# ---- block 1 ----
block_1/clock_wires.png
Drawn at 3 px/um.
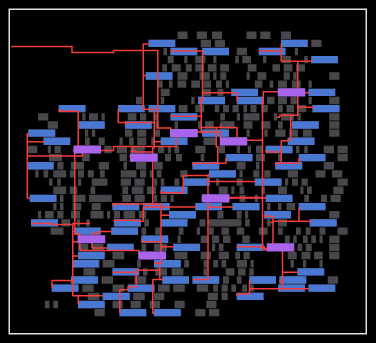
block_1/port_trees.png
Drawn at 2 px/um.
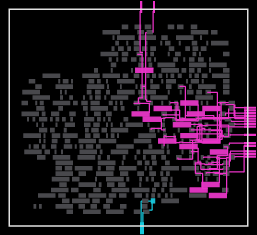
File: src/rtl/tape_rx_if.sv
// RAM write port and status outputs of the cassette decoder.
interface tape_rx_if;
    logic [15:0] addr;
    logic [7:0]  data;
    logic        we;
    logic [15:0] length;
    logic        busy;
    logic        err;

    modport master (output addr, data, we, length, busy, err);
    modport slave  (input  addr, data, we, length, busy, err);
endinterface

File: src/rtl/tape_rx.sv
// Cassette input decoder: turns the mark/space square wave back into bytes
// and writes them to consecutive RAM addresses.
module tape_rx #(
    parameter int unsigned SHORT_MIN = 3,
    parameter int unsigned SHORT_MAX = 8,
    parameter int unsigned LONG_MAX  = 16
) (
    input  logic       clk,
    input  logic       reset,
    input  logic       sample_en,
    input  logic       tape_in,
    input  logic [1:0] ctrl,
    tape_rx_if.master  bus
);
    localparam logic [4:0] S_MIN = 5'(SHORT_MIN);
    localparam logic [4:0] S_MAX = 5'(SHORT_MAX);
    localparam logic [4:0] L_MIN = 5'(SHORT_MAX + 1);
    localparam logic [4:0] L_MAX = 5'(LONG_MAX);

    typedef enum logic [1:0] {C_BAD, C_SHORT, C_LONG} cls_t;
    typedef enum logic [2:0] {B_IDLE, B_H1, B_H2, B_H3, B_H4} bstate_t;
    typedef enum logic [2:0] {M_OFF, M_HUNT, M_DATA, M_STOP, M_WRITE} mstate_t;

    logic       sync1, sync2, level;
    logic [4:0] cnt;
    logic       tog, rise;
    cls_t       half_cls;

    always_ff @(posedge clk or negedge reset) begin
        if (!reset) begin
            sync1 <= 1'b0;
            sync2 <= 1'b0;
            level <= 1'b0;
            cnt   <= '0;
        end else begin
            sync1 <= tape_in;
            sync2 <= sync1;
            if (sample_en) level <= sync2;
            if (tog) cnt <= '0;
            else if (sample_en && cnt != '1) cnt <= cnt + 5'd1;
        end
    end

    assign tog  = sample_en && (sync2 != level);
    assign rise = tog && sync2;

    always_comb begin
        half_cls = C_BAD;
        if (cnt >= S_MIN && cnt <= S_MAX)      half_cls = C_SHORT;
        else if (cnt >= L_MIN && cnt <= L_MAX) half_cls = C_LONG;
    end

    // Bit decoder: four alternating halves of one class starting with a rise
    bstate_t    bst, bst_nx;
    cls_t       bcls, bcls_nx;
    logic       valid_nx, val_nx, abort_nx;
    logic       bit_valid, bit_val, bit_abort;
    logic [4:0] thr;

    assign thr = (bcls == C_SHORT) ? S_MIN : L_MIN;

    always_ff @(posedge clk or negedge reset) begin
        if (!reset) begin
            bst       <= B_IDLE;
            bcls      <= C_BAD;
            bit_valid <= 1'b0;
            bit_val   <= 1'b0;
            bit_abort <= 1'b0;
        end else begin
            bst       <= bst_nx;
            bcls      <= bcls_nx;
            bit_valid <= valid_nx;
            bit_val   <= val_nx;
            bit_abort <= abort_nx;
        end
    end

    always_comb begin
        bst_nx   = bst;
        bcls_nx  = bcls;
        valid_nx = 1'b0;
        val_nx   = 1'b0;
        abort_nx = 1'b0;
        case (bst)
            B_IDLE: if (rise) bst_nx = B_H1;
            B_H1: begin
                if (tog) begin
                    if (half_cls == C_BAD) abort_nx = 1'b1;
                    else begin
                        bcls_nx = half_cls;
                        bst_nx  = B_H2;
                    end
                end else if (cnt > L_MAX) abort_nx = 1'b1;
            end
            B_H2, B_H3: begin
                if (tog) begin
                    if (half_cls != bcls) abort_nx = 1'b1;
                    else bst_nx = (bst == B_H2) ? B_H3 : B_H4;
                end else if (cnt > L_MAX) abort_nx = 1'b1;
            end
            B_H4: begin
                // Last half is accepted on length alone, so no trailing edge is needed
                if (tog) abort_nx = 1'b1;
                else if (cnt >= thr) begin
                    valid_nx = 1'b1;
                    val_nx   = (bcls == C_SHORT);
                    bst_nx   = B_IDLE;
                end
            end
            default: bst_nx = B_IDLE;
        endcase
        if (abort_nx) bst_nx = rise ? B_H1 : B_IDLE;
    end

    // Main framing FSM
    mstate_t     mst, mst_nx;
    logic        armed, arm, set_err, wr_go, shift_en;
    logic [2:0]  nbits;
    logic [7:0]  shreg;
    logic [15:0] addr_q, length_q;
    logic [7:0]  data_q;
    logic        we_q, err_q;

    assign armed = (ctrl == 2'd2);

    always_comb begin
        mst_nx   = mst;
        arm      = 1'b0;
        set_err  = 1'b0;
        wr_go    = 1'b0;
        shift_en = 1'b0;
        case (mst)
            M_OFF: if (armed) begin
                arm    = 1'b1;
                mst_nx = M_HUNT;
            end
            M_HUNT: if (bit_valid && !bit_val) mst_nx = M_DATA;
            M_DATA: begin
                if (bit_abort) begin
                    set_err = 1'b1;
                    mst_nx  = M_HUNT;
                end else if (bit_valid) begin
                    shift_en = 1'b1;
                    if (nbits == 3'd7) mst_nx = M_STOP;
                end
            end
            M_STOP: begin
                if (bit_abort || (bit_valid && !bit_val)) begin
                    set_err = 1'b1;
                    mst_nx  = M_HUNT;
                end else if (bit_valid) begin
                    if (length_q == '1) begin
                        set_err = 1'b1;
                        mst_nx  = M_HUNT;
                    end else mst_nx = M_WRITE;
                end
            end
            M_WRITE: begin
                wr_go  = 1'b1;
                mst_nx = M_HUNT;
            end
            default: mst_nx = M_OFF;
        endcase
        // Disarm wins over sample events; a write already issued still completes
        if (!armed && mst != M_OFF) begin
            mst_nx   = M_OFF;
            set_err  = 1'b0;
            shift_en = 1'b0;
        end
    end

    always_ff @(posedge clk or negedge reset) begin
        if (!reset) begin
            mst      <= M_OFF;
            nbits    <= '0;
            shreg    <= '0;
            addr_q   <= '0;
            length_q <= '0;
            data_q   <= '0;
            we_q     <= 1'b0;
            err_q    <= 1'b0;
        end else begin
            mst  <= mst_nx;
            we_q <= wr_go;
            if (wr_go) data_q <= shreg;
            if (mst != M_DATA) nbits <= '0;
            else if (shift_en) nbits <= nbits + 3'd1;
            if (shift_en) shreg <= {shreg[6:0], bit_val};
            if (we_q) begin
                length_q <= length_q + 16'd1;
                if (addr_q != '1) addr_q <= addr_q + 16'd1;
            end
            if (set_err) err_q <= 1'b1;
            if (arm) begin
                addr_q   <= '0;
                length_q <= '0;
                err_q    <= 1'b0;
            end
        end
    end

    assign bus.addr   = addr_q;
    assign bus.data   = data_q;
    assign bus.we     = we_q;
    assign bus.length = length_q;
    assign bus.busy   = (mst != M_OFF);
    assign bus.err    = err_q;
endmodule

File: src/flat_wrapper.sv
// flat-port wrapper written by rule: the top's interface ports become plain ports
module tape_rx_flat 
#(
    parameter int unsigned SHORT_MIN = 3,
    parameter int unsigned SHORT_MAX = 8,
    parameter int unsigned LONG_MAX  = 16
)
  (clk, reset, sample_en, tape_in, ctrl, bus_addr, bus_data, bus_we, bus_length, bus_busy, bus_err);
  tape_rx_if bus_i ();
  input  logic clk;
  input  logic reset;
  input  logic sample_en;
  input  logic tape_in;
  input  logic [1:0] ctrl;
  output wire logic [$bits(bus_i.addr)-1:0] bus_addr;
  output wire logic [$bits(bus_i.data)-1:0] bus_data;
  output wire logic [$bits(bus_i.we)-1:0] bus_we;
  output wire logic [$bits(bus_i.length)-1:0] bus_length;
  output wire logic [$bits(bus_i.busy)-1:0] bus_busy;
  output wire logic [$bits(bus_i.err)-1:0] bus_err;
  assign bus_addr = bus_i.addr;
  assign bus_data = bus_i.data;
  assign bus_we = bus_i.we;
  assign bus_length = bus_i.length;
  assign bus_busy = bus_i.busy;
  assign bus_err = bus_i.err;
  tape_rx #(.SHORT_MIN(SHORT_MIN), .SHORT_MAX(SHORT_MAX), .LONG_MAX(LONG_MAX)) u_core (.clk(clk), .reset(reset), .sample_en(sample_en), .tape_in(tape_in), .ctrl(ctrl), .bus(bus_i));
endmodule
File: config.mk
export PLATFORM = sky130hd
export DESIGN_NAME = tape_rx_flat
export DESIGN_NICKNAME = d
export VERILOG_FILES = /design/src/rtl/tape_rx_if.sv /design/src/rtl/tape_rx.sv /design/src/flat_wrapper.sv
export SDC_FILE = /design/constraint.sdc
export NUM_CORES = 1
export LEC_CHECK = 0
export CAP_MARGIN = 20
export CELL_PAD_IN_SITES_DETAIL_PLACEMENT = 1
export CELL_PAD_IN_SITES_GLOBAL_PLACEMENT = 2
export CORE_ASPECT_RATIO = 0.9
export CORE_MARGIN = 5
export CORE_UTILIZATION = 35
export DETAILED_ROUTE_END_ITERATION = 10
export PLACE_DENSITY = 0.86
export RECOVER_POWER = 100
export SYNTH_ARGS = -nofsm -noshare
export SYNTH_HDL_FRONTEND = slang
export SYNTH_SLANG_ARGS = --single-unit
File: constraint.sdc
create_clock -name clk -period 2.7 [get_ports clk]
set_clock_uncertainty 0.15 [all_clocks]
set_input_delay 0.54 -clock clk [delete_from_list [all_inputs] [get_ports clk]]
set_output_delay 0.54 -clock clk [all_outputs]
set_load 0.005 [all_outputs]
==> results.json <==
{
  "hold_class": "flop to flop",
  "yosys.area.top_type": "sky130_fd_sc_hd__dfrtp_1",
  "final_max_slew_viol_count": 73,
  "core_area_sq_um": 10300,
  "well_tap_count": 129,
  "numPlacedInstances": 528,
  "cts_resized": 0,
  "routed_length_per_placed_instance_um": 16.0,
  "critical_path.endpoint_type": "primary output",
  "multi_input_comb_area_sq_um": 1800,
  "failing_checks": "max-capacitance violations, max-slew violations",
  "headroom_to_the_max_slew_limit_pct": -20.6,
  "synth.yosys.chip_area_sq_um": 3710,
  "critPathMaxFanout": 8,
  "run_status": "finished with violations",
  "min_to": "u_core.sync2$_DFF_PN0_",
  "worstPathCellList": "or3_1, clkdlybuf4s50_1",
  "layout.cells.largest_class": "sequential cells",
  "worstMarginPinSlew_ns": 1.81,
  "yosys_warnings": 0,
  "crit_start": "u_core.mst[2]$_DFFE_PN0P_",
  "max_capacitance_violation_count": 1,
  "final_cell_mix": "sky130_fd_sc_hd__dfrtp_1, sky130_fd_sc_hd__dlygate4sd3_1, sky130_fd_sc_hd__nor2_1, sky130_fd_sc_hd__nand2_1, sky130_fd_sc_hd__xor2_1",
  "min_from": "u_core.sync1$_DFF_PN0_",
  "total_routing_resource_utilization_after_global_routing_pct": 14.3,
  "synthFlopType": "sky130_fd_sc_hd__dfrtp_1",
  "final.setup.worst_slack_ns": 0.286,
  "post_synth_main_area_contributors": "sky130_fd_sc_hd__dfrtp_1, sky130_fd_sc_hd__mux2_2, sky130_fd_sc_hd__xor2_1",
  "fin_nets": 426,
  "placement_rows": 35,
  "grt_pass1_vias": 2996,
  "drtIter0Drc": 120,
  "cpLargestDelayFamily": "simple AND/OR/NAND/NOR gates",
  "static-leakage-power_uw": 0.00221
}
## Picture notes: block_1/clock_wires.png
blue -> flip-flops  # count 72
red -> clock wires  # length 1100 um
purple -> clock-net drivers  # count 9
flops lie = widely spread
routed clock nets = 10

## Picture notes: block_1/port_trees.png
magenta -> bus_length  # bits 16, direction output, edge 14 right, 2 top, end cells 16, buffers 16, wire 845 um
cyan -> ctrl  # bits 2, direction input, edge bottom, end cells 1, buffers 2, wire 25.7 um

[cell usage after synthesis, drive strengths merged, types with 2 or more instances]
master,n
nor3b,3
inv,10
a41oi,2
nand3,11
or3,7
and2,3
a21oi,12
nor4b,3
clkbuf,9
o21ai,15
mux2i,6
nand2,26
xor2,21
and3,8
o2111ai,3
o31ai,2
nor3,7
xnor2,9
o211ai,6
a211o,2
a32oi,2
buf,4
nor2b,6
and4,3
ha,10
nand4,10
nand2b,7
a31oi,2
mux2,18
nor2,41
dfrtp,72
[per-layer routing]
metal  vias to the layer above  part of all wire [%]  global-route usage (%)
met1                      1424                    48                    18.7
li1                       1388                     -                       -
met5                         -                     0                       0
met4                         0                   1.5                    4.62
met3                        12                   3.8                    4.05
met2                        46                    47                    23.0
[report_power, final]
part / internal [uW] / total, uW / switching (uW)
registers: 1130 / 1200 / 72.4
logic: 221 / 528 / 307
clock network: 767 / 1210 / 446
total: 2120 / 2940 / 826
[cell families after synthesis]
group	synth area share [%]
compound gates	10.8
fa+ha+maj	3.37
xor+xnor	7.08
simple gates	20.3
buf+inv	2.73
mux	7.18
flops	48.6

# ---- block 2 ----
block_2/clock_wires.png
Drawn at 1.5 px/um.
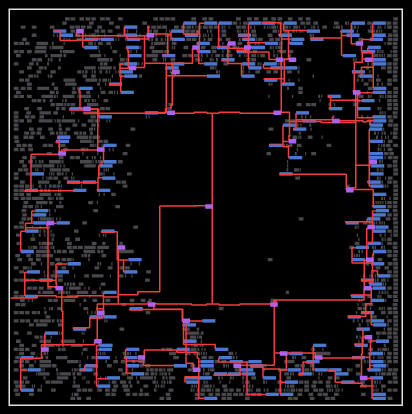
block_2/m4.png
Drawn at 1.5 px/um. Supply wires on this layer in gray.
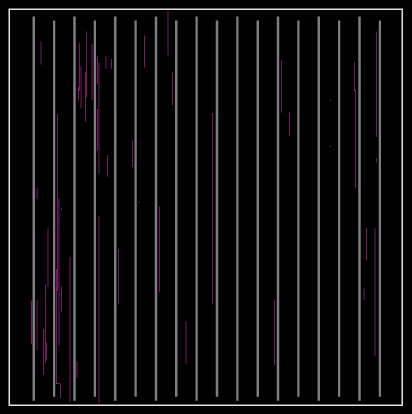
`config.mk`:
```
export PLATFORM = sky130hd
export DESIGN_NAME = cordic_arbiter
export DESIGN_NICKNAME = d
export VERILOG_FILES = /design/src/rtl/cordic_pkg.sv /design/src/rtl/rr_arbiter.sv /design/src/rtl/cordic_arbiter.sv
export SDC_FILE = /design/constraint.sdc
export NUM_CORES = 1
export LEC_CHECK = 0
export CORE_AREA = 2 2 259 261
export CTS_BUF_LIST = sky130_fd_sc_hd__clkbuf_2 sky130_fd_sc_hd__clkbuf_4 sky130_fd_sc_hd__clkbuf_8
export CTS_CLUSTER_DIAMETER = 120
export DETAILED_ROUTE_END_ITERATION = 10
export DIE_AREA = 0 0 261 263
export GPL_TIMING_DRIVEN = 1
export SYNTH_ARGS = -nofsm -noshare
export SYNTH_HDL_FRONTEND = slang
export SYNTH_SLANG_ARGS = --single-unit
export TNS_END_PERCENT = 10
```
`constraint.sdc`:
```
create_clock -name clk -period 9.6 [get_ports clk]
set_input_delay 1.44 -clock clk [delete_from_list [all_inputs] [get_ports clk]]
set_output_delay 1.44 -clock clk [all_outputs]
set_load 0.01 [all_outputs]
```
`src/rtl/cordic_pkg.sv`:
```
// Shared Q20.44 constants, arbiter state encoding and result payload for the CORDIC arbiter.
package cordic_pkg;

    localparam int unsigned DW = 64;

    typedef logic signed [DW-1:0] q_word_t;

    localparam q_word_t Q_ZERO = 64'sh0000_0000_0000_0000;
    localparam q_word_t Q_ONE  = 64'sh0000_1000_0000_0000;
    localparam q_word_t Q_PI   = 64'sh0000_3243_F6A8_885A;
    localparam q_word_t Q_PI2  = 64'sh0000_6487_ED51_10B4;

    typedef enum logic [1:0] {
        ST_IDLE,
        ST_ISSUE,
        ST_WAIT,
        ST_RESP
    } arb_state_t;

    typedef struct packed {
        q_word_t cos_val;
        q_word_t sin_val;
        q_word_t alpha_val;
    } cordic_res_t;

    // Angles outside [0, PI] are rejected without touching the engine.
    function automatic logic ang_out_of_range(input q_word_t a);
        return (a < Q_ZERO) || (a > Q_PI);
    endfunction

endpackage

```
`src/rtl/rr_arbiter.sv`:
```
// Combinational round-robin pick: first set request at or after ptr, wrapping at NR.
module rr_arbiter #(
    parameter int unsigned NR  = 4,
    parameter int unsigned IDW = $clog2(NR)
) (
    input  logic [NR-1:0]  req,
    input  logic [IDW-1:0] ptr,
    output logic [NR-1:0]  gnt,
    output logic [IDW-1:0] gnt_id
);

    logic [NR-1:0] rot;
    logic [IDW-1:0] off;
    logic [IDW:0]   sum;
    logic           found;

    always_comb begin
        rot   = NR'({req, req} >> ptr);
        found = 1'b0;
        off   = '0;
        // Descending scan so the lowest rotated offset wins.
        for (int i = NR - 1; i >= 0; i--) begin
            if (rot[i]) begin
                found = 1'b1;
                off   = IDW'(i);
            end
        end
        sum = (IDW+1)'(ptr) + (IDW+1)'(off);
        if (sum >= (IDW+1)'(NR)) begin
            sum = sum - (IDW+1)'(NR);
        end
        gnt_id = IDW'(sum);
        gnt    = '0;
        if (found) begin
            gnt[gnt_id] = 1'b1;
        end
    end

endmodule

```
`src/rtl/cordic_arbiter.sv`:
```
// Round-robin scheduler sharing one CORDIC engine among NR Goertzel requesters.
// Optional engine watchdog enabled by defining CORDIC_ARB_TIMEOUT_EN.
module cordic_arbiter
    import cordic_pkg::*;
#(
    parameter int unsigned NR      = 4,
    parameter int unsigned IDW     = $clog2(NR),
    parameter int unsigned TMO_CYC = 64
) (
    input  logic                 clk,
    input  logic                 rstn,
    input  logic [NR-1:0]        req_valid,
    input  logic [NR-1:0][DW-1:0] req_ang,
    output logic [NR-1:0]        req_ready,
    output logic                 eng_start,
    output logic [DW-1:0]        eng_ang,
    input  logic                 eng_done,
    input  logic [DW-1:0]        eng_cos,
    input  logic [DW-1:0]        eng_sin,
    output logic                 rsp_valid,
    output logic [IDW-1:0]       rsp_id,
    output logic [DW-1:0]        rsp_cos,
    output logic [DW-1:0]        rsp_sin,
    output logic [DW-1:0]        rsp_alpha,
    output logic                 rsp_err,
    output logic                 busy
);

    arb_state_t     state_q, state_d;
    logic [IDW-1:0] ptr_q, ptr_d;
    logic [IDW-1:0] id_q, id_d;
    logic [IDW-1:0] rsp_id_q, rsp_id_d;
    q_word_t        ang_q, ang_d;
    logic           rng_err_q, rng_err_d;
    logic           eng_start_q, eng_start_d;
    logic           rsp_valid_q, rsp_valid_d;
    logic           rsp_err_q, rsp_err_d;
    logic           busy_q, busy_d;
    cordic_res_t    res_q, res_d;

    logic [NR-1:0]  gnt;
    logic [IDW-1:0] gnt_id;
    q_word_t        sel_ang;
    logic           sel_bad;
    logic           tmo_hit;

    rr_arbiter #(
        .NR  (NR),
        .IDW (IDW)
    ) u_rr (
        .req    (req_valid),
        .ptr    (ptr_q),
        .gnt    (gnt),
        .gnt_id (gnt_id)
    );

    assign sel_ang = $signed(req_ang[gnt_id]);
    assign sel_bad = ang_out_of_range(sel_ang);

`ifdef CORDIC_ARB_TIMEOUT_EN
    localparam int unsigned TCW = $clog2(TMO_CYC + 1);

    logic [TCW-1:0] tmo_q, tmo_d;

    // Counts cycles spent in WAIT; zero everywhere else so each entry starts fresh.
    always_comb begin
        tmo_d = '0;
        if (state_q == ST_WAIT) begin
            tmo_d = tmo_q + TCW'(1);
        end
    end

    always_ff @(posedge clk or negedge rstn) begin
        if (!rstn) begin
            tmo_q <= '0;
        end else begin
            tmo_q <= tmo_d;
        end
    end

    assign tmo_hit = (tmo_q == TCW'(TMO_CYC - 1));
`else
    assign tmo_hit = 1'b0;
`endif

    always_comb begin
        state_d     = state_q;
        ptr_d       = ptr_q;
        id_d        = id_q;
        ang_d       = ang_q;
        rng_err_d   = rng_err_q;
        rsp_id_d    = rsp_id_q;
        rsp_err_d   = rsp_err_q;
        res_d       = res_q;
        eng_start_d = 1'b0;
        rsp_valid_d = 1'b0;
        req_ready   = '0;

        case (state_q)
            ST_IDLE: begin
                if (|req_valid) begin
                    req_ready   = gnt;
                    id_d        = gnt_id;
                    ang_d       = sel_ang;
                    rng_err_d   = sel_bad;
                    eng_start_d = !sel_bad;
                    ptr_d       = (gnt_id == IDW'(NR - 1)) ? '0 : gnt_id + IDW'(1);
                    state_d     = ST_ISSUE;
                end
            end
            ST_ISSUE: begin
                if (rng_err_q) begin
                    rsp_valid_d = 1'b1;
                    rsp_id_d    = id_q;
                    rsp_err_d   = 1'b1;
                    res_d       = '0;
                    state_d     = ST_RESP;
                end else begin
                    state_d = ST_WAIT;
                end
            end
            ST_WAIT: begin
                if (eng_done) begin
                    rsp_valid_d     = 1'b1;
                    rsp_id_d        = id_q;
                    rsp_err_d       = 1'b0;
                    res_d.cos_val   = $signed(eng_cos);
                    res_d.sin_val   = $signed(eng_sin);
                    res_d.alpha_val = $signed(eng_cos) <<< 1;
                    state_d         = ST_RESP;
                end else if (tmo_hit) begin
                    rsp_valid_d = 1'b1;
                    rsp_id_d    = id_q;
                    rsp_err_d   = 1'b1;
                    res_d       = '0;
                    state_d     = ST_RESP;
                end
            end
            ST_RESP: begin
                state_d = ST_IDLE;
            end
            default: begin
                state_d = ST_IDLE;
            end
        endcase

        busy_d = (state_d != ST_IDLE);
    end

    always_ff @(posedge clk or negedge rstn) begin
        if (!rstn) begin
            state_q     <= ST_IDLE;
            ptr_q       <= '0;
            id_q        <= '0;
            ang_q       <= '0;
            rng_err_q   <= 1'b0;
            rsp_id_q    <= '0;
            rsp_err_q   <= 1'b0;
            res_q       <= '0;
            eng_start_q <= 1'b0;
            rsp_valid_q <= 1'b0;
            busy_q      <= 1'b0;
        end else begin
            state_q     <= state_d;
            ptr_q       <= ptr_d;
            id_q        <= id_d;
            ang_q       <= ang_d;
            rng_err_q   <= rng_err_d;
            rsp_id_q    <= rsp_id_d;
            rsp_err_q   <= rsp_err_d;
            res_q       <= res_d;
            eng_start_q <= eng_start_d;
            rsp_valid_q <= rsp_valid_d;
            busy_q      <= busy_d;
        end
    end

    assign eng_start = eng_start_q;
    assign eng_ang   = ang_q;
    assign rsp_valid = rsp_valid_q;
    assign rsp_id    = rsp_id_q;
    assign rsp_cos   = res_q.cos_val;
    assign rsp_sin   = res_q.sin_val;
    assign rsp_alpha = res_q.alpha_val;
    assign rsp_err   = rsp_err_q;
    assign busy      = busy_q;

endmodule

```
==> results.json <==
{
  "ys_types": 63,
  "largestPowerGroup": "combinational cells",
  "internal_power_uw": 3230,
  "power.sequential.total_uw": 1350,
  "latency_at_later_pin_ns": 0.59,
  "clock_path_buffers": 3,
  "combinationalPowerShare_pct": 57.4,
  "yosys.area.top_type": "sky130_fd_sc_hd__dfrtp_1",
  "total_routing_resource_utilization_after_global_routing_pct": 16.0,
  "arrival_ns": 5.41,
  "final-nonclk-buf-share_pct": 34.5,
  "effective_utilization_at_floorplan_pct": 17.4,
  "min_to": "rsp_sin[63]$_DFFE_PN0P_",
  "path_class": "input pin to primary output",
  "synthFlopType": "sky130_fd_sc_hd__dfrtp_1",
  "well_tap_count": 864,
  "path_clk_slew_ns": 0.06,
  "core_area_sq_um": 65600,
  "fp.dieArea_sq_um": 68600,
  "hold_depth": 2,
  "run_status": "completed",
  "cts_hold_buf": 0,
  "synth-edff-count": 0
}
## Picture notes: block_2/clock_wires.png
blue -> flip-flops  # count 205
red -> clock wires  # length 4000 um
purple -> clock-net drivers  # count 41
routed clock nets = 42
flops lie = widely spread

## Picture notes: block_2/m4.png
nets with wire on the layer = 39
main direction = vertical
share of all routed wire = 3.2%
wire length on this layer = 1800 um

==> layout by cell type, fill, tap and decap left out, drive strengths merged, types with 5 or more instances in the layout <==
master and instances:
dfrtp 205, nor4 23, nor2 21, nand2b 6, a21oi 20, o21ai 144
nand4 7, and2 6, nand3 9, diode 12, nor3 26, inv 9
mux2 5, nand4b 5, clkdlybuf4s50 654, and3 6, buf 10, a31oi 10
nand2 475, ha 8, clkinv 7, mux4 63, mux2i 9, clkbuf 58
==> stage by stage <==
stage                     total power (uW)  hold WS (ns)
after floorplan                       3310         0.446
final                                 5530         0.473
after global placement                4530         0.461
after CTS                             5630         0.480
after global routing                  5960         0.498
after detailed placement              4570         0.462
==> layer usage <==
metal / global-route usage (%) / wire length [um] / vias up
li1: - / - / 5398
met1: 17.9 / 21700 / 5568
met2: 26.7 / 27700 / 618
met3: 6.45 / 5860 / 108
met4: 7.00 / 1800 / 12
met5: 0 / 78 / -
==> worst max-delay path, delay by kind of cell <==
| kind | cells | cell delay [ns] |
|---|---|---|
| buf+inv | 4 | 2.05 |
| fa+ha+maj | 2 | 1.23 |
| compound gates | 4 | 0.51 |
| simple gates | 1 | 0.14 |

# ---- block 3 ----
block_3/util_map.png
Drawn at 4 px/um. 10 x 10 tiles, from dark blue (low) to red (high), 0 to 100% covered.
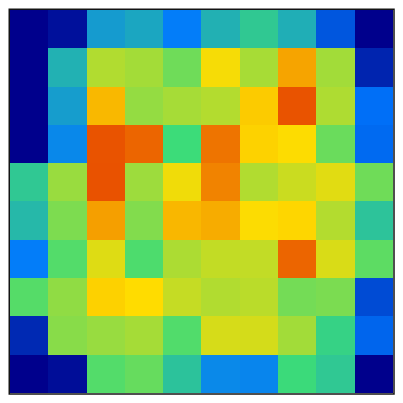
block_3/m3.png
Drawn at 4 px/um. Cells faint in the background.
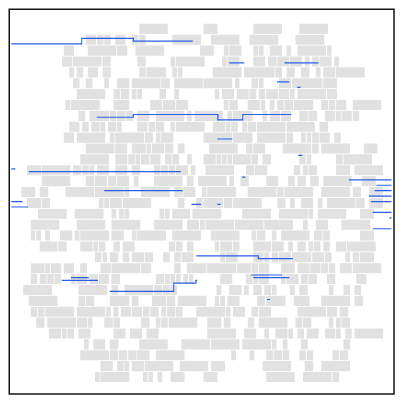
File: src/rtl/btn_debounce_pkg.sv
// Shared constants and helpers for the button debounce path.
package btn_debounce_pkg;

  // 10 ms of stable input at the 125 MHz system clock.
  localparam int DEBOUNCE_10MS_125MHZ = 1250000;
  // Short window so simulation reaches acceptance in a handful of cycles.
  localparam int SIM_DEBOUNCE_CYCLES  = 4;
  // Number of push-buttons wired on the board.
  localparam int N_BTN_BOARD          = 4;

  // Counter width for a given window; kept at least one bit wide.
  function automatic int cnt_width(input int cycles);
    int w;
    w = $clog2(cycles);
    return (w < 1) ? 1 : w;
  endfunction

endpackage

File: src/rtl/btn_debounce_ch.sv
// One debounce channel: 2-flop synchroniser, stability counter, registered
// level and one-cycle press/release pulses.
module btn_debounce_ch
  import btn_debounce_pkg::*;
#(
  parameter int DEBOUNCE_CYCLES = SIM_DEBOUNCE_CYCLES
) (
  input  logic sysclk,
  input  logic rst,
  input  logic din,
  output logic level,
  output logic press,
  output logic rel
);

  localparam int             CNT_W = cnt_width(DEBOUNCE_CYCLES);
  localparam logic [CNT_W-1:0] LAST  = CNT_W'(DEBOUNCE_CYCLES - 1);

  logic             s1;
  logic             s2;
  logic [CNT_W-1:0] cnt;

  // Synchronise the pin, count consecutive disagreeing cycles, and accept the
  // new level (with a single pulse) once the window has been fully observed.
  always_ff @(posedge sysclk) begin
    if (rst) begin
      s1    <= 1'b0;
      s2    <= 1'b0;
      cnt   <= '0;
      level <= 1'b0;
      press <= 1'b0;
      rel   <= 1'b0;
    end else begin
      s1    <= din;
      s2    <= s1;
      press <= 1'b0;
      rel   <= 1'b0;
      if (s2 == level) begin
        cnt <= '0;
      end else if (cnt == LAST) begin
        level <= s2;
        cnt   <= '0;
        press <= s2;
        rel   <= ~s2;
      end else begin
        cnt <= cnt + 1'b1;
      end
    end
  end

endmodule

File: src/rtl/btn_debounce.sv
// N independent button channels: raw pins in, clean levels and edge pulses out.
module btn_debounce
  import btn_debounce_pkg::*;
#(
  parameter int N_BTN           = N_BTN_BOARD,
  parameter int DEBOUNCE_CYCLES = DEBOUNCE_10MS_125MHZ
) (
  input  logic             sysclk,
  input  logic             rst,
  input  logic [N_BTN-1:0] btn_in,
  output logic [N_BTN-1:0] btn_level,
  output logic [N_BTN-1:0] btn_press,
  output logic [N_BTN-1:0] btn_release
);

  // One self-contained channel per button; no interaction between them.
  for (genvar i = 0; i < N_BTN; i++) begin : g_ch
    btn_debounce_ch #(
      .DEBOUNCE_CYCLES(DEBOUNCE_CYCLES)
    ) u_ch (
      .sysclk(sysclk),
      .rst   (rst),
      .din   (btn_in[i]),
      .level (btn_level[i]),
      .press (btn_press[i]),
      .rel   (btn_release[i])
    );
  end

endmodule

File: config.mk
export PLATFORM = sky130hd
export DESIGN_NAME = btn_debounce
export DESIGN_NICKNAME = d
export VERILOG_FILES = /design/src/rtl/btn_debounce_pkg.sv /design/src/rtl/btn_debounce_ch.sv /design/src/rtl/btn_debounce.sv
export SDC_FILE = /design/constraint.sdc
export NUM_CORES = 1
export LEC_CHECK = 0
export CAP_MARGIN = 20
export CORE_MARGIN = 2
export CORE_UTILIZATION = 55
export DETAILED_ROUTE_END_ITERATION = 10
export PLACE_DENSITY = 0.75
export RECOVER_POWER = 100
export SYNTH_ARGS = -nofsm -noshare
export SYNTH_HDL_FRONTEND = slang
export SYNTH_SLANG_ARGS = --single-unit
File: constraint.sdc
create_clock -name sysclk -period 2.55 [get_ports sysclk]
set_input_delay 0.6375 -clock sysclk [delete_from_list [all_inputs] [get_ports sysclk]]
set_output_delay 0.6375 -clock sysclk [all_outputs]
set_load 0.01 [all_outputs]
==> results.json <==
{
  "run_status": "completed",
  "finalCritPeriodShare_pct": 86.4,
  "core_area_sq_um": 8180,
  "syn_to_final_growth_pct": 6.91,
  "grt_max_degree": 22,
  "post_dp_hpwl_mm": 6.09,
  "dp_worst_setup_slack_ns": 0.385,
  "num_vias": 3638,
  "min_from": "g_ch[3].u_ch.s1$_SDFF_PP0_",
  "final.min_clock_period_ns": 2.20,
  "yosys.area.top_type": "sky130_fd_sc_hd__dfxtp_1",
  "final_cells": 645,
  "effective_utilization_at_floorplan_pct": 56.7,
  "ff_latch_area_sq_um": 2080,
  "async_sr_flop_fraction_pct": 0,
  "fin_worst_skew_ns": 0.0118,
  "hold_class": "flop to flop",
  "sw_frac_of_total_pct": 21.4,
  "grt_pass1_vias": 3295,
  "globalRouteMet1Util_pct": 25.4,
  "power.ir.vdd_worst_mv": 0.307,
  "cts_setup_buffers": 0,
  "synth-edff-count": 0,
  "globalplace.congestion": 0.852,
  "place.port_buffers": 17,
  "multi_input_comb_area_sq_um": 2320
}
Notes on block_3/util_map.png above:
mean over tiles = 53%
fullest tile = 91%
nearly empty tiles = 7.0%

Notes on block_3/m3.png above:
nets with wire on the layer = 23
share of all routed wire = 3.5%

==> cells by family after synthesis <==
kind of cell,synth area share [%]
flip-flops,44.9
buffers and inverters,5.07
AND/OR/NAND/NOR,31.2
XOR/XNOR,9.82
AND-OR/OR-AND,7.98
adder cells (fa/ha/maj),1.08
==> final cells by class <==
class / count / area share, %
flip-flops and latches: 104 / 42.0
clock buffers: 14 / 3.08
multi-input cells: 381 / 46.8
well taps: 105 / 2.65
repair buffers: 23 / 3.96
clock inverters: 2 / 0.303
inverters: 16 / 1.21
==> power groups by stage <==
stage	Clock [uW]	Combinational, uW	Sequential [uW]
3_5_place_dp	0	38.1	1670
2_1_floorplan	0	22.8	1670
4_1_cts	939	38.3	1640
3_3_place_gp	0	37.5	1670
6_report	911	35.1	1640
5_1_grt	1010	39.5	1640
==> critical path: cells and delay by family <==
family | cells | cell delay [ns]
buf+inv | 2 | 1.43
compound gates | 1 | 0.09
simple gates | 2 | 0.25
==> registers in the layout (all words and copies together), names as in the netlist <==
name / flops
g_ch.u_ch.s2: 4
g_ch.u_ch.press: 4
g_ch.u_ch.s1: 4
g_ch.u_ch.rel: 4
g_ch.u_ch.cnt: 84
g_ch.u_ch.level: 4

# ---- block 4 ----
[src/rtl/uart_pkg.sv]
// Shared encodings for the uart receive path: config fields, status bits,
// receiver states and the FIFO entry width.
package uart_pkg;

  localparam logic [1:0] DB5 = 2'b00;
  localparam logic [1:0] DB6 = 2'b01;
  localparam logic [1:0] DB7 = 2'b10;
  localparam logic [1:0] DB8 = 2'b11;

  localparam int PAR_EN  = 1;
  localparam int PAR_ODD = 0;

  localparam int ST_PE  = 0;
  localparam int ST_FE  = 1;
  localparam int ST_BRK = 2;

  localparam int ENTRY_W = 11;

  typedef enum logic [2:0] {
    IDLE    = 3'd0,
    START   = 3'd1,
    DATA    = 3'd2,
    PARITY  = 3'd3,
    STOP    = 3'd4,
    BRKWAIT = 3'd5
  } rx_state_e;

endpackage

[src/rtl/uart_sync_fifo.sv]
// First-word-fall-through synchronous FIFO with occupancy output.
// A write while full is accepted only if a pop frees a slot in the same cycle.
module uart_sync_fifo #(
  parameter int WIDTH = 11,
  parameter int DEPTH = 16,
  localparam int AW = $clog2(DEPTH)
) (
  input  logic             i_clk,
  input  logic             i_reset_n,
  input  logic             i_push,
  input  logic [WIDTH-1:0] i_wdata,
  input  logic             i_pop,
  output logic [WIDTH-1:0] o_rdata,
  output logic             o_empty,
  output logic [AW:0]      o_level,
  output logic             o_drop
);

  logic [WIDTH-1:0] mem_q [DEPTH];
  logic [AW-1:0]    wr_ptr_q, rd_ptr_q;
  logic [AW:0]      count_q, count_d;
  logic             full_s, do_pop_s, do_push_s;

  assign full_s    = (count_q == (AW+1)'(DEPTH));
  assign o_empty   = (count_q == '0);
  assign do_pop_s  = i_pop && !o_empty;
  assign do_push_s = i_push && (!full_s || do_pop_s);
  assign o_drop    = i_push && full_s && !do_pop_s;
  assign o_level   = count_q;
  // Head word is forced to zero when empty so the output is defined from reset.
  assign o_rdata   = o_empty ? '0 : mem_q[rd_ptr_q];

  always_comb begin
    count_d = count_q;
    case ({do_push_s, do_pop_s})
      2'b10:   count_d = count_q + (AW+1)'(1);
      2'b01:   count_d = count_q - (AW+1)'(1);
      default: count_d = count_q;
    endcase
  end

  always_ff @(posedge i_clk or negedge i_reset_n) begin
    if (!i_reset_n) begin
      wr_ptr_q <= '0;
      rd_ptr_q <= '0;
      count_q  <= '0;
    end else begin
      count_q <= count_d;
      if (do_push_s) wr_ptr_q <= wr_ptr_q + AW'(1);
      if (do_pop_s)  rd_ptr_q <= rd_ptr_q + AW'(1);
    end
  end

  always_ff @(posedge i_clk) begin
    if (do_push_s) mem_q[wr_ptr_q] <= i_wdata;
  end

endmodule

[src/rtl/uart_rx_fifo.sv]
// Oversampling UART receiver (5-8 data bits, optional parity, break detect)
// feeding a status-tagged FIFO with threshold/idle-timeout interrupt.
module uart_rx_fifo
  import uart_pkg::*;
#(
  parameter int FIFO_DEPTH = 16,
  parameter int OVS        = 16,
  parameter int TOUT_BITS  = 32,
  localparam int LW = $clog2(FIFO_DEPTH) + 1
) (
  input  logic          i_clk,
  input  logic          i_reset_n,
  input  logic [15:0]   i_div,
  input  logic [1:0]    i_dbits,
  input  logic [1:0]    i_parity,
  input  logic [LW-1:0] i_thresh,
  input  logic          i_uart_rxd,
  output logic          o_rx_valid,
  input  logic          i_rx_ready,
  output logic [7:0]    o_rx_data,
  output logic [2:0]    o_rx_stat,
  output logic [LW-1:0] o_level,
  output logic          o_overrun,
  input  logic          i_clr_overrun,
  output logic          o_timeout,
  output logic          o_rx_int
);

  localparam int SW = $clog2(OVS);
  localparam int TW = $clog2(TOUT_BITS + 1);

  logic sync1_q, sync2_q, prev_q;
  rx_state_e state_q, state_d;
  logic [15:0] tick_cnt_q, tick_cnt_d;
  logic [SW-1:0] samp_q, samp_d;
  logic s0_q, s0_d, s1_q, s1_d, par_q, par_d;
  logic [3:0] bit_cnt_q, bit_cnt_d, nbits_s;
  logic [7:0] data_q, data_d;
  logic fall_s, tick_s, mid_tick_s, end_tick_s, maj_s;
  logic pe_s, fe_s, brk_s, push_s, pop_s, empty_s, drop_s;
  logic [ENTRY_W-1:0] entry_s, head_s;
  logic [LW-1:0] level_s;
  logic [15:0] idle_div_q, idle_div_d;
  logic [SW-1:0] idle_samp_q, idle_samp_d;
  logic [TW-1:0] tout_cnt_q, tout_cnt_d;
  logic timeout_q, timeout_d, overrun_q, overrun_d, tout_run_s, bit_tick_s;

  assign fall_s     = prev_q && !sync2_q;
  assign tick_s     = (state_q != IDLE) && (tick_cnt_q == i_div);
  assign mid_tick_s = tick_s && (samp_q == SW'(OVS/2 + 1));
  assign end_tick_s = tick_s && (samp_q == SW'(OVS - 1));
  assign maj_s      = (s0_q & s1_q) | (s0_q & sync2_q) | (s1_q & sync2_q);
  assign nbits_s    = 4'd5 + {2'b00, i_dbits};

  assign pe_s   = i_parity[PAR_EN] && ((^data_q ^ par_q) != i_parity[PAR_ODD]);
  assign fe_s   = !maj_s;
  assign brk_s  = fe_s && (data_q == 8'd0) && (!i_parity[PAR_EN] || !par_q);
  assign push_s = (state_q == STOP) && mid_tick_s;
  assign pop_s  = !empty_s && i_rx_ready;

  // Assemble the FIFO entry from the finished frame.
  always_comb begin
    entry_s              = '0;
    entry_s[7:0]         = data_q;
    entry_s[8 + ST_PE]   = pe_s;
    entry_s[8 + ST_FE]   = fe_s;
    entry_s[8 + ST_BRK]  = brk_s;
  end

  // Bit timebase and receive FSM next state.
  always_comb begin
    state_d    = state_q;
    tick_cnt_d = tick_cnt_q;
    samp_d     = samp_q;
    s0_d       = s0_q;
    s1_d       = s1_q;
    bit_cnt_d  = bit_cnt_q;
    data_d     = data_q;
    par_d      = par_q;

    if (state_q == IDLE) begin
      tick_cnt_d = 16'd0;
      samp_d     = '0;
    end else if (tick_s) begin
      tick_cnt_d = 16'd0;
      samp_d     = (samp_q == SW'(OVS - 1)) ? '0 : samp_q + SW'(1);
    end else begin
      tick_cnt_d = tick_cnt_q + 16'd1;
    end

    if (tick_s && (samp_q == SW'(OVS/2 - 1))) s0_d = sync2_q;
    else s0_d = s0_q;
    if (tick_s && (samp_q == SW'(OVS/2))) s1_d = sync2_q;
    else s1_d = s1_q;

    case (state_q)
      IDLE: begin
        if (fall_s) begin
          state_d   = START;
          data_d    = 8'd0;
          bit_cnt_d = 4'd0;
          par_d     = 1'b0;
        end else begin
          state_d = IDLE;
        end
      end
      START: begin
        if (mid_tick_s && maj_s) state_d = IDLE;
        else if (end_tick_s)     state_d = DATA;
        else                     state_d = START;
      end
      DATA: begin
        if (mid_tick_s) begin
          if (!bit_cnt_q[3]) data_d[bit_cnt_q[2:0]] = maj_s;
          else               data_d = data_q;
          bit_cnt_d = bit_cnt_q + 4'd1;
        end else if (end_tick_s && (bit_cnt_q >= nbits_s)) begin
          state_d = i_parity[PAR_EN] ? PARITY : STOP;
        end else begin
          state_d = DATA;
        end
      end
      PARITY: begin
        if (mid_tick_s)      par_d   = maj_s;
        else if (end_tick_s) state_d = STOP;
        else                 state_d = PARITY;
      end
      // Leave at the stop sample point so a back-to-back start edge is not missed.
      STOP: begin
        if (mid_tick_s) state_d = brk_s ? BRKWAIT : IDLE;
        else            state_d = STOP;
      end
      BRKWAIT: begin
        if (sync2_q) state_d = IDLE;
        else         state_d = BRKWAIT;
      end
      default: state_d = IDLE;
    endcase
  end

  // Idle bit-time counter driving the timeout flag, plus overrun flag.
  always_comb begin
    idle_div_d  = idle_div_q;
    idle_samp_d = idle_samp_q;
    tout_cnt_d  = tout_cnt_q;
    if (pop_s || push_s || !tout_run_s) begin
      idle_div_d  = 16'd0;
      idle_samp_d = '0;
      tout_cnt_d  = '0;
    end else if (bit_tick_s) begin
      idle_div_d  = 16'd0;
      idle_samp_d = '0;
      tout_cnt_d  = (tout_cnt_q == TW'(TOUT_BITS)) ? tout_cnt_q : tout_cnt_q + TW'(1);
    end else if (idle_div_q == i_div) begin
      idle_div_d  = 16'd0;
      idle_samp_d = idle_samp_q + SW'(1);
    end else begin
      idle_div_d = idle_div_q + 16'd1;
    end

    if (pop_s || (level_s == '0))          timeout_d = 1'b0;
    else if (tout_cnt_q == TW'(TOUT_BITS)) timeout_d = 1'b1;
    else                                   timeout_d = timeout_q;

    if (i_clr_overrun) overrun_d = 1'b0;
    else if (drop_s)   overrun_d = 1'b1;
    else               overrun_d = overrun_q;
  end

  assign tout_run_s = (state_q == IDLE) && (level_s != '0);
  assign bit_tick_s = (idle_div_q == i_div) && (idle_samp_q == SW'(OVS - 1));

  // State registers; the synchroniser resets high so reset never looks like a start.
  always_ff @(posedge i_clk or negedge i_reset_n) begin
    if (!i_reset_n) begin
      sync1_q     <= 1'b1;
      sync2_q     <= 1'b1;
      prev_q      <= 1'b1;
      state_q     <= IDLE;
      tick_cnt_q  <= 16'd0;
      samp_q      <= '0;
      s0_q        <= 1'b1;
      s1_q        <= 1'b1;
      bit_cnt_q   <= 4'd0;
      data_q      <= 8'd0;
      par_q       <= 1'b0;
      idle_div_q  <= 16'd0;
      idle_samp_q <= '0;
      tout_cnt_q  <= '0;
      timeout_q   <= 1'b0;
      overrun_q   <= 1'b0;
    end else begin
      sync1_q     <= i_uart_rxd;
      sync2_q     <= sync1_q;
      prev_q      <= sync2_q;
      state_q     <= state_d;
      tick_cnt_q  <= tick_cnt_d;
      samp_q      <= samp_d;
      s0_q        <= s0_d;
      s1_q        <= s1_d;
      bit_cnt_q   <= bit_cnt_d;
      data_q      <= data_d;
      par_q       <= par_d;
      idle_div_q  <= idle_div_d;
      idle_samp_q <= idle_samp_d;
      tout_cnt_q  <= tout_cnt_d;
      timeout_q   <= timeout_d;
      overrun_q   <= overrun_d;
    end
  end

  uart_sync_fifo #(.WIDTH(ENTRY_W), .DEPTH(FIFO_DEPTH)) u_fifo (
    .i_clk     (i_clk),
    .i_reset_n (i_reset_n),
    .i_push    (push_s),
    .i_wdata   (entry_s),
    .i_pop     (pop_s),
    .o_rdata   (head_s),
    .o_empty   (empty_s),
    .o_level   (level_s),
    .o_drop    (drop_s)
  );

  assign o_rx_valid = !empty_s;
  assign o_rx_data  = head_s[7:0];
  assign o_rx_stat  = head_s[10:8];
  assign o_level    = level_s;
  assign o_overrun  = overrun_q;
  assign o_timeout  = timeout_q;
  assign o_rx_int   = ((i_thresh != '0) && (level_s >= i_thresh)) || timeout_q;

endmodule

[config.mk]
export PLATFORM = sky130hd
export DESIGN_NAME = uart_rx_fifo
export DESIGN_NICKNAME = d
export VERILOG_FILES = /design/src/rtl/uart_pkg.sv /design/src/rtl/uart_sync_fifo.sv /design/src/rtl/uart_rx_fifo.sv
export SDC_FILE = /design/constraint.sdc
export NUM_CORES = 1
export LEC_CHECK = 0
export CAP_MARGIN = 0
export CORE_MARGIN = 2
export CORE_UTILIZATION = 65
export DETAILED_ROUTE_END_ITERATION = 16
export PLACE_DENSITY = 0.95
export SKIP_LAST_GASP = 1
export SYNTH_ARGS = -nofsm -noshare
export SYNTH_HDL_FRONTEND = slang
export SYNTH_SLANG_ARGS = --single-unit
[constraint.sdc]
create_clock -name i_clk -period 8.5 [get_ports i_clk]
set_clock_uncertainty 0.15 [all_clocks]
set_input_delay 0.85 -clock i_clk [delete_from_list [all_inputs] [get_ports i_clk]]
set_output_delay 0.85 -clock i_clk [all_outputs]
set_load 0.01 [all_outputs]
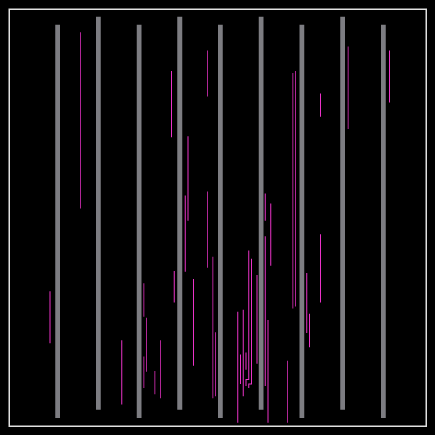
block_4/m4.png
Drawn at 3 px/um. Supply wires on this layer in gray.
wire length on this layer = 977 um
share of all routed wire = 3.5%

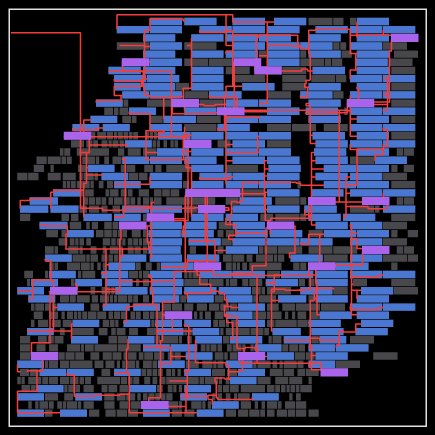
block_4/clock_wires.png
Drawn at 3 px/um.
purple -> clock-net drivers  # count 26
blue -> flip-flops  # count 258
red -> clock wires  # length 2950 um
flops lie = widely spread
routed clock nets = 27

==> results.json <==
{
  "combinationalPowerShare_pct": 14.9,
  "largestPowerGroup": "sequential cells",
  "clock_path_buffers": 3,
  "hold_viol_final": 0,
  "clkCellAreaFrac_pct": 7.51,
  "post_route_cells_drive_above_1_share_pct": 14.9,
  "sw_frac_of_total_pct": 25.8,
  "async_sr_flop_fraction_pct": 31.8,
  "largest_incremental_delay_on_the_critical_path_ns": 0.81,
  "antennaDiodeCount": 0,
  "path_class": "flop to primary output",
  "layout.core_utilization_pct": 75.5,
  "cts_tree": "built",
  "fp.dieArea_sq_um": 19200,
  "arrival_ns": 3.75,
  "headroom_to_the_max_slew_limit_pct": 20.9,
  "run_status": "completed",
  "final_cells": 1092,
  "clk_root_buffer_cell": "sky130_fd_sc_hd__clkbuf_16",
  "finalWirelength_mm": 27.7,
  "critical_path.reg2reg.startpoint": "u_fifo.o_level[1]$_DFFE_PN0P_",
  "final_area_sq_um": 13500,
  "final_cell_mix": "sky130_fd_sc_hd__edfxtp_1, sky130_fd_sc_hd__dfrtp_1, sky130_fd_sc_hd__mux4_2, sky130_fd_sc_hd__nor2_1, sky130_fd_sc_hd__clkdlybuf4s50_1",
  "inverters_excl_clock": 38,
  "yosys_warnings": 0,
  "path_depth": 5,
  "synthFlopType": "sky130_fd_sc_hd__edfxtp_1",
  "static-leakage-power_uw": 0.00511,
  "crit_start": "u_fifo.rd_ptr_q[0]$_DFFE_PN0P_",
  "syn_avg_cell_area_sq_um": 14.8,
  "numPlacedInstances": 1044,
  "netlist_top_cells_count": "sky130_fd_sc_hd__edfxtp_1, sky130_fd_sc_hd__dfrtp_1, sky130_fd_sc_hd__mux4_2, sky130_fd_sc_hd__nor2_1, sky130_fd_sc_hd__xnor2_1",
  "setup_total_negative_slack_ns": 0,
  "power.sequential.total_uw": 1540,
  "worstPathCellList": "buf_4, mux4_2, mux4_2, nor2b_1, clkdlybuf4s50_1",
  "netlist_instances": 793
}
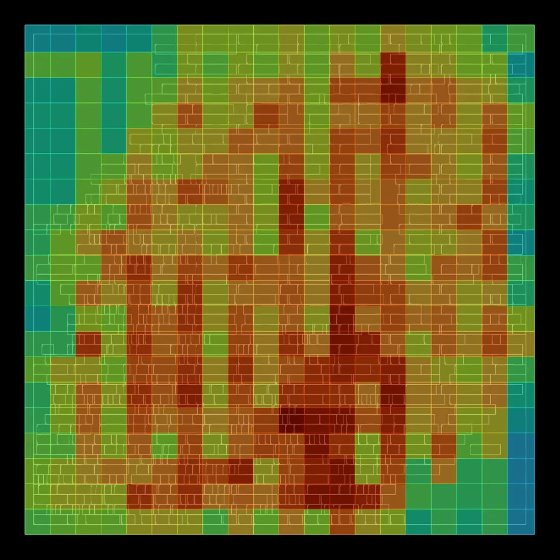
block_4/congestion_map.png
met3 capacity usage during global routing: 4.99%
routed length per placed instance: 25.4 um

[worst reg2reg max path, stage by stage, from the launching register on]
cell,delay [ns]
sky130_fd_sc_hd__dfrtp_1,0.46
sky130_fd_sc_hd__or4_1,0.61
sky130_fd_sc_hd__nor2_1,0.25
sky130_fd_sc_hd__buf_4,0.28
sky130_fd_sc_hd__nor2b_1,0.23
sky130_fd_sc_hd__o21ai_2,0.20
sky130_fd_sc_hd__inv_1,0.14
sky130_fd_sc_hd__ha_1,0.37
sky130_fd_sc_hd__a21o_1,0.20
sky130_fd_sc_hd__a21oi_1,0.27
sky130_fd_sc_hd__o211ai_1,0.17
sky130_fd_sc_hd__o31ai_2,0.13
sky130_fd_sc_hd__xor2_1,0.21
[cells by family after synthesis]
group | after synthesis | share of synthesized area [%]
flip-flops | 258 | 62.5
AND/OR/NAND/NOR | 212 | 10.4
AND-OR/OR-AND | 82 | 4.28
XOR/XNOR | 73 | 5.44
buffers and inverters | 68 | 2.25
multiplexers | 68 | 11.7
adder cells (fa/ha/maj) | 32 | 3.47
[metal layers]
metal  up-vias  share of wire, %
met3        77               9.2
li1       3081                 -
met5         -                 0
met4         0               3.5
met1      3630                37
met2       499                50

# ---- block 5 ----
block_5/clock_wires.png
Drawn at 4 px/um.
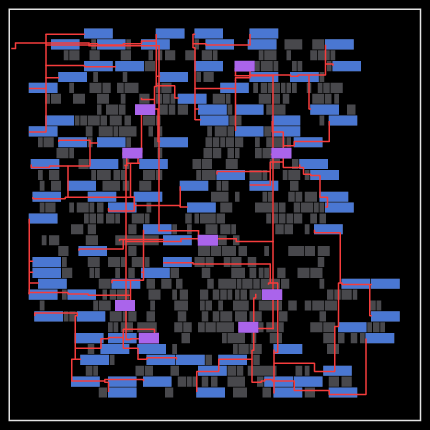
**src/rtl/pwm_decoder.sv**
```systemverilog
// Decodes an H-bridge PWM stream (pwm, dir_a, dir_b) into a midpoint-centred duty code.
// Optional glitch filter on the synchronized PWM: define PWM_DECODER_FILTER_EN.
module pwm_decoder #(
    parameter int unsigned MAX_COUNT      = 512,
    parameter int unsigned TIMEOUT_CYCLES = 1024
) (
    input  logic        clk,
    input  logic        rst,
    input  logic        pwm_in,
    input  logic        dir_a_in,
    input  logic        dir_b_in,
    output logic [15:0] duty_out,
    output logic [15:0] period_out,
    output logic        duty_valid,
    output logic        stale,
    output logic        fault
);

    localparam logic [15:0] MIDPOINT = 16'(MAX_COUNT >> 1);
    localparam logic [15:0] TO_LAST  = 16'(TIMEOUT_CYCLES - 1);
    localparam logic [16:0] MAX17    = 17'(MAX_COUNT);

    typedef enum logic {
        IDLE,
        MEASURE
    } state_t;

    state_t      state_q;
    logic [1:0]  pwm_sync_q;
    logic [1:0]  dir_a_sync_q;
    logic [1:0]  dir_b_sync_q;
    logic        pwm_prev_q;
    logic [15:0] period_cnt_q;
    logic [15:0] high_cnt_q;
    logic [15:0] to_cnt_q;
    logic [15:0] duty_q;
    logic [15:0] period_q;
    logic        valid_q;
    logic        stale_q;
    logic        fault_q;

    logic        pwm_s;
    logic        dir_a_s;
    logic        dir_b_s;
    logic        rise;
    logic        timeout;
    logic        edge_emit;
    logic        emit;
    logic [15:0] meas_high;
    logic [15:0] meas_period;
    logic [16:0] sum17;
    logic [15:0] duty_d;

    assign dir_a_s = dir_a_sync_q[1];
    assign dir_b_s = dir_b_sync_q[1];

`ifdef PWM_DECODER_FILTER_EN
    // Filtered level follows the synchronizer only once three successive samples agree.
    logic [1:0] pwm_hist_q;
    logic       pwm_filt_q;

    assign pwm_s = (pwm_sync_q[1] == pwm_hist_q[0] && pwm_sync_q[1] == pwm_hist_q[1])
                   ? pwm_sync_q[1] : pwm_filt_q;

    always_ff @(posedge clk) begin
        if (rst) begin
            pwm_hist_q <= 2'b00;
            pwm_filt_q <= 1'b0;
        end else begin
            pwm_hist_q <= {pwm_hist_q[0], pwm_sync_q[1]};
            pwm_filt_q <= pwm_s;
        end
    end
`else
    assign pwm_s = pwm_sync_q[1];
`endif

    // NOTE: every variable gets a default at the top of always_comb so no latch is inferred.
    always_comb begin
        rise        = pwm_s & ~pwm_prev_q;
        timeout     = !rise && (to_cnt_q == TO_LAST);
        edge_emit   = rise && (state_q == MEASURE);
        emit        = edge_emit | timeout;
        meas_high   = edge_emit ? high_cnt_q : (pwm_s ? MIDPOINT : 16'd0);
        meas_period = edge_emit ? period_cnt_q : 16'd0;
        sum17       = {1'b0, MIDPOINT} + {1'b0, meas_high};
        duty_d      = MIDPOINT;
        if (dir_a_s && !dir_b_s) begin
            duty_d = (sum17 > MAX17) ? MAX17[15:0] : sum17[15:0];
        end else if (dir_b_s && !dir_a_s) begin
            duty_d = (meas_high > MIDPOINT) ? 16'd0 : (MIDPOINT - meas_high);
        end
    end

    // NOTE: sequential state uses non-blocking assignments so all registers update together.
    always_ff @(posedge clk) begin
        if (rst) begin
            state_q      <= IDLE;
            pwm_sync_q   <= 2'b00;
            dir_a_sync_q <= 2'b00;
            dir_b_sync_q <= 2'b00;
            pwm_prev_q   <= 1'b0;
            period_cnt_q <= 16'd0;
            high_cnt_q   <= 16'd0;
            to_cnt_q     <= 16'd0;
            duty_q       <= MIDPOINT;
            period_q     <= 16'd0;
            valid_q      <= 1'b0;
            stale_q      <= 1'b1;
            fault_q      <= 1'b0;
        end else begin
            pwm_sync_q   <= {pwm_sync_q[0], pwm_in};
            dir_a_sync_q <= {dir_a_sync_q[0], dir_a_in};
            dir_b_sync_q <= {dir_b_sync_q[0], dir_b_in};
            pwm_prev_q   <= pwm_s;
            fault_q      <= dir_a_s & dir_b_s;

            if (rise) begin
                period_cnt_q <= 16'd1;
                high_cnt_q   <= 16'd1;
            end else begin
                if (period_cnt_q != 16'hFFFF) period_cnt_q <= period_cnt_q + 16'd1;
                if (pwm_s && high_cnt_q != MIDPOINT) high_cnt_q <= high_cnt_q + 16'd1;
            end

            if (rise || timeout) to_cnt_q <= 16'd0;
            else                 to_cnt_q <= to_cnt_q + 16'd1;

            valid_q <= emit;
            if (emit) begin
                duty_q   <= duty_d;
                period_q <= meas_period;
            end

            if (edge_emit)    stale_q <= 1'b0;
            else if (timeout) stale_q <= 1'b1;

            // Timeout wins: it can only fire in a cycle without a rise anyway.
            if (timeout)   state_q <= IDLE;
            else if (rise) state_q <= MEASURE;
        end
    end

    assign duty_out   = duty_q;
    assign period_out = period_q;
    assign duty_valid = valid_q;
    assign stale      = stale_q;
    assign fault      = fault_q;

endmodule

```
**config.mk**
```make
export PLATFORM = sky130hd
export DESIGN_NAME = pwm_decoder
export DESIGN_NICKNAME = d
export VERILOG_FILES = /design/src/rtl/pwm_decoder.sv
export SDC_FILE = /design/constraint.sdc
export NUM_CORES = 1
export LEC_CHECK = 0
export CORE_MARGIN = 4
export CORE_UTILIZATION = 45
export CTS_BUF_LIST = sky130_fd_sc_hd__clkbuf_2 sky130_fd_sc_hd__clkbuf_4 sky130_fd_sc_hd__clkbuf_8
export CTS_CLUSTER_DIAMETER = 200
export DETAILED_ROUTE_END_ITERATION = 10
export DONT_BUFFER_PORTS = 1
export PLACE_DENSITY = 0.62
export SETUP_SLACK_MARGIN = 0.5
export SYNTH_ARGS = -nofsm -noshare
export SYNTH_HDL_FRONTEND = slang
export SYNTH_SLANG_ARGS = --single-unit
```
**constraint.sdc**
```tcl
create_clock -name clk -period 3.5 [get_ports clk]
set_clock_uncertainty 0.05 [all_clocks]
set_input_delay 0.35 -clock clk [delete_from_list [all_inputs] [get_ports clk]]
set_output_delay 0.35 -clock clk [all_outputs]
set_load 0.1 [all_outputs]
```
==> results.json <==
{
  "post_dp_hpwl_mm": 5.99,
  "ff2ff_path_depth": 8,
  "routed_length_per_placed_instance_um": 15.3,
  "final.min_clock_period_ns": 2.60,
  "final_max_slew_viol_count": 0,
  "cpLargestDelayFamily": "simple AND/OR/NAND/NOR gates",
  "top_level_ports": 40,
  "max_capacitance_violation_count": 0,
  "initial_antenna_violation_count": 0,
  "layout.core_utilization_pct": 49.6,
  "start_kind": "flop",
  "clkCellAreaFrac_pct": 4.76,
  "critical_path.reg2reg.startpoint": "pwm_sync_q[1]$_SDFF_PP0_",
  "synth_cell_area_sq_um": 4010,
  "hold_viol_final": 0,
  "run_status": "completed",
  "post_route_cells_drive_above_1_share_pct": 6.91,
  "post_synth_main_area_contributors": "sky130_fd_sc_hd__dfxtp_1, sky130_fd_sc_hd__nor2_1, sky130_fd_sc_hd__xor2_1",
  "num_vias": 3204,
  "final-nonclk-buf-share_pct": 1.22,
  "fin_nets": 469,
  "core_area_sq_um": 8680,
  "cts_setup_buffers": 0,
  "globalplace.congestion": 0.870,
  "netlist.area_leader.share_pct": 45.4,
  "place.port_buffers": 0,
  "remaining_drc_errors": 0,
  "drtIter0Drc": 165,
  "effective_utilization_at_floorplan_pct": 46.2,
  "number_of_openroad_warnings": 27,
  "reported_clock_group_power_uw": 740,
  "grt_max_degree": 42,
  "combinationalPowerShare_pct": 3.8,
  "well_tap_count": 108,
  "flop_share_of_the_area_pct": 42.3,
  "worstSetupEndpoint": "duty_out[4]$_SDFFE_PP0P_",
  "static-leakage-power_uw": 0.00151,
  "drt_pre_antenna_iters": 4,
  "final.setup.worst_slack_ns": 0.898
}
Notes on block_5/clock_wires.png above:
purple -> clock-net drivers  # count 9
red -> clock wires  # length 1170 um
blue -> flip-flops  # count 91
routed clock nets = 10
flops lie = widely spread

-- cell families (layout without fill, tap and decap cells) --
family | after synthesis | count (layout) | share of synthesized area (%)
simple gates | 211 | 211 | 26.1
flops | 91 | 91 | 45.4
compound gates | 81 | 81 | 13.4
buf+inv | 39 | 32 | 3.87
xor+xnor | 38 | 38 | 8.29
fa+ha+maj | 6 | 6 | 1.87
mux | 4 | 4 | 0.998
-- sequential cells by signal, summed over array words and instances (netlist names) --
signal / flops
to_cnt_q: 16
state_q: 1
high_cnt_q: 16
dir_a_sync_q: 2
duty_valid: 1
stale: 1
duty_out: 16
period_out: 16
pwm_prev_q: 1
period_cnt_q: 16
pwm_sync_q: 2
fault: 1
dir_b_sync_q: 2
-- worst min-delay path by stage --
stage	slack [ns]	startpoint	end
floorplan	0.36	dir_a_sync_q[0]$_SDFF_PP0_	dir_a_sync_q[1]$_SDFF_PP0_
finish	0.04	rst	stale$_SDFFE_PP1P_
CTS	0.03	rst	stale$_SDFFE_PP1P_
global route	0.03	rst	stale$_SDFFE_PP1P_
global placement	0.37	rst	pwm_prev_q$_SDFF_PP0_
detailed placement	0.38	rst	pwm_prev_q$_SDFF_PP0_

# ---- block 6 ----
block_6/congestion_map.png
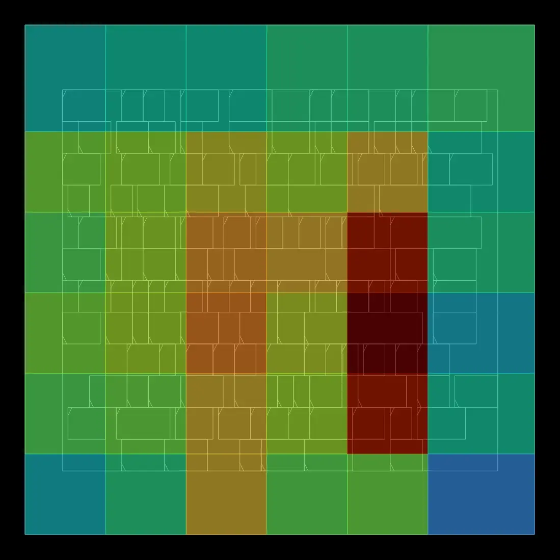
block_6/clock_wires.png
Drawn at 8 px/um.
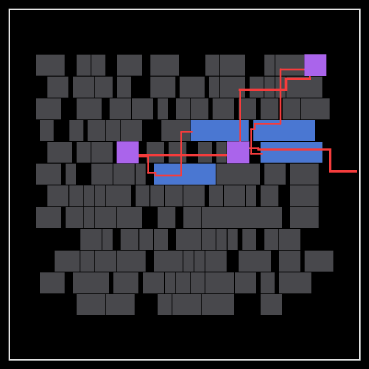
block_6/port_trees.png
Drawn at 6 px/um.
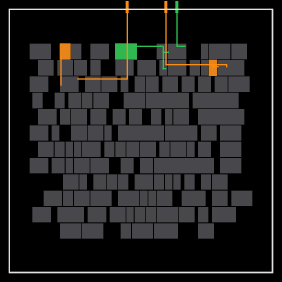
### src/rtl/mips_multicycle_ctrl.sv
// Multicycle MIPS control FSM: decodes the IR opcode and sequences the datapath enables/selects.
// Optional feature macro: ILLEGAL_TRAP_EN (ILLEGAL state becomes absorbing until rst).
module mips_multicycle_ctrl #(
    parameter logic [5:0] OP_RTYPE = 6'b000000,
    parameter logic [5:0] OP_LW    = 6'b100011,
    parameter logic [5:0] OP_SW    = 6'b101011,
    parameter logic [5:0] OP_BEQ   = 6'b000100,
    parameter logic [5:0] OP_J     = 6'b000010,
    parameter logic [5:0] OP_ADDI  = 6'b001000
) (
    input  logic       clk,
    input  logic       rst,
    input  logic [5:0] opcode,
    input  logic       zero,
    input  logic       mem_ready,
    output logic       pc_write,
    output logic       pc_write_cond,
    output logic       i_or_d,
    output logic       mem_read,
    output logic       mem_write,
    output logic       ir_write,
    output logic       mem_to_reg,
    output logic       reg_dst,
    output logic       reg_write,
    output logic       alu_src_a,
    output logic [1:0] alu_src_b,
    output logic [1:0] alu_op,
    output logic [1:0] pc_source,
    output logic [3:0] state,
    output logic       illegal
);

    typedef enum logic [3:0] {
        FETCH    = 4'd0,
        DECODE   = 4'd1,
        MEM_ADDR = 4'd2,
        MEM_RD   = 4'd3,
        LW_WB    = 4'd4,
        MEM_WR   = 4'd5,
        R_EXEC   = 4'd6,
        R_WB     = 4'd7,
        BRANCH   = 4'd8,
        JUMP     = 4'd9,
        I_EXEC   = 4'd10,
        I_WB     = 4'd11,
        ILLEGAL  = 4'd12
    } state_t;

    state_t state_q;
    state_t state_d;
    logic   pc_write_c;
    logic   ir_write_c;
    logic   reg_write_c;
    logic   mem_write_c;

    always_ff @(posedge clk) begin
        if (rst) state_q <= FETCH;
        else     state_q <= state_d;
    end

    always_comb begin
        state_d       = state_q;
        pc_write_c    = 1'b0;
        pc_write_cond = 1'b0;
        i_or_d        = 1'b0;
        mem_read      = 1'b0;
        mem_write_c   = 1'b0;
        ir_write_c    = 1'b0;
        mem_to_reg    = 1'b0;
        reg_dst       = 1'b0;
        reg_write_c   = 1'b0;
        alu_src_a     = 1'b0;
        alu_src_b     = 2'b00;
        alu_op        = 2'b00;
        pc_source     = 2'b00;
        illegal       = 1'b0;
        unique case (state_q)
            FETCH: begin
                mem_read = 1'b1;
                // IR latch and PC+4 happen only in the cycle memory delivers the word
                if (mem_ready) begin
                    ir_write_c = 1'b1;
                    pc_write_c = 1'b1;
                    alu_src_b  = 2'b01;
                    state_d    = DECODE;
                end
            end
            DECODE: begin
                alu_src_b = 2'b11;
                if (opcode == OP_LW || opcode == OP_SW) state_d = MEM_ADDR;
                else if (opcode == OP_RTYPE)            state_d = R_EXEC;
                else if (opcode == OP_BEQ)              state_d = BRANCH;
                else if (opcode == OP_J)                state_d = JUMP;
                else if (opcode == OP_ADDI)             state_d = I_EXEC;
                else                                    state_d = ILLEGAL;
            end
            MEM_ADDR: begin
                alu_src_a = 1'b1;
                alu_src_b = 2'b10;
                state_d   = (opcode == OP_LW) ? MEM_RD : MEM_WR;
            end
            MEM_RD: begin
                mem_read = 1'b1;
                i_or_d   = 1'b1;
                if (mem_ready) state_d = LW_WB;
            end
            LW_WB: begin
                reg_write_c = 1'b1;
                mem_to_reg  = 1'b1;
                state_d     = FETCH;
            end
            MEM_WR: begin
                mem_write_c = 1'b1;
                i_or_d      = 1'b1;
                if (mem_ready) state_d = FETCH;
            end
            R_EXEC: begin
                alu_src_a = 1'b1;
                alu_op    = 2'b10;
                state_d   = R_WB;
            end
            R_WB: begin
                reg_write_c = 1'b1;
                reg_dst     = 1'b1;
                state_d     = FETCH;
            end
            BRANCH: begin
                alu_src_a     = 1'b1;
                alu_op        = 2'b01;
                pc_write_cond = 1'b1;
                pc_source     = 2'b01;
                state_d       = FETCH;
            end
            JUMP: begin
                pc_write_c = 1'b1;
                pc_source  = 2'b10;
                state_d    = FETCH;
            end
            I_EXEC: begin
                alu_src_a = 1'b1;
                alu_src_b = 2'b10;
                state_d   = I_WB;
            end
            I_WB: begin
                reg_write_c = 1'b1;
                state_d     = FETCH;
            end
            ILLEGAL: begin
                illegal = 1'b1;
`ifdef ILLEGAL_TRAP_EN
                state_d = ILLEGAL;
`else
                state_d = FETCH;
`endif
            end
            default: state_d = FETCH;
        endcase
    end

    // Architectural side effects are suppressed for the whole reset cycle
    assign pc_write  = pc_write_c  & ~rst;
    assign ir_write  = ir_write_c  & ~rst;
    assign reg_write = reg_write_c & ~rst;
    assign mem_write = mem_write_c & ~rst;
    assign state     = state_q;

endmodule
### config.mk
export PLATFORM = sky130hd
export DESIGN_NAME = mips_multicycle_ctrl
export DESIGN_NICKNAME = d
export VERILOG_FILES = /design/src/rtl/mips_multicycle_ctrl.sv
export SDC_FILE = /design/constraint.sdc
export NUM_CORES = 1
export LEC_CHECK = 0
export CAP_MARGIN = 20
export CORE_MARGIN = 3
export CORE_UTILIZATION = 41
export CTS_CLUSTER_DIAMETER = 30
export DETAILED_ROUTE_END_ITERATION = 8
export PLACE_DENSITY = 0.83
export SYNTH_ARGS = -nofsm -noshare
export SYNTH_HDL_FRONTEND = slang
export SYNTH_SLANG_ARGS = --single-unit
### constraint.sdc
create_clock -name clk -period 2.1 [get_ports clk]
set_input_delay 0.42 -clock clk [delete_from_list [all_inputs] [get_ports clk]]
set_output_delay 0.42 -clock clk [all_outputs]
set_load 0.02 [all_outputs]
==> results.json <==
{
  "grt_max_degree": 14,
  "synth-edff-count": 0,
  "start_kind": "flop",
  "arrival_ns": 1.62,
  "worstPathBufferInverterCount": 1,
  "finalWirelength_mm": 2.05,
  "ant_nets": 0,
  "route.met3.wl_um": 118,
  "initial_antenna_violation_count": 0,
  "run_status": "completed",
  "final_cells": 138,
  "yosys_warnings": 0,
  "synth.yosys.chip_area_sq_um": 581,
  "reg2reg_setup_slack_ns": 0.70,
  "fp.dieW_um": 43.6,
  "via_per_inst": 5.75,
  "drtIter0Drc": 22,
  "final.min_clock_period_ns": 2.04,
  "grt_pass1_vias": 762,
  "met2_length_um": 984,
  "grt_most_used_layer": "met2",
  "netlist.top_cell.by_instances": "sky130_fd_sc_hd__nor2_1",
  "synth.comb.largest_family": "simple AND/OR/NAND/NOR gates",
  "critical_path.reg2reg.startpoint": "state[2]$_SDFFE_PP0P_",
  "fin_worst_skew_ns": 0.00142,
  "netlist.area_leader.share_pct": 13.8,
  "globalRouteMet1Util_pct": 27.3,
  "final_max_slew_viol_count": 0,
  "netlist_instances": 85,
  "detail_route.wirelength.met1_um": 894,
  "cts_sink_count": 4,
  "yosysSeqAreaShare_pct": 13.8,
  "antennaDiodeCount": 0
}
## Picture notes: block_6/congestion_map.png
total routing resource utilization after global routing: 22.5%
grt met2 use: 37.2%
fraction of the core area covered by cells at the end of the flow: 79.0%

## Picture notes: block_6/clock_wires.png
blue -> flip-flops  # count 4
red -> clock wires  # length 89.5 um
purple -> clock-net drivers  # count 3
routed clock nets = 4

## Picture notes: block_6/port_trees.png
orange -> alu_op  # bits 2, direction output, edge top, end cells 2, buffers 2, wire 44.1 um
green -> mem_to_reg  # bits 1, direction output, edge top, end cells 1, buffers 1, wire 17.2 um

==> where the power goes <==
| group | internal [uW] | total, uW | switching, uW |
|---|---|---|---|
| combinational | 124 | 259 | 135 |
| clock | 64.2 | 100 | 36.1 |
| sequential | 83.9 | 102 | 18.2 |
==> per-stage QoR <==
stage	TNS, ns	hold slack (ns)	setup slack (ns)	area, sq um
2_1_floorplan	0	0.618	0.0933	586
3_3_place_gp	-0.895	0.747	-0.328	957
3_5_place_dp	-0.950	0.756	-0.326	957
4_1_cts	0	0.715	0.0131	962
5_1_grt	0	0.751	0.00468	961
6_report	0	0.728	0.0579	961
==> worst reg2reg max path, delay by kind of cell, from the launching register on <==
kind	cells	cell delay (ns)
AND/OR/NAND/NOR	1	0.12
buffers and inverters	2	0.31
flip-flops	1	0.41
multiplexers	1	0.33
AND-OR/OR-AND	1	0.10
==> timing repair <==
item,4_1_cts,5_1_grt
endpoints found under the setup margin,17,2
buffers inserted,0,0
endpoints found under the hold margin,0,0
gates resized,21,4
hold buffers,0,0
==> area by class of cell <==
class,count,area share (%)
Timing Repair Buffer,44,39.6
Clock buffer,3,2.34
Sequential cell,4,8.72
Multi-Input combinational cell,73,47.5
Tap cell,14,1.82

# ---- block 7 ----
File: src/rtl/control_unit.sv
// Multi-cycle accumulator-machine sequencer: fetch/decode/execute FSM driving register write enables.
// Outputs are Moore-style from current state and ir; fetch+decode takes 4 cycles, STORE 6, LOAD/ALU 8.
// No backpressure: memory read latency is a fixed single cycle; start is honoured only in IDLE.
module control_unit #(
    parameter int ADDR_W = 12
) (
    input  logic        clock,
    input  logic        reset_n,
    input  logic        start,
    input  logic [15:0] ir,
    input  logic        acc_zero,
    input  logic        acc_neg,
    output logic        mar_write,
    output logic        mbr_write,
    output logic        ir_write,
    output logic        pc_write,
    output logic        acc_write,
    output logic        mar_sel,
    output logic        pc_sel,
    output logic        acc_sel,
    output logic        mem_write,
    output logic [3:0]  alu_op,
    output logic        halted,
    output logic [3:0]  state,
    output logic [15:0] retired
);

    // State encoding is visible on the debug port, so the values are fixed.
    typedef enum logic [3:0] {
        S_IDLE   = 4'd0,
        S_F_ADDR = 4'd1,
        S_F_WAIT = 4'd2,
        S_F_LOAD = 4'd3,
        S_DECODE = 4'd4,
        S_O_ADDR = 4'd5,
        S_O_WAIT = 4'd6,
        S_O_LOAD = 4'd7,
        S_O_EXEC = 4'd8,
        S_ST_WR  = 4'd9,
        S_HALT   = 4'd10
    } state_t;

    localparam logic [3:0] OP_LOAD    = 4'h1;
    localparam logic [3:0] OP_STORE   = 4'h2;
    localparam logic [3:0] OP_ADD     = 4'h3;
    localparam logic [3:0] OP_SUB     = 4'h4;
    localparam logic [3:0] OP_AND     = 4'h5;
    localparam logic [3:0] OP_OR      = 4'h6;
    localparam logic [3:0] OP_HALT    = 4'h7;
    localparam logic [3:0] OP_SKIPZ   = 4'h8;
    localparam logic [3:0] OP_JUMP    = 4'h9;
    localparam logic [3:0] OP_SKIPNEG = 4'hA;

    localparam logic [3:0] ALU_ADD = 4'b0000;
    localparam logic [3:0] ALU_SUB = 4'b0001;
    localparam logic [3:0] ALU_AND = 4'b1000;
    localparam logic [3:0] ALU_OR  = 4'b1001;

    state_t      r_state;
    state_t      w_next;
    logic [15:0] r_retired;
    logic [3:0]  w_opcode;
    logic        w_retire;

    logic        w_mar_write;
    logic        w_mbr_write;
    logic        w_ir_write;
    logic        w_pc_write;
    logic        w_acc_write;
    logic        w_mar_sel;
    logic        w_pc_sel;
    logic        w_acc_sel;
    logic        w_mem_write;
    logic [3:0]  w_alu_op;
    logic        w_halted;

    // The operand address only steers the datapath muxes; the sequencer never looks at it.
    logic        w_unused_operand;
    assign w_unused_operand = ^ir[ADDR_W-1:0];

    assign w_opcode = ir[15:12];

    // State register; reset forces IDLE immediately so every enable drops without a clock.
    always_ff @(posedge clock or negedge reset_n) begin
        if (!reset_n) begin
            r_state <= S_IDLE;
        end else begin
            r_state <= w_next;
        end
    end

    // Next-state and Moore outputs; every enable defaults low and is raised only where needed.
    always_comb begin
        w_next      = r_state;
        w_mar_write = 1'b0;
        w_mbr_write = 1'b0;
        w_ir_write  = 1'b0;
        w_pc_write  = 1'b0;
        w_acc_write = 1'b0;
        w_mar_sel   = 1'b0;
        w_pc_sel    = 1'b0;
        w_acc_sel   = 1'b0;
        w_mem_write = 1'b0;
        w_alu_op    = ALU_ADD;
        w_halted    = 1'b0;

        case (r_state)
            S_IDLE: begin
                if (start) begin
                    w_next = S_F_ADDR;
                end
            end

            // MAR <- PC to address the next instruction.
            S_F_ADDR: begin
                w_mar_write = 1'b1;
                w_mar_sel   = 1'b0;
                w_next      = S_F_WAIT;
            end

            // Memory read in flight; use the spare cycle to advance PC.
            S_F_WAIT: begin
                w_pc_write = 1'b1;
                w_pc_sel   = 1'b0;
                w_next     = S_F_LOAD;
            end

            S_F_LOAD: begin
                w_ir_write = 1'b1;
                w_next     = S_DECODE;
            end

            // Control-flow instructions complete here by adjusting PC directly.
            S_DECODE: begin
                case (w_opcode)
                    OP_LOAD, OP_ADD, OP_SUB, OP_AND, OP_OR, OP_STORE: begin
                        w_next = S_O_ADDR;
                    end
                    OP_HALT: begin
                        w_next = S_HALT;
                    end
                    OP_JUMP: begin
                        w_pc_write = 1'b1;
                        w_pc_sel   = 1'b1;
                        w_next     = S_F_ADDR;
                    end
                    OP_SKIPZ: begin
                        w_pc_write = acc_zero;
                        w_next     = S_F_ADDR;
                    end
                    OP_SKIPNEG: begin
                        w_pc_write = acc_neg;
                        w_next     = S_F_ADDR;
                    end
                    default: begin
                        w_next = S_F_ADDR;
                    end
                endcase
            end

            // MAR <- operand address; stores skip the read path entirely.
            S_O_ADDR: begin
                w_mar_write = 1'b1;
                w_mar_sel   = 1'b1;
                if (w_opcode == OP_STORE) begin
                    w_next = S_ST_WR;
                end else begin
                    w_next = S_O_WAIT;
                end
            end

            S_O_WAIT: begin
                w_next = S_O_LOAD;
            end

            S_O_LOAD: begin
                w_mbr_write = 1'b1;
                w_next      = S_O_EXEC;
            end

            // ACC takes MBR for LOAD, otherwise the ALU result for the selected operation.
            S_O_EXEC: begin
                w_acc_write = 1'b1;
                case (w_opcode)
                    OP_LOAD: w_acc_sel = 1'b1;
                    OP_SUB:  w_alu_op  = ALU_SUB;
                    OP_AND:  w_alu_op  = ALU_AND;
                    OP_OR:   w_alu_op  = ALU_OR;
                    default: w_alu_op  = ALU_ADD;
                endcase
                w_next = S_F_ADDR;
            end

            S_ST_WR: begin
                w_mem_write = 1'b1;
                w_next      = S_F_ADDR;
            end

            // Terminal until reset; start is deliberately ignored.
            S_HALT: begin
                w_halted = 1'b1;
                w_next   = S_HALT;
            end

            default: begin
                w_next = S_IDLE;
            end
        endcase
    end

    // An instruction retires on its last active cycle; HALT retires as it is entered.
    assign w_retire = ((r_state == S_DECODE) &&
                       ((w_next == S_F_ADDR) || (w_next == S_HALT))) ||
                      (r_state == S_O_EXEC) ||
                      (r_state == S_ST_WR);

    // Retired-instruction counter, free-running modulo 2^16.
    always_ff @(posedge clock or negedge reset_n) begin
        if (!reset_n) begin
            r_retired <= 16'd0;
        end else if (w_retire) begin
            r_retired <= r_retired + 16'd1;
        end
    end

    assign mar_write = w_mar_write;
    assign mbr_write = w_mbr_write;
    assign ir_write  = w_ir_write;
    assign pc_write  = w_pc_write;
    assign acc_write = w_acc_write;
    assign mar_sel   = w_mar_sel;
    assign pc_sel    = w_pc_sel;
    assign acc_sel   = w_acc_sel;
    assign mem_write = w_mem_write;
    assign alu_op    = w_alu_op;
    assign halted    = w_halted;
    assign state     = r_state;
    assign retired   = r_retired;

endmodule

File: config.mk
export PLATFORM = sky130hd
export DESIGN_NAME = control_unit
export DESIGN_NICKNAME = d
export VERILOG_FILES = /design/src/rtl/control_unit.sv
export SDC_FILE = /design/constraint.sdc
export NUM_CORES = 1
export LEC_CHECK = 0
export CORE_MARGIN = 4
export CORE_UTILIZATION = 45
export CTS_BUF_LIST = sky130_fd_sc_hd__clkbuf_4 sky130_fd_sc_hd__clkbuf_8
export DETAILED_ROUTE_END_ITERATION = 12
export GPL_TIMING_DRIVEN = 0
export PLACE_DENSITY_LB_ADDON = 0.05
export RECOVER_POWER = 25
export REMOVE_ABC_BUFFERS = 1
export SYNTH_ARGS = -nofsm -noshare
export SYNTH_HDL_FRONTEND = slang
export SYNTH_SLANG_ARGS = --single-unit
File: constraint.sdc
create_clock -name clock -period 1.75 [get_ports clock]
set_input_delay 0.2625 -clock clock [delete_from_list [all_inputs] [get_ports clock]]
set_output_delay 0.2625 -clock clock [all_outputs]
set_load 0.05 [all_outputs]
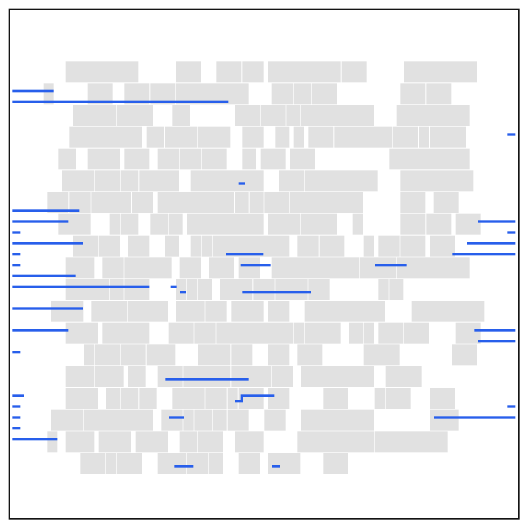
block_7/m3.png
Drawn at 8 px/um. Cells faint in the background.
nets with wire on the layer = 34
share of all routed wire = 5.1%
longest straight run = 26.7 um
main direction = horizontal

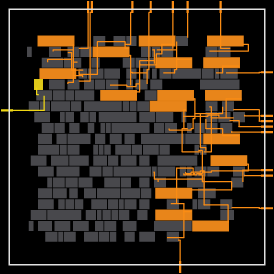
block_7/port_trees.png
Drawn at 4 px/um.
yellow -> mar_write  # bits 1, direction output, edge left, end cells 1, buffers 1, wire 13.8 um
orange -> retired  # bits 16, direction output, edge 8 right, 7 top, 1 bottom, end cells 16, buffers 16, wire 526 um

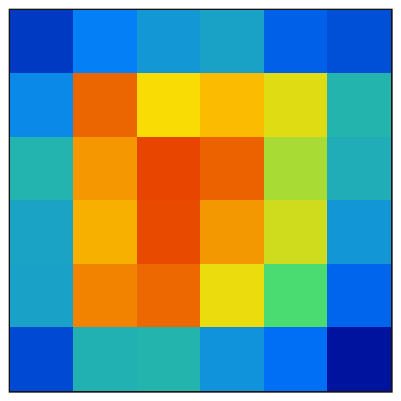
block_7/util_map.png
Drawn at 6 px/um. 6 x 6 tiles, from dark blue (low) to red (high), 0 to 100% covered.
tiles over 75% full = 28%
emptiest ninth of the die = bottom right
densest ninth of the die = middle
mean over tiles = 51%

==> results.json <==
{
  "yosys.area.top_type": "sky130_fd_sc_hd__dfrtp_1",
  "start_kind": "flop",
  "fill_cells": 207,
  "largestPowerGroup": "combinational cells",
  "drt_pre_antenna_iters": 4,
  "globalRouteMet1Util_pct": 20.5,
  "power_uw": 3410,
  "failing_checks": "negative setup slack",
  "run_status": "finished with violations",
  "detail_route.wirelength.met1_mm": 1.57,
  "power.sequential.total_uw": 769,
  "htree_num_levels": 1,
  "cts_tree": "built",
  "layout.cells.largest_class": "logic gates",
  "final-nonclk-buf-share_pct": 28.2,
  "hold_depth": 1,
  "critPathMaxFanout": 5,
  "die.size.y_um": 63.5,
  "flop-count": 20,
  "synth.yosys.chip_area_sq_um": 1390,
  "final.setup.worst_slack_ns": -0.181,
  "grt_most_used_layer": "met2",
  "ant_nets": 0,
  "netlist.top_cell.by_instances": "sky130_fd_sc_hd__dfrtp_1",
  "synth-seq-cells": 20,
  "post_synth_xor_area_fraction_pct": 9.48,
  "global_route.usage.met2_pct": 29.3,
  "ff_latch_area_sq_um": 505,
  "synth.cellmix.compoundShare_pct": 22.0,
  "timing.final.setup_violations": 7,
  "areal_power_density_over_the_cells_nw_per_um2": 1630,
  "min_from": "retired[15]$_DFFE_PN0P_",
  "clockBufferCount": 3,
  "arrival_ns": 1.67,
  "final_cells": 224,
  "via_per_inst": 5.55,
  "reported_clock_group_power_uw": 383
}
[kinds of logic after synthesis]
group / Yosys count
compound gates: 32
fa+ha+maj: 1
flops: 20
mux: 1
buf+inv: 19
xor+xnor: 15
other cells: 1
simple gates: 46
[sequential cells by signal, indices dropped and copies added (netlist names)]
signal,cells
retired,16
state,4
[worst max-delay path, stage by stage, from the launching register on]
cell	delay, ns
sky130_fd_sc_hd__dfrtp_2	0.46
sky130_fd_sc_hd__nand2b_4	0.18
sky130_fd_sc_hd__nor3_4	0.25
sky130_fd_sc_hd__nand3_2	0.14
sky130_fd_sc_hd__a21oi_2	0.16
sky130_fd_sc_hd__buf_6	0.17
[per-stage QoR]
| stage | setup slack (ns) | utilization [%] | hold WS [ns] | area [sq um] |
|---|---|---|---|---|
| after floorplan | -2.26 | - | -0.0331 | 1290 |
| after global placement | -0.839 | 60.6 | 0.456 | 1730 |
| after detailed placement | -0.858 | 60.6 | 0.461 | 1730 |
| after CTS | -0.137 | 65.9 | 0.468 | 1880 |
| after global routing | -0.221 | 73.2 | 0.492 | 2090 |
| final | -0.181 | 73.2 | 0.470 | 2090 |

# ---- block 8 ----
===== config.mk =====
export PLATFORM = sky130hd
export DESIGN_NAME = rc4_decrypt_loop_flat
export DESIGN_NICKNAME = d
export VERILOG_FILES = /design/src/rtl/rc4_decrypt_loop_pkg.sv /design/src/rtl/rc4_decrypt_loop_if.sv /design/src/rtl/rc4_decrypt_loop.sv /design/src/flat_wrapper.sv
export SDC_FILE = /design/constraint.sdc
export NUM_CORES = 1
export LEC_CHECK = 0
export CAP_MARGIN = 20
export CORE_MARGIN = 2
export CORE_UTILIZATION = 58
export DETAILED_ROUTE_END_ITERATION = 10
export PLACE_DENSITY = 0.86
export REMOVE_ABC_BUFFERS = 1
export SYNTH_ARGS = -nofsm -noshare
export SYNTH_HDL_FRONTEND = slang
export SYNTH_SLANG_ARGS = --single-unit

===== constraint.sdc =====
create_clock -name clok -period 6.31 [get_ports clok]
set_input_delay 0.9465 -clock clok [delete_from_list [all_inputs] [get_ports clok]]
set_output_delay 0.9465 -clock clok [all_outputs]
set_load 0.01 [all_outputs]

===== src/rtl/rc4_decrypt_loop_pkg.sv =====
// rc4_pkg: shared definitions for the RC4 key-search datapath.
//   - loop3_state_e : state encoding of the decrypt loop (loop 3)
//   - MSG_LEN       : bytes in the encrypted message
//   - S_SIZE        : entries in the S memory
//   - KEY_W/KEY_MAX : key width and highest key searched (shared with check_char)
package rc4_pkg;

  localparam int MSG_LEN = 32;
  localparam int S_SIZE  = 256;
  localparam int KEY_W   = 24;
  localparam logic [KEY_W-1:0] KEY_MAX = 24'h3FFFFF;

  typedef enum logic [3:0] {
    ST_IDLE  = 4'd0,
    ST_RD_SI = 4'd1,
    ST_W_SI  = 4'd2,
    ST_RD_SJ = 4'd3,
    ST_W_SJ  = 4'd4,
    ST_WR_I  = 4'd5,
    ST_WR_J  = 4'd6,
    ST_RD_F  = 4'd7,
    ST_W_F   = 4'd8,
    ST_XOR   = 4'd9,
    ST_OFFER = 4'd10,
    ST_NEXT  = 4'd11,
    ST_FIN   = 4'd12
  } loop3_state_e;

endpackage


===== src/rtl/rc4_decrypt_loop_if.sv =====
// rc4_decrypt_loop_if: memory bus between the decrypt loop and its memories.
//   S memory     : s_addr, s_wdata, s_wren (loop -> mem), s_rdata (mem -> loop)
//   encrypted ROM: e_addr (loop -> rom), e_rdata (rom -> loop)
//   decrypted RAM: d_addr, d_wdata, d_wren (loop -> ram)
// All memories register their address; read data follows one cycle later.
// modport master: the decrypt loop.  modport slave: the memory side.
interface rc4_decrypt_loop_if #(
  parameter int ADDR_W = 5
) ();

  logic [7:0]        s_addr;
  logic [7:0]        s_wdata;
  logic              s_wren;
  logic [7:0]        s_rdata;
  logic [ADDR_W-1:0] e_addr;
  logic [7:0]        e_rdata;
  logic [ADDR_W-1:0] d_addr;
  logic [7:0]        d_wdata;
  logic              d_wren;

  modport master (
    output s_addr, s_wdata, s_wren, e_addr, d_addr, d_wdata, d_wren,
    input  s_rdata, e_rdata
  );

  modport slave (
    input  s_addr, s_wdata, s_wren, e_addr, d_addr, d_wdata, d_wren,
    output s_rdata, e_rdata
  );

endinterface


===== src/rtl/rc4_decrypt_loop.sv =====
// rc4_decrypt_loop: loop 3 of the RC4 key search. Runs the PRGA over the
// shuffled S memory, XORs each keystream byte with the encrypted ROM, writes
// the plaintext to the decrypted RAM and offers each byte to check_char.
//
// Ports:
//   clok, resetm        clock, synchronous active-high reset
//   start               pulse from loops 1-2: S is shuffled, begin a pass
//   start_over          abort request from check_char (level, top priority)
//   compared_char       ack from check_char for the offered byte
//   mem                 memory bus (rc4_decrypt_loop_if.master)
//   new_char            plaintext byte valid on char_recieved
//   char_recieved       plaintext byte
//   char_count          current k (reaches MSG_LEN only in FIN)
//   busy, done          pass in progress / pass completed
//   dbg_cycles          busy-cycle counter, present only with LOOP3_CYCLE_CNT_EN
//
// Optional feature macro: LOOP3_CYCLE_CNT_EN
//
// Every output is driven straight from a flop: the next-state logic computes
// the value each output must carry in the state being entered.
module rc4_decrypt_loop #(
  parameter int MSG_LEN = rc4_pkg::MSG_LEN,
  parameter int ADDR_W  = 5
) (
  input  logic                clok,
  input  logic                resetm,
  input  logic                start,
  input  logic                start_over,
  input  logic                compared_char,
  rc4_decrypt_loop_if.master  mem,
  output logic                new_char,
  output logic [7:0]          char_recieved,
  output logic [5:0]          char_count,
  output logic                busy,
`ifdef LOOP3_CYCLE_CNT_EN
  output logic                done,
  output logic [15:0]         dbg_cycles
`else
  output logic                done
`endif
);

  import rc4_pkg::*;

  localparam logic [5:0] MSG_LEN_C = 6'(MSG_LEN);

  loop3_state_e      state_r, state_s;
  logic [7:0]        i_r, i_s;
  logic [7:0]        j_r, j_s;
  logic [7:0]        si_r, si_s;
  logic [7:0]        sj_r, sj_s;
  logic [5:0]        k_r, k_s;
  logic [7:0]        s_addr_r, s_addr_s;
  logic [7:0]        s_wdata_r, s_wdata_s;
  logic              s_wren_r, s_wren_s;
  logic [ADDR_W-1:0] e_addr_r, e_addr_s;
  logic [ADDR_W-1:0] d_addr_r, d_addr_s;
  logic [7:0]        d_wdata_r, d_wdata_s;
  logic              d_wren_r, d_wren_s;
  logic              new_char_r, new_char_s;
  logic [7:0]        char_r, char_s;
  logic              busy_r, busy_s;
  logic              done_r, done_s;
  logic              start_ok_s;

  // start is honoured only when no pass is running (IDLE or FIN)
  assign start_ok_s = start && ((state_r == ST_IDLE) || (state_r == ST_FIN));

  // Next-state and next-output logic of the per-byte PRGA sequence
  always_comb begin
    state_s    = state_r;
    i_s        = i_r;
    j_s        = j_r;
    si_s       = si_r;
    sj_s       = sj_r;
    k_s        = k_r;
    s_addr_s   = s_addr_r;
    s_wdata_s  = s_wdata_r;
    s_wren_s   = 1'b0;
    e_addr_s   = e_addr_r;
    d_addr_s   = d_addr_r;
    d_wdata_s  = d_wdata_r;
    d_wren_s   = 1'b0;
    new_char_s = new_char_r;
    char_s     = char_r;
    busy_s     = busy_r;
    done_s     = done_r;

    if (start_over) begin
      state_s    = ST_IDLE;
      new_char_s = 1'b0;
      busy_s     = 1'b0;
      done_s     = 1'b0;
      i_s        = 8'd0;
      j_s        = 8'd0;
      k_s        = 6'd0;
    end else begin
      case (state_r)
        ST_IDLE, ST_FIN: begin
          if (start_ok_s) begin
            // i restarts at 0 and RD_SI pre-increments it, so enter with i=1
            state_s  = ST_RD_SI;
            i_s      = 8'd1;
            s_addr_s = 8'd1;
            j_s      = 8'd0;
            k_s      = 6'd0;
            done_s   = 1'b0;
            busy_s   = 1'b1;
          end else begin
            state_s = state_r;
          end
        end
        ST_RD_SI: state_s = ST_W_SI;
        ST_W_SI: begin
          // S[i] arrives now; fold it into j and fetch S[j]
          state_s  = ST_RD_SJ;
          si_s     = mem.s_rdata;
          j_s      = j_r + mem.s_rdata;
          s_addr_s = j_r + mem.s_rdata;
        end
        ST_RD_SJ: state_s = ST_W_SJ;
        ST_W_SJ: begin
          // S[j] arrives now; swap starts by writing it to S[i]
          state_s   = ST_WR_I;
          sj_s      = mem.s_rdata;
          s_addr_s  = i_r;
          s_wdata_s = mem.s_rdata;
          s_wren_s  = 1'b1;
        end
        ST_WR_I: begin
          state_s   = ST_WR_J;
          s_addr_s  = j_r;
          s_wdata_s = si_r;
          s_wren_s  = 1'b1;
        end
        ST_WR_J: begin
          state_s  = ST_RD_F;
          s_addr_s = si_r + sj_r;
          e_addr_s = ADDR_W'(k_r);
        end
        ST_RD_F: state_s = ST_W_F;
        ST_W_F: begin
          state_s   = ST_XOR;
          char_s    = mem.s_rdata ^ mem.e_rdata;
          d_addr_s  = ADDR_W'(k_r);
          d_wdata_s = mem.s_rdata ^ mem.e_rdata;
          d_wren_s  = 1'b1;
        end
        ST_XOR: begin
          state_s    = ST_OFFER;
          new_char_s = 1'b1;
        end
        ST_OFFER: begin
          if (compared_char) begin
            state_s    = ST_NEXT;
            new_char_s = 1'b0;
          end else begin
            state_s = ST_OFFER;
          end
        end
        ST_NEXT: begin
          k_s = k_r + 6'd1;
          if ((k_r + 6'd1) == MSG_LEN_C) begin
            state_s = ST_FIN;
            busy_s  = 1'b0;
            done_s  = 1'b1;
          end else begin
            state_s  = ST_RD_SI;
            i_s      = i_r + 8'd1;
            s_addr_s = i_r + 8'd1;
          end
        end
        default: begin
          state_s    = ST_IDLE;
          new_char_s = 1'b0;
          busy_s     = 1'b0;
          done_s     = 1'b0;
        end
      endcase
    end
  end

  // State, datapath and output registers
  always_ff @(posedge clok) begin
    if (resetm) begin
      state_r    <= ST_IDLE;
      i_r        <= 8'd0;
      j_r        <= 8'd0;
      si_r       <= 8'd0;
      sj_r       <= 8'd0;
      k_r        <= 6'd0;
      s_addr_r   <= 8'd0;
      s_wdata_r  <= 8'd0;
      s_wren_r   <= 1'b0;
      e_addr_r   <= '0;
      d_addr_r   <= '0;
      d_wdata_r  <= 8'd0;
      d_wren_r   <= 1'b0;
      new_char_r <= 1'b0;
      char_r     <= 8'd0;
      busy_r     <= 1'b0;
      done_r     <= 1'b0;
    end else begin
      state_r    <= state_s;
      i_r        <= i_s;
      j_r        <= j_s;
      si_r       <= si_s;
      sj_r       <= sj_s;
      k_r        <= k_s;
      s_addr_r   <= s_addr_s;
      s_wdata_r  <= s_wdata_s;
      s_wren_r   <= s_wren_s;
      e_addr_r   <= e_addr_s;
      d_addr_r   <= d_addr_s;
      d_wdata_r  <= d_wdata_s;
      d_wren_r   <= d_wren_s;
      new_char_r <= new_char_s;
      char_r     <= char_s;
      busy_r     <= busy_s;
      done_r     <= done_s;
    end
  end

`ifdef LOOP3_CYCLE_CNT_EN
  logic [15:0] cyc_r;

  // Busy-cycle counter: saturating, frozen outside a pass
  always_ff @(posedge clok) begin
    if (resetm) begin
      cyc_r <= 16'd0;
    end else if (start_over || start_ok_s) begin
      cyc_r <= 16'd0;
    end else if (busy_r && (cyc_r != 16'hFFFF)) begin
      cyc_r <= cyc_r + 16'd1;
    end else begin
      cyc_r <= cyc_r;
    end
  end

  assign dbg_cycles = cyc_r;
`endif

  assign mem.s_addr    = s_addr_r;
  assign mem.s_wdata   = s_wdata_r;
  assign mem.s_wren    = s_wren_r;
  assign mem.e_addr    = e_addr_r;
  assign mem.d_addr    = d_addr_r;
  assign mem.d_wdata   = d_wdata_r;
  assign mem.d_wren    = d_wren_r;
  assign new_char      = new_char_r;
  assign char_recieved = char_r;
  assign char_count    = k_r;
  assign busy          = busy_r;
  assign done          = done_r;

endmodule


===== src/flat_wrapper.sv =====
// flat-port wrapper written by rule: the top's interface ports become plain ports
module rc4_decrypt_loop_flat import rc4_pkg::*;
#(
  parameter int MSG_LEN = rc4_pkg::MSG_LEN,
  parameter int ADDR_W  = 5
)
  (clok, resetm, start, start_over, compared_char, new_char, char_recieved, char_count, busy, done, mem_s_addr, mem_s_wdata, mem_s_wren, mem_e_addr, mem_d_addr, mem_d_wdata, mem_d_wren, mem_s_rdata, mem_e_rdata);
  rc4_decrypt_loop_if #(.ADDR_W(ADDR_W)) mem_i ();
  input  logic clok;
  input  logic resetm;
  input  logic start;
  input  logic start_over;
  input  logic compared_char;
  output logic new_char;
  output logic [7:0] char_recieved;
  output logic [5:0] char_count;
  output logic busy;
  output logic done;
  output wire logic [$bits(mem_i.s_addr)-1:0] mem_s_addr;
  output wire logic [$bits(mem_i.s_wdata)-1:0] mem_s_wdata;
  output wire logic [$bits(mem_i.s_wren)-1:0] mem_s_wren;
  output wire logic [$bits(mem_i.e_addr)-1:0] mem_e_addr;
  output wire logic [$bits(mem_i.d_addr)-1:0] mem_d_addr;
  output wire logic [$bits(mem_i.d_wdata)-1:0] mem_d_wdata;
  output wire logic [$bits(mem_i.d_wren)-1:0] mem_d_wren;
  input wire logic [$bits(mem_i.s_rdata)-1:0] mem_s_rdata;
  input wire logic [$bits(mem_i.e_rdata)-1:0] mem_e_rdata;
  assign mem_s_addr = mem_i.s_addr;
  assign mem_s_wdata = mem_i.s_wdata;
  assign mem_s_wren = mem_i.s_wren;
  assign mem_e_addr = mem_i.e_addr;
  assign mem_d_addr = mem_i.d_addr;
  assign mem_d_wdata = mem_i.d_wdata;
  assign mem_d_wren = mem_i.d_wren;
  assign mem_i.s_rdata = mem_s_rdata;
  assign mem_i.e_rdata = mem_e_rdata;
  rc4_decrypt_loop #(.MSG_LEN(MSG_LEN), .ADDR_W(ADDR_W)) u_core (.clok(clok), .resetm(resetm), .start(start), .start_over(start_over), .compared_char(compared_char), .mem(mem_i), .new_char(new_char), .char_recieved(char_recieved), .char_count(char_count), .busy(busy), .done(done));
endmodule

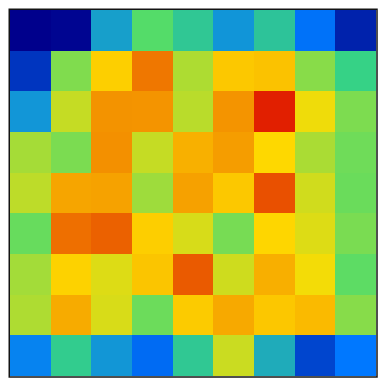
block_8/util_map.png
Drawn at 4 px/um. 9 x 9 tiles, from dark blue (low) to red (high), 0 to 100% covered.
nearly empty tiles = 2.5%
tiles over 75% full = 37%
mean over tiles = 62%
emptiest ninth of the die = top left
fullest tile = 97%

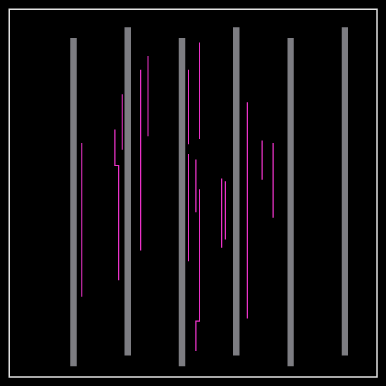
block_8/m4.png
Drawn at 4 px/um. Supply wires on this layer in gray.
longest straight run = 53.7 um
main direction = vertical
wire length on this layer = 390 um

==> results.json <==
{
  "run_status": "completed",
  "synth.cellmix.compoundShare_pct": 23.5,
  "critical_path.reg2reg.startpoint": "u_core.state_r[1]$_SDFFE_PP0N_",
  "finalWirelength_mm": 11.3,
  "setup_repair_after_global_routing_missed_its_margin": "false",
  "yosys.area.top_type": "sky130_fd_sc_hd__dfxtp_1",
  "layout_top_cell_excl_fill_tap": "sky130_fd_sc_hd__dfxtp_1",
  "drtIter0Drc": 306,
  "synth-seq-cells": 81,
  "combinationalPowerShare_pct": 7.8,
  "yosys_warnings": 0,
  "fill_cells": 560,
  "effective_utilization_at_floorplan_pct": 60.7,
  "clock_path_buffers": 2,
  "crit_start": "start_over",
  "comb_cell_power_uw": 75.4,
  "post_dp_hpwl_mm": 7.81,
  "headroom_to_the_max_slew_limit_pct": 27.3,
  "yosys-stat-cells": 533,
  "worstMarginPinSlew_ns": 1.09,
  "cts_sink_count": 81,
  "cts_resized": 0,
  "hold_viol_final": 0,
  "total_routing_resource_utilization_after_global_routing_pct": 27.2,
  "static-leakage-power_uw": 0.00180,
  "final_cell_mix": "sky130_fd_sc_hd__dfxtp_1, sky130_fd_sc_hd__clkdlybuf4s50_1, sky130_fd_sc_hd__nor2_1, sky130_fd_sc_hd__nand2_1, sky130_fd_sc_hd__a21oi_1",
  "largestPowerGroup": "sequential cells",
  "areal_power_density_over_the_cells_nw_per_um2": 183,
  "post_route_cells_drive_above_1_share_pct": 6.32,
  "htree_num_levels": 3,
  "final_cells": 684,
  "fin_worst_skew_ns": 0.00383,
  "syn_avg_cell_area_sq_um": 8.35,
  "cts_setup_buffers": 0,
  "r2r_end": "u_core.mem.s_addr[5]$_SDFFE_PP0P_",
  "grt_pass1_vias": 4008,
  "top_level_ports": 74,
  "placement_rows": 31,
  "final.min_clock_period_ns": 3.14,
  "hold_class": "flop to flop",
  "setup_total_negative_slack_ns": 0,
  "ys_types": 59,
  "antennaDiodeCount": 0
}
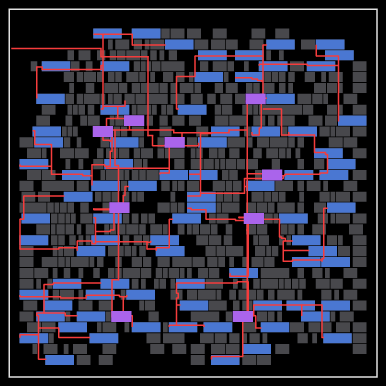
block_8/clock_wires.png
Drawn at 4 px/um.
blue -> flip-flops  # count 81
red -> clock wires  # length 1040 um
purple -> clock-net drivers  # count 9
routed clock nets = 10
flops lie = widely spread

-- metrics by stage --
step,setup slack [ns],total power (uW),instance area [sq um],util [%]
6_report,3.17,971,5300,72.3
5_1_grt,3.02,1000,5300,72.3
4_1_cts,3.20,971,5300,72.3
3_5_place_dp,2.84,604,5110,69.8
3_3_place_gp,2.92,602,5110,69.8
2_1_floorplan,3.59,568,4250,-
-- layer usage --
layer / global-route usage (%) / wire [um]
met2: 45.6 / 5400
met4: 13.4 / 390
met5: 0 / 0
met1: 33.7 / 4790
met3: 4.56 / 727
-- final cells by class --
cell class,instances,area (sq um),area share (%)
clock buffers,10,128,2.41
clock inverters,5,57.6,1.09
repair buffers,74,733,13.8
inverters,4,15.0,0.283
multi-input cells,411,2620,49.4
well taps,99,124,2.34
flip-flops and latches,81,1620,30.6
-- worst max-delay path, stage by stage --
cell and delay (ns):
sky130_fd_sc_hd__clkdlybuf4s50_1 0.95, sky130_fd_sc_hd__or2_2 0.77, sky130_fd_sc_hd__nor3_1 0.53, sky130_fd_sc_hd__a22o_1 0.23

# ---- block 9 ----
`src/rtl/reg_dump_engine.sv`:
```
// reg_dump_engine: streams every register as {index, value} over valid/ready, then a checksum trailer
module reg_dump_engine #(
  parameter int NUM_REGS   = 32,
  parameter int DATA_WIDTH = 32,
  parameter int ADDR_WIDTH = 5
) (
  input  logic                  _clock,
  input  logic                  _reset,
  input  logic                  start,
  output logic [ADDR_WIDTH-1:0] rf_addr,
  input  logic [DATA_WIDTH-1:0] rf_data,
  output logic                  out_valid,
  input  logic                  out_ready,
  output logic [ADDR_WIDTH-1:0] out_index,
  output logic [DATA_WIDTH-1:0] out_data,
  output logic                  out_last,
  output logic                  busy,
  output logic                  done
);
  typedef enum logic [2:0] {IDLE, READ, SEND, TRAIL, DONE} state_t;
  localparam logic [ADDR_WIDTH-1:0] LAST_IDX = ADDR_WIDTH'(NUM_REGS - 1);
  state_t                state_q, state_d;
  logic [ADDR_WIDTH-1:0] idx_q, idx_d, oidx_q, oidx_d;
  logic [DATA_WIDTH-1:0] sum_q, sum_d, data_q, data_d;
  logic                  xfer;
  assign xfer      = out_valid && out_ready;
  assign rf_addr   = idx_q;
  assign out_index = oidx_q;
  assign out_data  = data_q;
  assign out_valid = (state_q == SEND) || (state_q == TRAIL);
  assign out_last  = state_q == TRAIL;
  assign busy      = state_q != IDLE;
  assign done      = state_q == DONE;
  always_comb begin
    state_d = state_q;
    idx_d   = idx_q;
    oidx_d  = oidx_q;
    sum_d   = sum_q;
    data_d  = data_q;
    case (state_q)
      IDLE: if (start) begin
        state_d = READ;
        idx_d   = '0;
        sum_d   = '0;
      end
      READ: begin
        state_d = SEND;
        data_d  = rf_data;
        oidx_d  = idx_q;
        sum_d   = sum_q + rf_data;
      end
      SEND: if (xfer) begin
        state_d = (idx_q == LAST_IDX) ? TRAIL : READ;
        idx_d   = (idx_q == LAST_IDX) ? '0 : idx_q + 1'b1;
        data_d  = (idx_q == LAST_IDX) ? sum_q : data_q;
        oidx_d  = (idx_q == LAST_IDX) ? '0 : oidx_q;
      end
      TRAIL:   state_d = xfer ? DONE : TRAIL;
      DONE:    state_d = IDLE;
      default: state_d = IDLE;
    endcase
  end
  always_ff @(posedge _clock) begin
    if (!_reset) begin
      state_q <= IDLE;
      idx_q   <= '0;
      oidx_q  <= '0;
      sum_q   <= '0;
      data_q  <= '0;
    end else begin
      state_q <= state_d;
      idx_q   <= idx_d;
      oidx_q  <= oidx_d;
      sum_q   <= sum_d;
      data_q  <= data_d;
    end
  end
endmodule

```
`config.mk`:
```
export PLATFORM = sky130hd
export DESIGN_NAME = reg_dump_engine
export DESIGN_NICKNAME = d
export VERILOG_FILES = /design/src/rtl/reg_dump_engine.sv
export SDC_FILE = /design/constraint.sdc
export NUM_CORES = 1
export LEC_CHECK = 0
export CAP_MARGIN = 5
export CORE_MARGIN = 1
export CORE_UTILIZATION = 45
export CTS_CLUSTER_DIAMETER = 80
export DETAILED_ROUTE_END_ITERATION = 8
export PLACE_DENSITY = 0.69
export RECOVER_POWER = 100
export SKIP_LAST_GASP = 1
export SLEW_MARGIN = 40
export SYNTH_ARGS = -nofsm -noshare
export SYNTH_HDL_FRONTEND = slang
export SYNTH_SLANG_ARGS = --single-unit
```
`constraint.sdc`:
```
create_clock -name _clock -period 4.3 [get_ports _clock]
set_input_delay 0.86 -clock _clock [delete_from_list [all_inputs] [get_ports _clock]]
set_output_delay 0.86 -clock _clock [all_outputs]
set_load 0.1 [all_outputs]
```
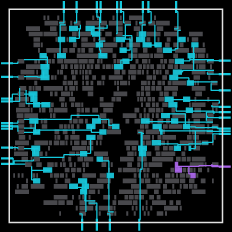
block_9/port_trees.png
Drawn at 2 px/um.
cyan -> rf_data  # bits 32, direction input, edge 10 left, 9 top, 9 right, 4 bottom, end cells 65, buffers 32, wire 1020 um
purple -> start  # bits 1, direction input, edge right, end cells 3, buffers 1, wire 37.3 um

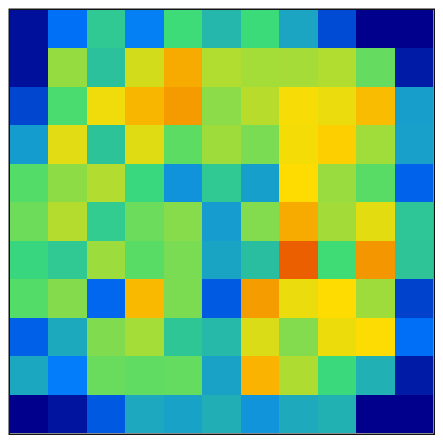
block_9/util_map.png
Drawn at 4 px/um. 11 x 11 tiles, from dark blue (low) to red (high), 0 to 100% covered.
tiles over 75% full = 9.1%
emptiest ninth of the die = bottom left
fullest tile = 89%
nearly empty tiles = 4.1%

==> results.json <==
{
  "largest_incremental_delay_on_the_critical_path_ns": 0.56,
  "clk_root_buffer_cell": "sky130_fd_sc_hd__clkbuf_8",
  "yosysSeqAreaShare_pct": 31.8,
  "final_cells": 765,
  "placement_rows": 37,
  "place.port_buffers": 81,
  "remaining_drc_errors": 0,
  "grt_pass1_wl_mm": 18.9,
  "fp.dieW_um": 106,
  "well_tap_count": 136,
  "run_status": "finished with violations",
  "hold_viol_final": 0,
  "cts_hold_buf": 0,
  "nNonClkBuffers": 87,
  "netlist.area_leader.share_pct": 31.8,
  "flop-count": 77,
  "grt_pass1_vias": 4054,
  "critical_path.reg2reg.startpoint": "sum_q[0]$_SDFFE_PN0P_",
  "die.size.y_um": 106,
  "failing_checks": "max-capacitance violations, max-slew violations",
  "start_kind": "input pin",
  "final_max_slew_viol_count": 53,
  "critical_path.endpoint_type": "flop",
  "cell_area_after_placement_sq_um": 5500,
  "critPathMaxFanout": 4,
  "max_capacitance_violation_count": 1,
  "reg2reg_setup_slack_ns": 1.27,
  "fin_nets": 694,
  "drtIter0Drc": 158,
  "comb_area_share_pct": 55.4,
  "final_cell_mix": "sky130_fd_sc_hd__dfxtp_1, sky130_fd_sc_hd__nand2_1, sky130_fd_sc_hd__clkbuf_1, sky130_fd_sc_hd__a21oi_1",
  "fin_worst_skew_ns": 0.0120,
  "internal_power_uw": 1310,
  "worstMarginPinSlew_ns": 2.02,
  "fill_cells": 1030
}
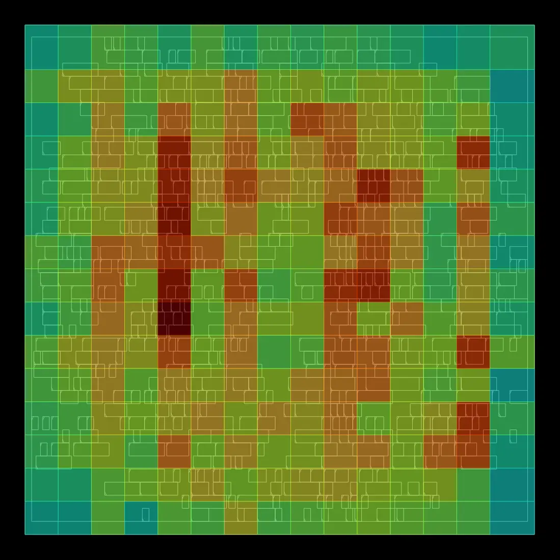
block_9/congestion_map.png
grt met2 use: 35.7%
fraction of the core area covered by cells at the end of the flow: 54.3%
routing layer with the top usage in global route: met2
total routing resource utilization after global routing: 20.8%

-- metal layers --
| layer | global-route usage [%] | vias up | part of all wire (%) |
|---|---|---|---|
| met5 | 0 | - | 0 |
| met4 | 6.45 | 0 | 1.1 |
| met3 | 3.46 | 14 | 3.3 |
| met2 | 35.7 | 74 | 47 |
| met1 | 26.5 | 2036 | 48 |
| li1 | - | 2174 | - |
-- registers in the layout (all words and copies together), names as in the netlist --
register,cells
out_data,32
out_index,5
rf_addr,5
state_q,3
sum_q,32
-- power by group through the flow --
stage | registers [uW] | clock network (uW) | logic [uW]
2_1_floorplan | 1050 | 0 | 366
6_report | 805 | 631 | 734
3_3_place_gp | 820 | 0 | 772
3_5_place_dp | 821 | 0 | 746
5_1_grt | 813 | 674 | 787
4_1_cts | 804 | 645 | 750
-- cells by family (layout without fill, tap and decap cells) --
family / count (synthesis) / count (layout) / share of synthesized area, %
AND/OR/NAND/NOR: 178 / 178 / 17.8
AND-OR/OR-AND: 170 / 170 / 26.4
flip-flops: 77 / 77 / 31.8
buffers and inverters: 42 / 110 / 3.51
adder cells (fa/ha/maj): 34 / 34 / 8.92
multiplexers: 32 / 32 / 6.60
XOR/XNOR: 28 / 28 / 5.05

# ---- block 10 ----
block_10/m4.png
Drawn at 4 px/um. Supply wires on this layer in gray.
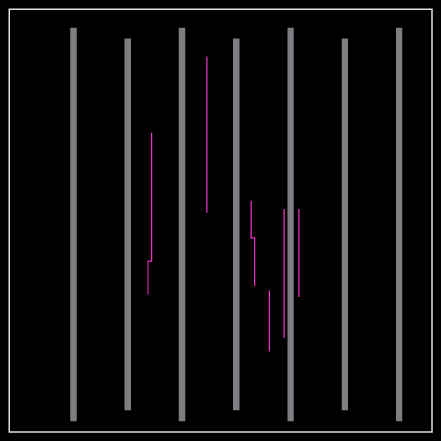
block_10/port_trees.png
Drawn at 3 px/um.
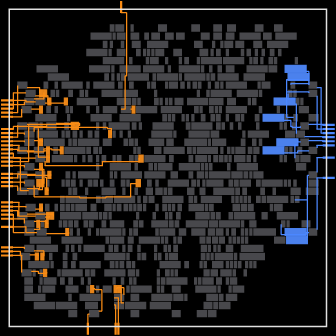
`src/rtl/uart_dbg_pkg.sv`:
```
// Shared types and constants for the UART debugger command path.
package uart_dbg_pkg;

    typedef enum logic [2:0] {
        S_HUNT,
        S_CMD,
        S_ADDR,
        S_DATA,
        S_EXEC,
        S_RESP
    } uart_cmd_state_e;

    localparam logic [7:0] ST_WR_ACK  = 8'hA0;
    localparam logic [7:0] ST_RD_ACK  = 8'hA1;
    localparam logic [7:0] ST_BAD_CMD = 8'hE0;
    localparam logic [7:0] ST_RD_TMO  = 8'hE1;

    localparam int unsigned FRAME_LEN  = 7;
    // MAGIC, CMD and ADDR precede the payload.
    localparam int unsigned DATA_BYTES = FRAME_LEN - 3;

endpackage

```
`src/rtl/uart_cmd_resp.sv`:
```
// Response serializer: loads a status byte plus optional 32-bit data (length 1 or 5)
// and streams the bytes out over the tx_valid/tx_ready handshake.
module uart_cmd_resp (
    input  logic        clk_25mhz,
    input  logic        core_reset,
    input  logic        load,
    input  logic [7:0]  status,
    input  logic [31:0] data,
    input  logic [2:0]  len,
    input  logic        tx_ready,
    output logic [7:0]  tx_byte,
    output logic        tx_valid,
    output logic        last
);

    logic [31:0] data_q;
    logic [2:0]  left;

    assign last = tx_valid && tx_ready && (left == 3'd0);

    // NOTE: state registers are updated with <= so every register samples pre-edge values.
    always_ff @(posedge clk_25mhz) begin
        if (core_reset) begin
            tx_byte  <= 8'h00;
            tx_valid <= 1'b0;
            data_q   <= 32'h0;
            left     <= 3'd0;
        end else if (load) begin
            tx_byte  <= status;
            tx_valid <= 1'b1;
            data_q   <= data;
            left     <= len - 3'd1;
        end else if (tx_valid && tx_ready) begin
            if (left == 3'd0) begin
                tx_valid <= 1'b0;
            end else begin
                tx_byte <= data_q[31:24];
                data_q  <= {data_q[23:0], 8'h00};
                left    <= left - 3'd1;
            end
        end
    end

endmodule

```
`src/rtl/uart_cmd_ctrl.sv`:
```
// UART debugger command controller: parses 7-byte frames into register-bus accesses
// and returns a status frame. Define UART_CMD_RD_TIMEOUT_EN to bound read waits.
module uart_cmd_ctrl
    import uart_dbg_pkg::*;
#(
    parameter logic [7:0]  MAGIC      = 8'hCC,
    parameter logic [7:0]  CMD_WR     = 8'h06,
    parameter logic [7:0]  CMD_RD     = 8'h86,
    parameter int unsigned RD_TIMEOUT = 1024
) (
    input  logic        clk_25mhz,
    input  logic        core_reset,
    input  logic [7:0]  rx_byte,
    input  logic        rx_valid,
    output logic [7:0]  tx_byte,
    output logic        tx_valid,
    input  logic        tx_ready,
    output logic [7:0]  u_reg_addr,
    output logic [31:0] u_reg_wr_data,
    output logic        u_reg_wr_en,
    output logic        u_reg_rd_en,
    input  logic [31:0] u_reg_rd_data,
    input  logic        u_reg_rd_done,
    output logic        busy,
    output logic        frame_err
);

    if (RD_TIMEOUT < 1) begin : g_bad_rd_timeout
        $error("RD_TIMEOUT must be at least 1");
    end

    uart_cmd_state_e state;
    logic [7:0]      cmd_q;
    logic [1:0]      byte_cnt;

    logic            resp_load;
    logic [7:0]      resp_status;
    logic [2:0]      resp_len;
    logic            resp_last;

`ifdef UART_CMD_RD_TIMEOUT_EN
    localparam int unsigned TW = $clog2(RD_TIMEOUT + 1);
    localparam logic [TW-1:0] TMO_LAST = TW'(RD_TIMEOUT - 1);
    logic [TW-1:0] rd_cnt;
`endif

    assign busy = (state != S_HUNT);

    // Decides in the current cycle whether a response starts, so tx_valid rises on the same edge.
    // NOTE: every output gets a default before the case so no latch is inferred.
    always_comb begin
        resp_load   = 1'b0;
        resp_status = ST_WR_ACK;
        resp_len    = 3'd1;
        unique case (state)
            S_DATA: begin
                if (rx_valid && byte_cnt == 2'd0 && cmd_q != CMD_WR && cmd_q != CMD_RD) begin
                    resp_load   = 1'b1;
                    resp_status = ST_BAD_CMD;
                end
            end
            S_EXEC: begin
                if (u_reg_wr_en) begin
                    resp_load = 1'b1;
                end else if (u_reg_rd_en && u_reg_rd_done) begin
                    resp_load   = 1'b1;
                    resp_status = ST_RD_ACK;
                    resp_len    = 3'd5;
`ifdef UART_CMD_RD_TIMEOUT_EN
                end else if (u_reg_rd_en && rd_cnt == TMO_LAST) begin
                    resp_load   = 1'b1;
                    resp_status = ST_RD_TMO;
`endif
                end
            end
            default: ;
        endcase
    end

    always_ff @(posedge clk_25mhz) begin
        if (core_reset) begin
            state         <= S_HUNT;
            cmd_q         <= 8'h00;
            byte_cnt      <= 2'd0;
            u_reg_addr    <= 8'h00;
            u_reg_wr_data <= 32'h0;
            u_reg_wr_en   <= 1'b0;
            u_reg_rd_en   <= 1'b0;
            frame_err     <= 1'b0;
`ifdef UART_CMD_RD_TIMEOUT_EN
            rd_cnt        <= '0;
`endif
        end else begin
            u_reg_wr_en <= 1'b0;
            frame_err   <= 1'b0;
            unique case (state)
                S_HUNT: if (rx_valid && rx_byte == MAGIC) state <= S_CMD;
                S_CMD: begin
                    if (rx_valid) begin
                        cmd_q <= rx_byte;
                        state <= S_ADDR;
                    end
                end
                S_ADDR: begin
                    if (rx_valid) begin
                        u_reg_addr <= rx_byte;
                        byte_cnt   <= 2'(DATA_BYTES - 1);
                        state      <= S_DATA;
                    end
                end
                S_DATA: begin
                    if (rx_valid) begin
                        u_reg_wr_data <= {u_reg_wr_data[23:0], rx_byte};
                        byte_cnt      <= byte_cnt - 2'd1;
                        if (byte_cnt == 2'd0) begin
                            if (cmd_q == CMD_WR) begin
                                u_reg_wr_en <= 1'b1;
                                state       <= S_EXEC;
                            end else if (cmd_q == CMD_RD) begin
                                u_reg_rd_en <= 1'b1;
                                state       <= S_EXEC;
`ifdef UART_CMD_RD_TIMEOUT_EN
                                rd_cnt      <= '0;
`endif
                            end else begin
                                frame_err <= 1'b1;
                                state     <= S_RESP;
                            end
                        end
                    end
                end
                S_EXEC: begin
                    if (rx_valid) frame_err <= 1'b1;
`ifdef UART_CMD_RD_TIMEOUT_EN
                    if (u_reg_rd_en) rd_cnt <= rd_cnt + 1'b1;
`endif
                    if (resp_load) begin
                        u_reg_rd_en <= 1'b0;
                        state       <= S_RESP;
                    end
                end
                S_RESP: begin
                    if (rx_valid) frame_err <= 1'b1;
                    if (resp_last) state <= S_HUNT;
                end
                default: state <= S_HUNT;
            endcase
        end
    end

    uart_cmd_resp u_resp (
        .clk_25mhz  (clk_25mhz),
        .core_reset (core_reset),
        .load       (resp_load),
        .status     (resp_status),
        .data       (u_reg_rd_data),
        .len        (resp_len),
        .tx_ready   (tx_ready),
        .tx_byte    (tx_byte),
        .tx_valid   (tx_valid),
        .last       (resp_last)
    );

endmodule

```
`config.mk`:
```
export PLATFORM = sky130hd
export DESIGN_NAME = uart_cmd_ctrl
export DESIGN_NICKNAME = d
export VERILOG_FILES = /design/src/rtl/uart_dbg_pkg.sv /design/src/rtl/uart_cmd_resp.sv /design/src/rtl/uart_cmd_ctrl.sv
export SDC_FILE = /design/constraint.sdc
export NUM_CORES = 1
export LEC_CHECK = 0
export ABC_AREA = 1
export CAP_MARGIN = 5
export CORE_MARGIN = 2
export CORE_UTILIZATION = 40
export CTS_CLUSTER_DIAMETER = 150
export DETAILED_ROUTE_END_ITERATION = 8
export GPL_TIMING_DRIVEN = 0
export PLACE_DENSITY = 0.66
export SLEW_MARGIN = 20
export SYNTH_ARGS = -nofsm -noshare
export SYNTH_HDL_FRONTEND = slang
export SYNTH_SLANG_ARGS = --single-unit
export TNS_END_PERCENT = 1
```
`constraint.sdc`:
```
create_clock -name clk_25mhz -period 1.7 [get_ports clk_25mhz]
set_input_delay 0.425 -clock clk_25mhz [delete_from_list [all_inputs] [get_ports clk_25mhz]]
set_output_delay 0.425 -clock clk_25mhz [all_outputs]
set_load 0.02 [all_outputs]
```
==> results.json <==
{
  "run_status": "finished with violations",
  "failing_checks": "negative setup slack",
  "mux_area_share_pct": 0,
  "ff2ff_path_depth": 12,
  "cts_setup_buffers": 6,
  "setup_repair_after_global_routing_missed_its_margin": "true",
  "netlist.area_leader.share_pct": 48.8,
  "r2r_end": "u_resp.left[1]$_SDFFE_PP0P_",
  "layout.core_utilization_pct": 57.6,
  "globalplace.congestion": 0.851,
  "htree_num_levels": 3,
  "crit_start": "state[0]$_SDFFE_PP0P_",
  "netlist_instances": 578,
  "timing.final.setup_violations": 3,
  "worstPathCellList": "buf_6, inv_4, nand2_4, buf_6, nor2_4, inv_2, buf_6",
  "yosys-stat-cells": 578,
  "drt_pre_antenna_iters": 4,
  "grt_pass1_vias": 3940,
  "nNonClkBuffers": 143,
  "netlist_top_cells_count": "sky130_fd_sc_hd__nand2_1, sky130_fd_sc_hd__dfxtp_1, sky130_fd_sc_hd__nor2_1, sky130_fd_sc_hd__o21ai_0, sky130_fd_sc_hd__a21oi_1",
  "static-leakage-power_uw": 0.00251,
  "syn_avg_cell_area_sq_um": 7.10,
  "cts_tree": "built",
  "via_per_inst": 4.90,
  "pwr-share-clk_pct": 24.7,
  "power.ir.vdd_worst_mv": 0.482,
  "clkCellAreaFrac_pct": 3.61,
  "fa_ha_area_share_pct": 0.610,
  "cpMostUsedCell": "sky130_fd_sc_hd__buf_6",
  "grt_max_degree": 19,
  "cell_area_after_placement_sq_um": 5240,
  "final.setup.worst_slack_ns": -0.0288,
  "fill_cells": 985,
  "cp_slowest_cell": "sky130_fd_sc_hd__dfxtp_2",
  "ant_nets": 0,
  "maxClockFrequency_mhz": 578,
  "async_sr_flop_fraction_pct": 0
}
Notes on block_10/m4.png above:
nets with wire on the layer = 5
longest straight run = 38.8 um
wire length on this layer = 171 um
main direction = vertical

Notes on block_10/port_trees.png above:
blue -> u_reg_addr  # bits 8, direction output, edge right, end cells 8, buffers 8, wire 199 um
orange -> u_reg_rd_data  # bits 32, direction input, edge 28 left, 3 bottom, 1 top, end cells 32, buffers 32, wire 568 um

[power groups by stage]
stage	registers (uW)	clock network, uW	logic (uW)
2_1_floorplan	2790	0	938
4_1_cts	2700	1560	1590
3_5_place_dp	2750	0	1510
5_1_grt	2750	1670	2140
3_3_place_gp	2740	0	1480
6_report	2730	1530	1940
[stage by stage]
| step | hold slack, ns | std cells | total power, uW | worst slack, ns |
|---|---|---|---|---|
| after global placement | 0.440 | 807 | 4220 | -0.810 |
| after global routing | 0.470 | 839 | 6550 | -0.119 |
| after detailed placement | 0.447 | 807 | 4260 | -0.829 |
| after CTS | 0.462 | 829 | 5850 | -0.119 |
| after floorplan | 0.429 | 578 | 3730 | 0.0269 |
| final | 0.445 | 839 | 6200 | -0.0288 |
[metal layers]
metal	up-vias	track usage, %	share of wire (%)
li1	2085	-	-
met1	1901	25.2	44
met2	115	36.0	50
met3	14	3.46	4.2
met4	0	6.29	1.5
met5	-	0	0
[registers in the layout, indices dropped and copies added, names as in the netlist]
name and cells:
byte_cnt 2, u_resp.left 3, u_reg_wr_data 32, frame_err 1, u_resp.data_q 32, u_reg_rd_en 1
state 3, cmd_q 8, u_reg_addr 8, u_resp.tx_valid 1, u_reg_wr_en 1, u_resp.tx_byte 8


==> layout pictures side by side <==
Congestion heat map.
(a)
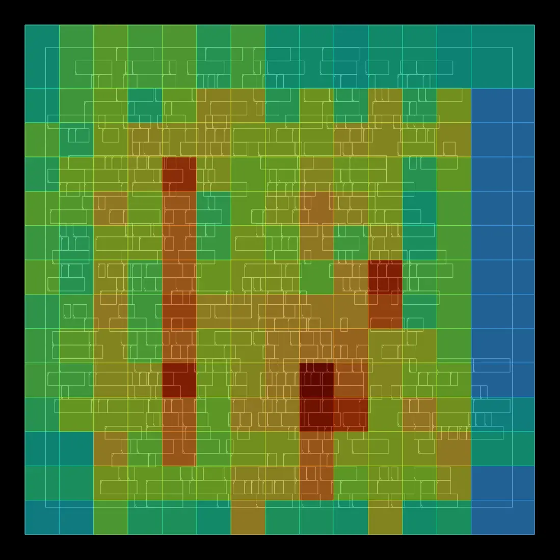
(b)
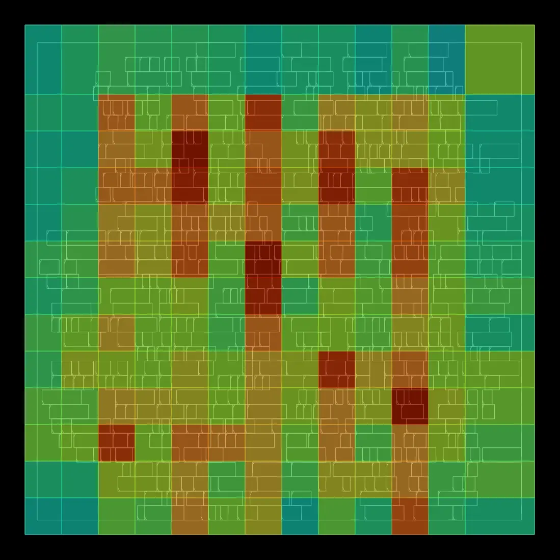
(c)
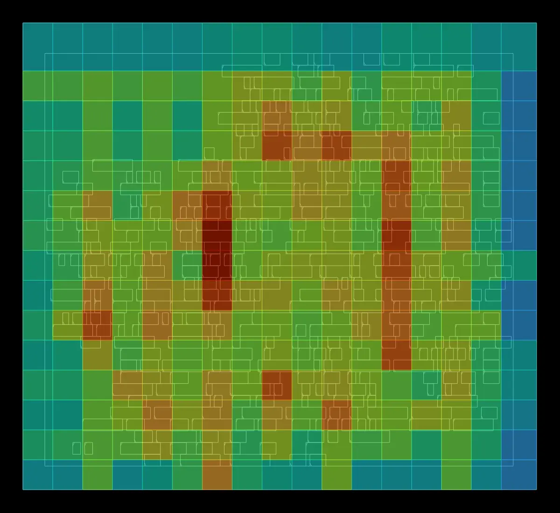
(d)
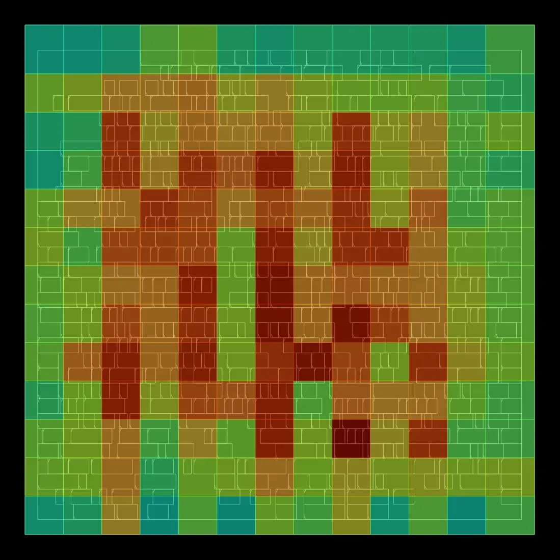
(e)
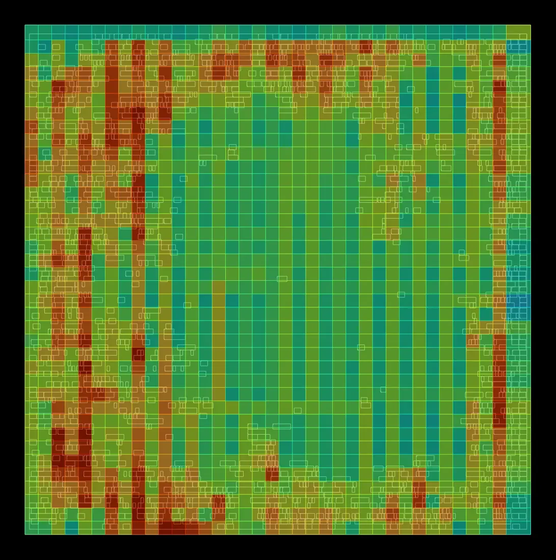
(f)
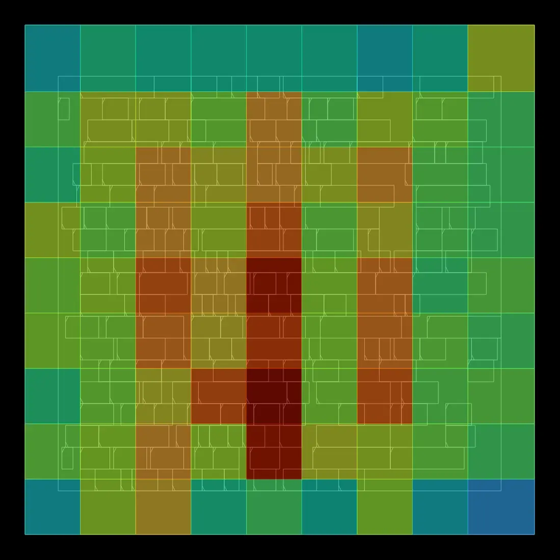
Block 1 is (c).
Block 3 is (b).
Block 2 is (e).
Block 7 is (f).
Block 5 is (a).
Block 8 is (d).
Of these, highest track usage: (d)


==> gallery <==
Cell density map.
picture 1
Drawn at 1.5 px/um. 26 x 26 tiles, from dark blue (low) to red (high), 0 to 100% covered.
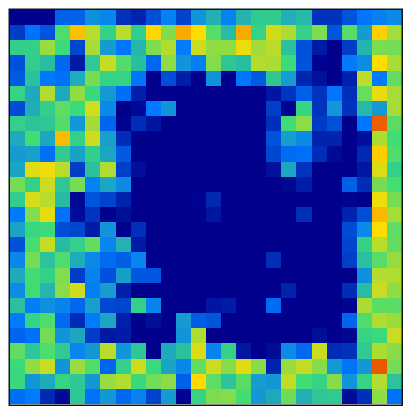
picture 2
Drawn at 4 px/um. 11 x 11 tiles, from dark blue (low) to red (high), 0 to 100% covered.
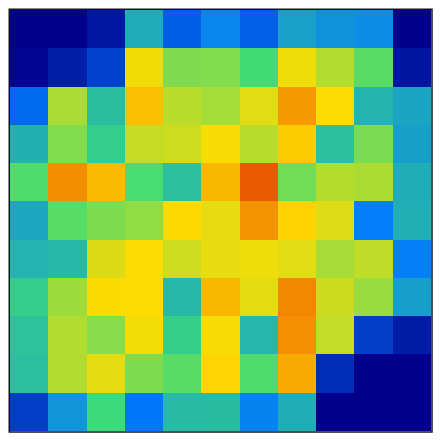
picture 3
Drawn at 3 px/um. 12 x 11 tiles, from dark blue (low) to red (high), 0 to 100% covered.
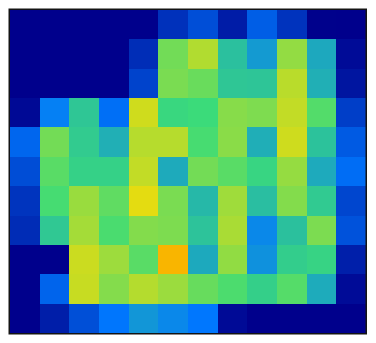
picture 4
Drawn at 8 px/um. 9 x 9 tiles, from dark blue (low) to red (high), 0 to 100% covered.
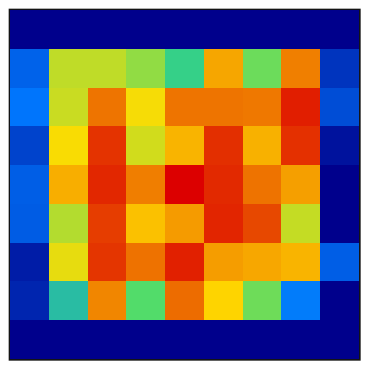
picture 5
Drawn at 4 px/um. 10 x 10 tiles, from dark blue (low) to red (high), 0 to 100% covered.
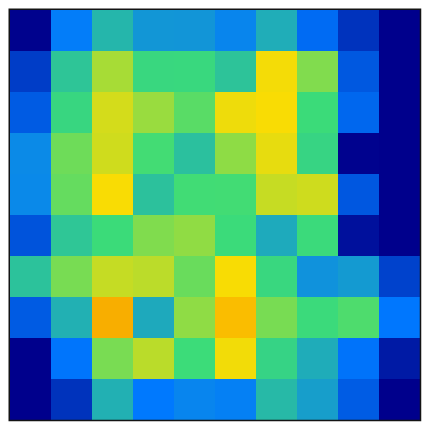
picture 6
Drawn at 3 px/um. 14 x 14 tiles, from dark blue (low) to red (high), 0 to 100% covered.
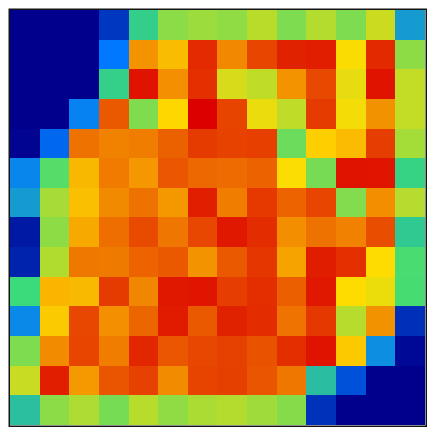
| from | picture |
|---|---|
| block 10 | picture 2 |
| block 5 | picture 5 |
| block 1 | picture 3 |
| block 6 | picture 4 |
| block 4 | picture 6 |
| block 2 | picture 1 |
The one with the lowest utilization is picture 1.

Power and IR drop assume default switching activity.
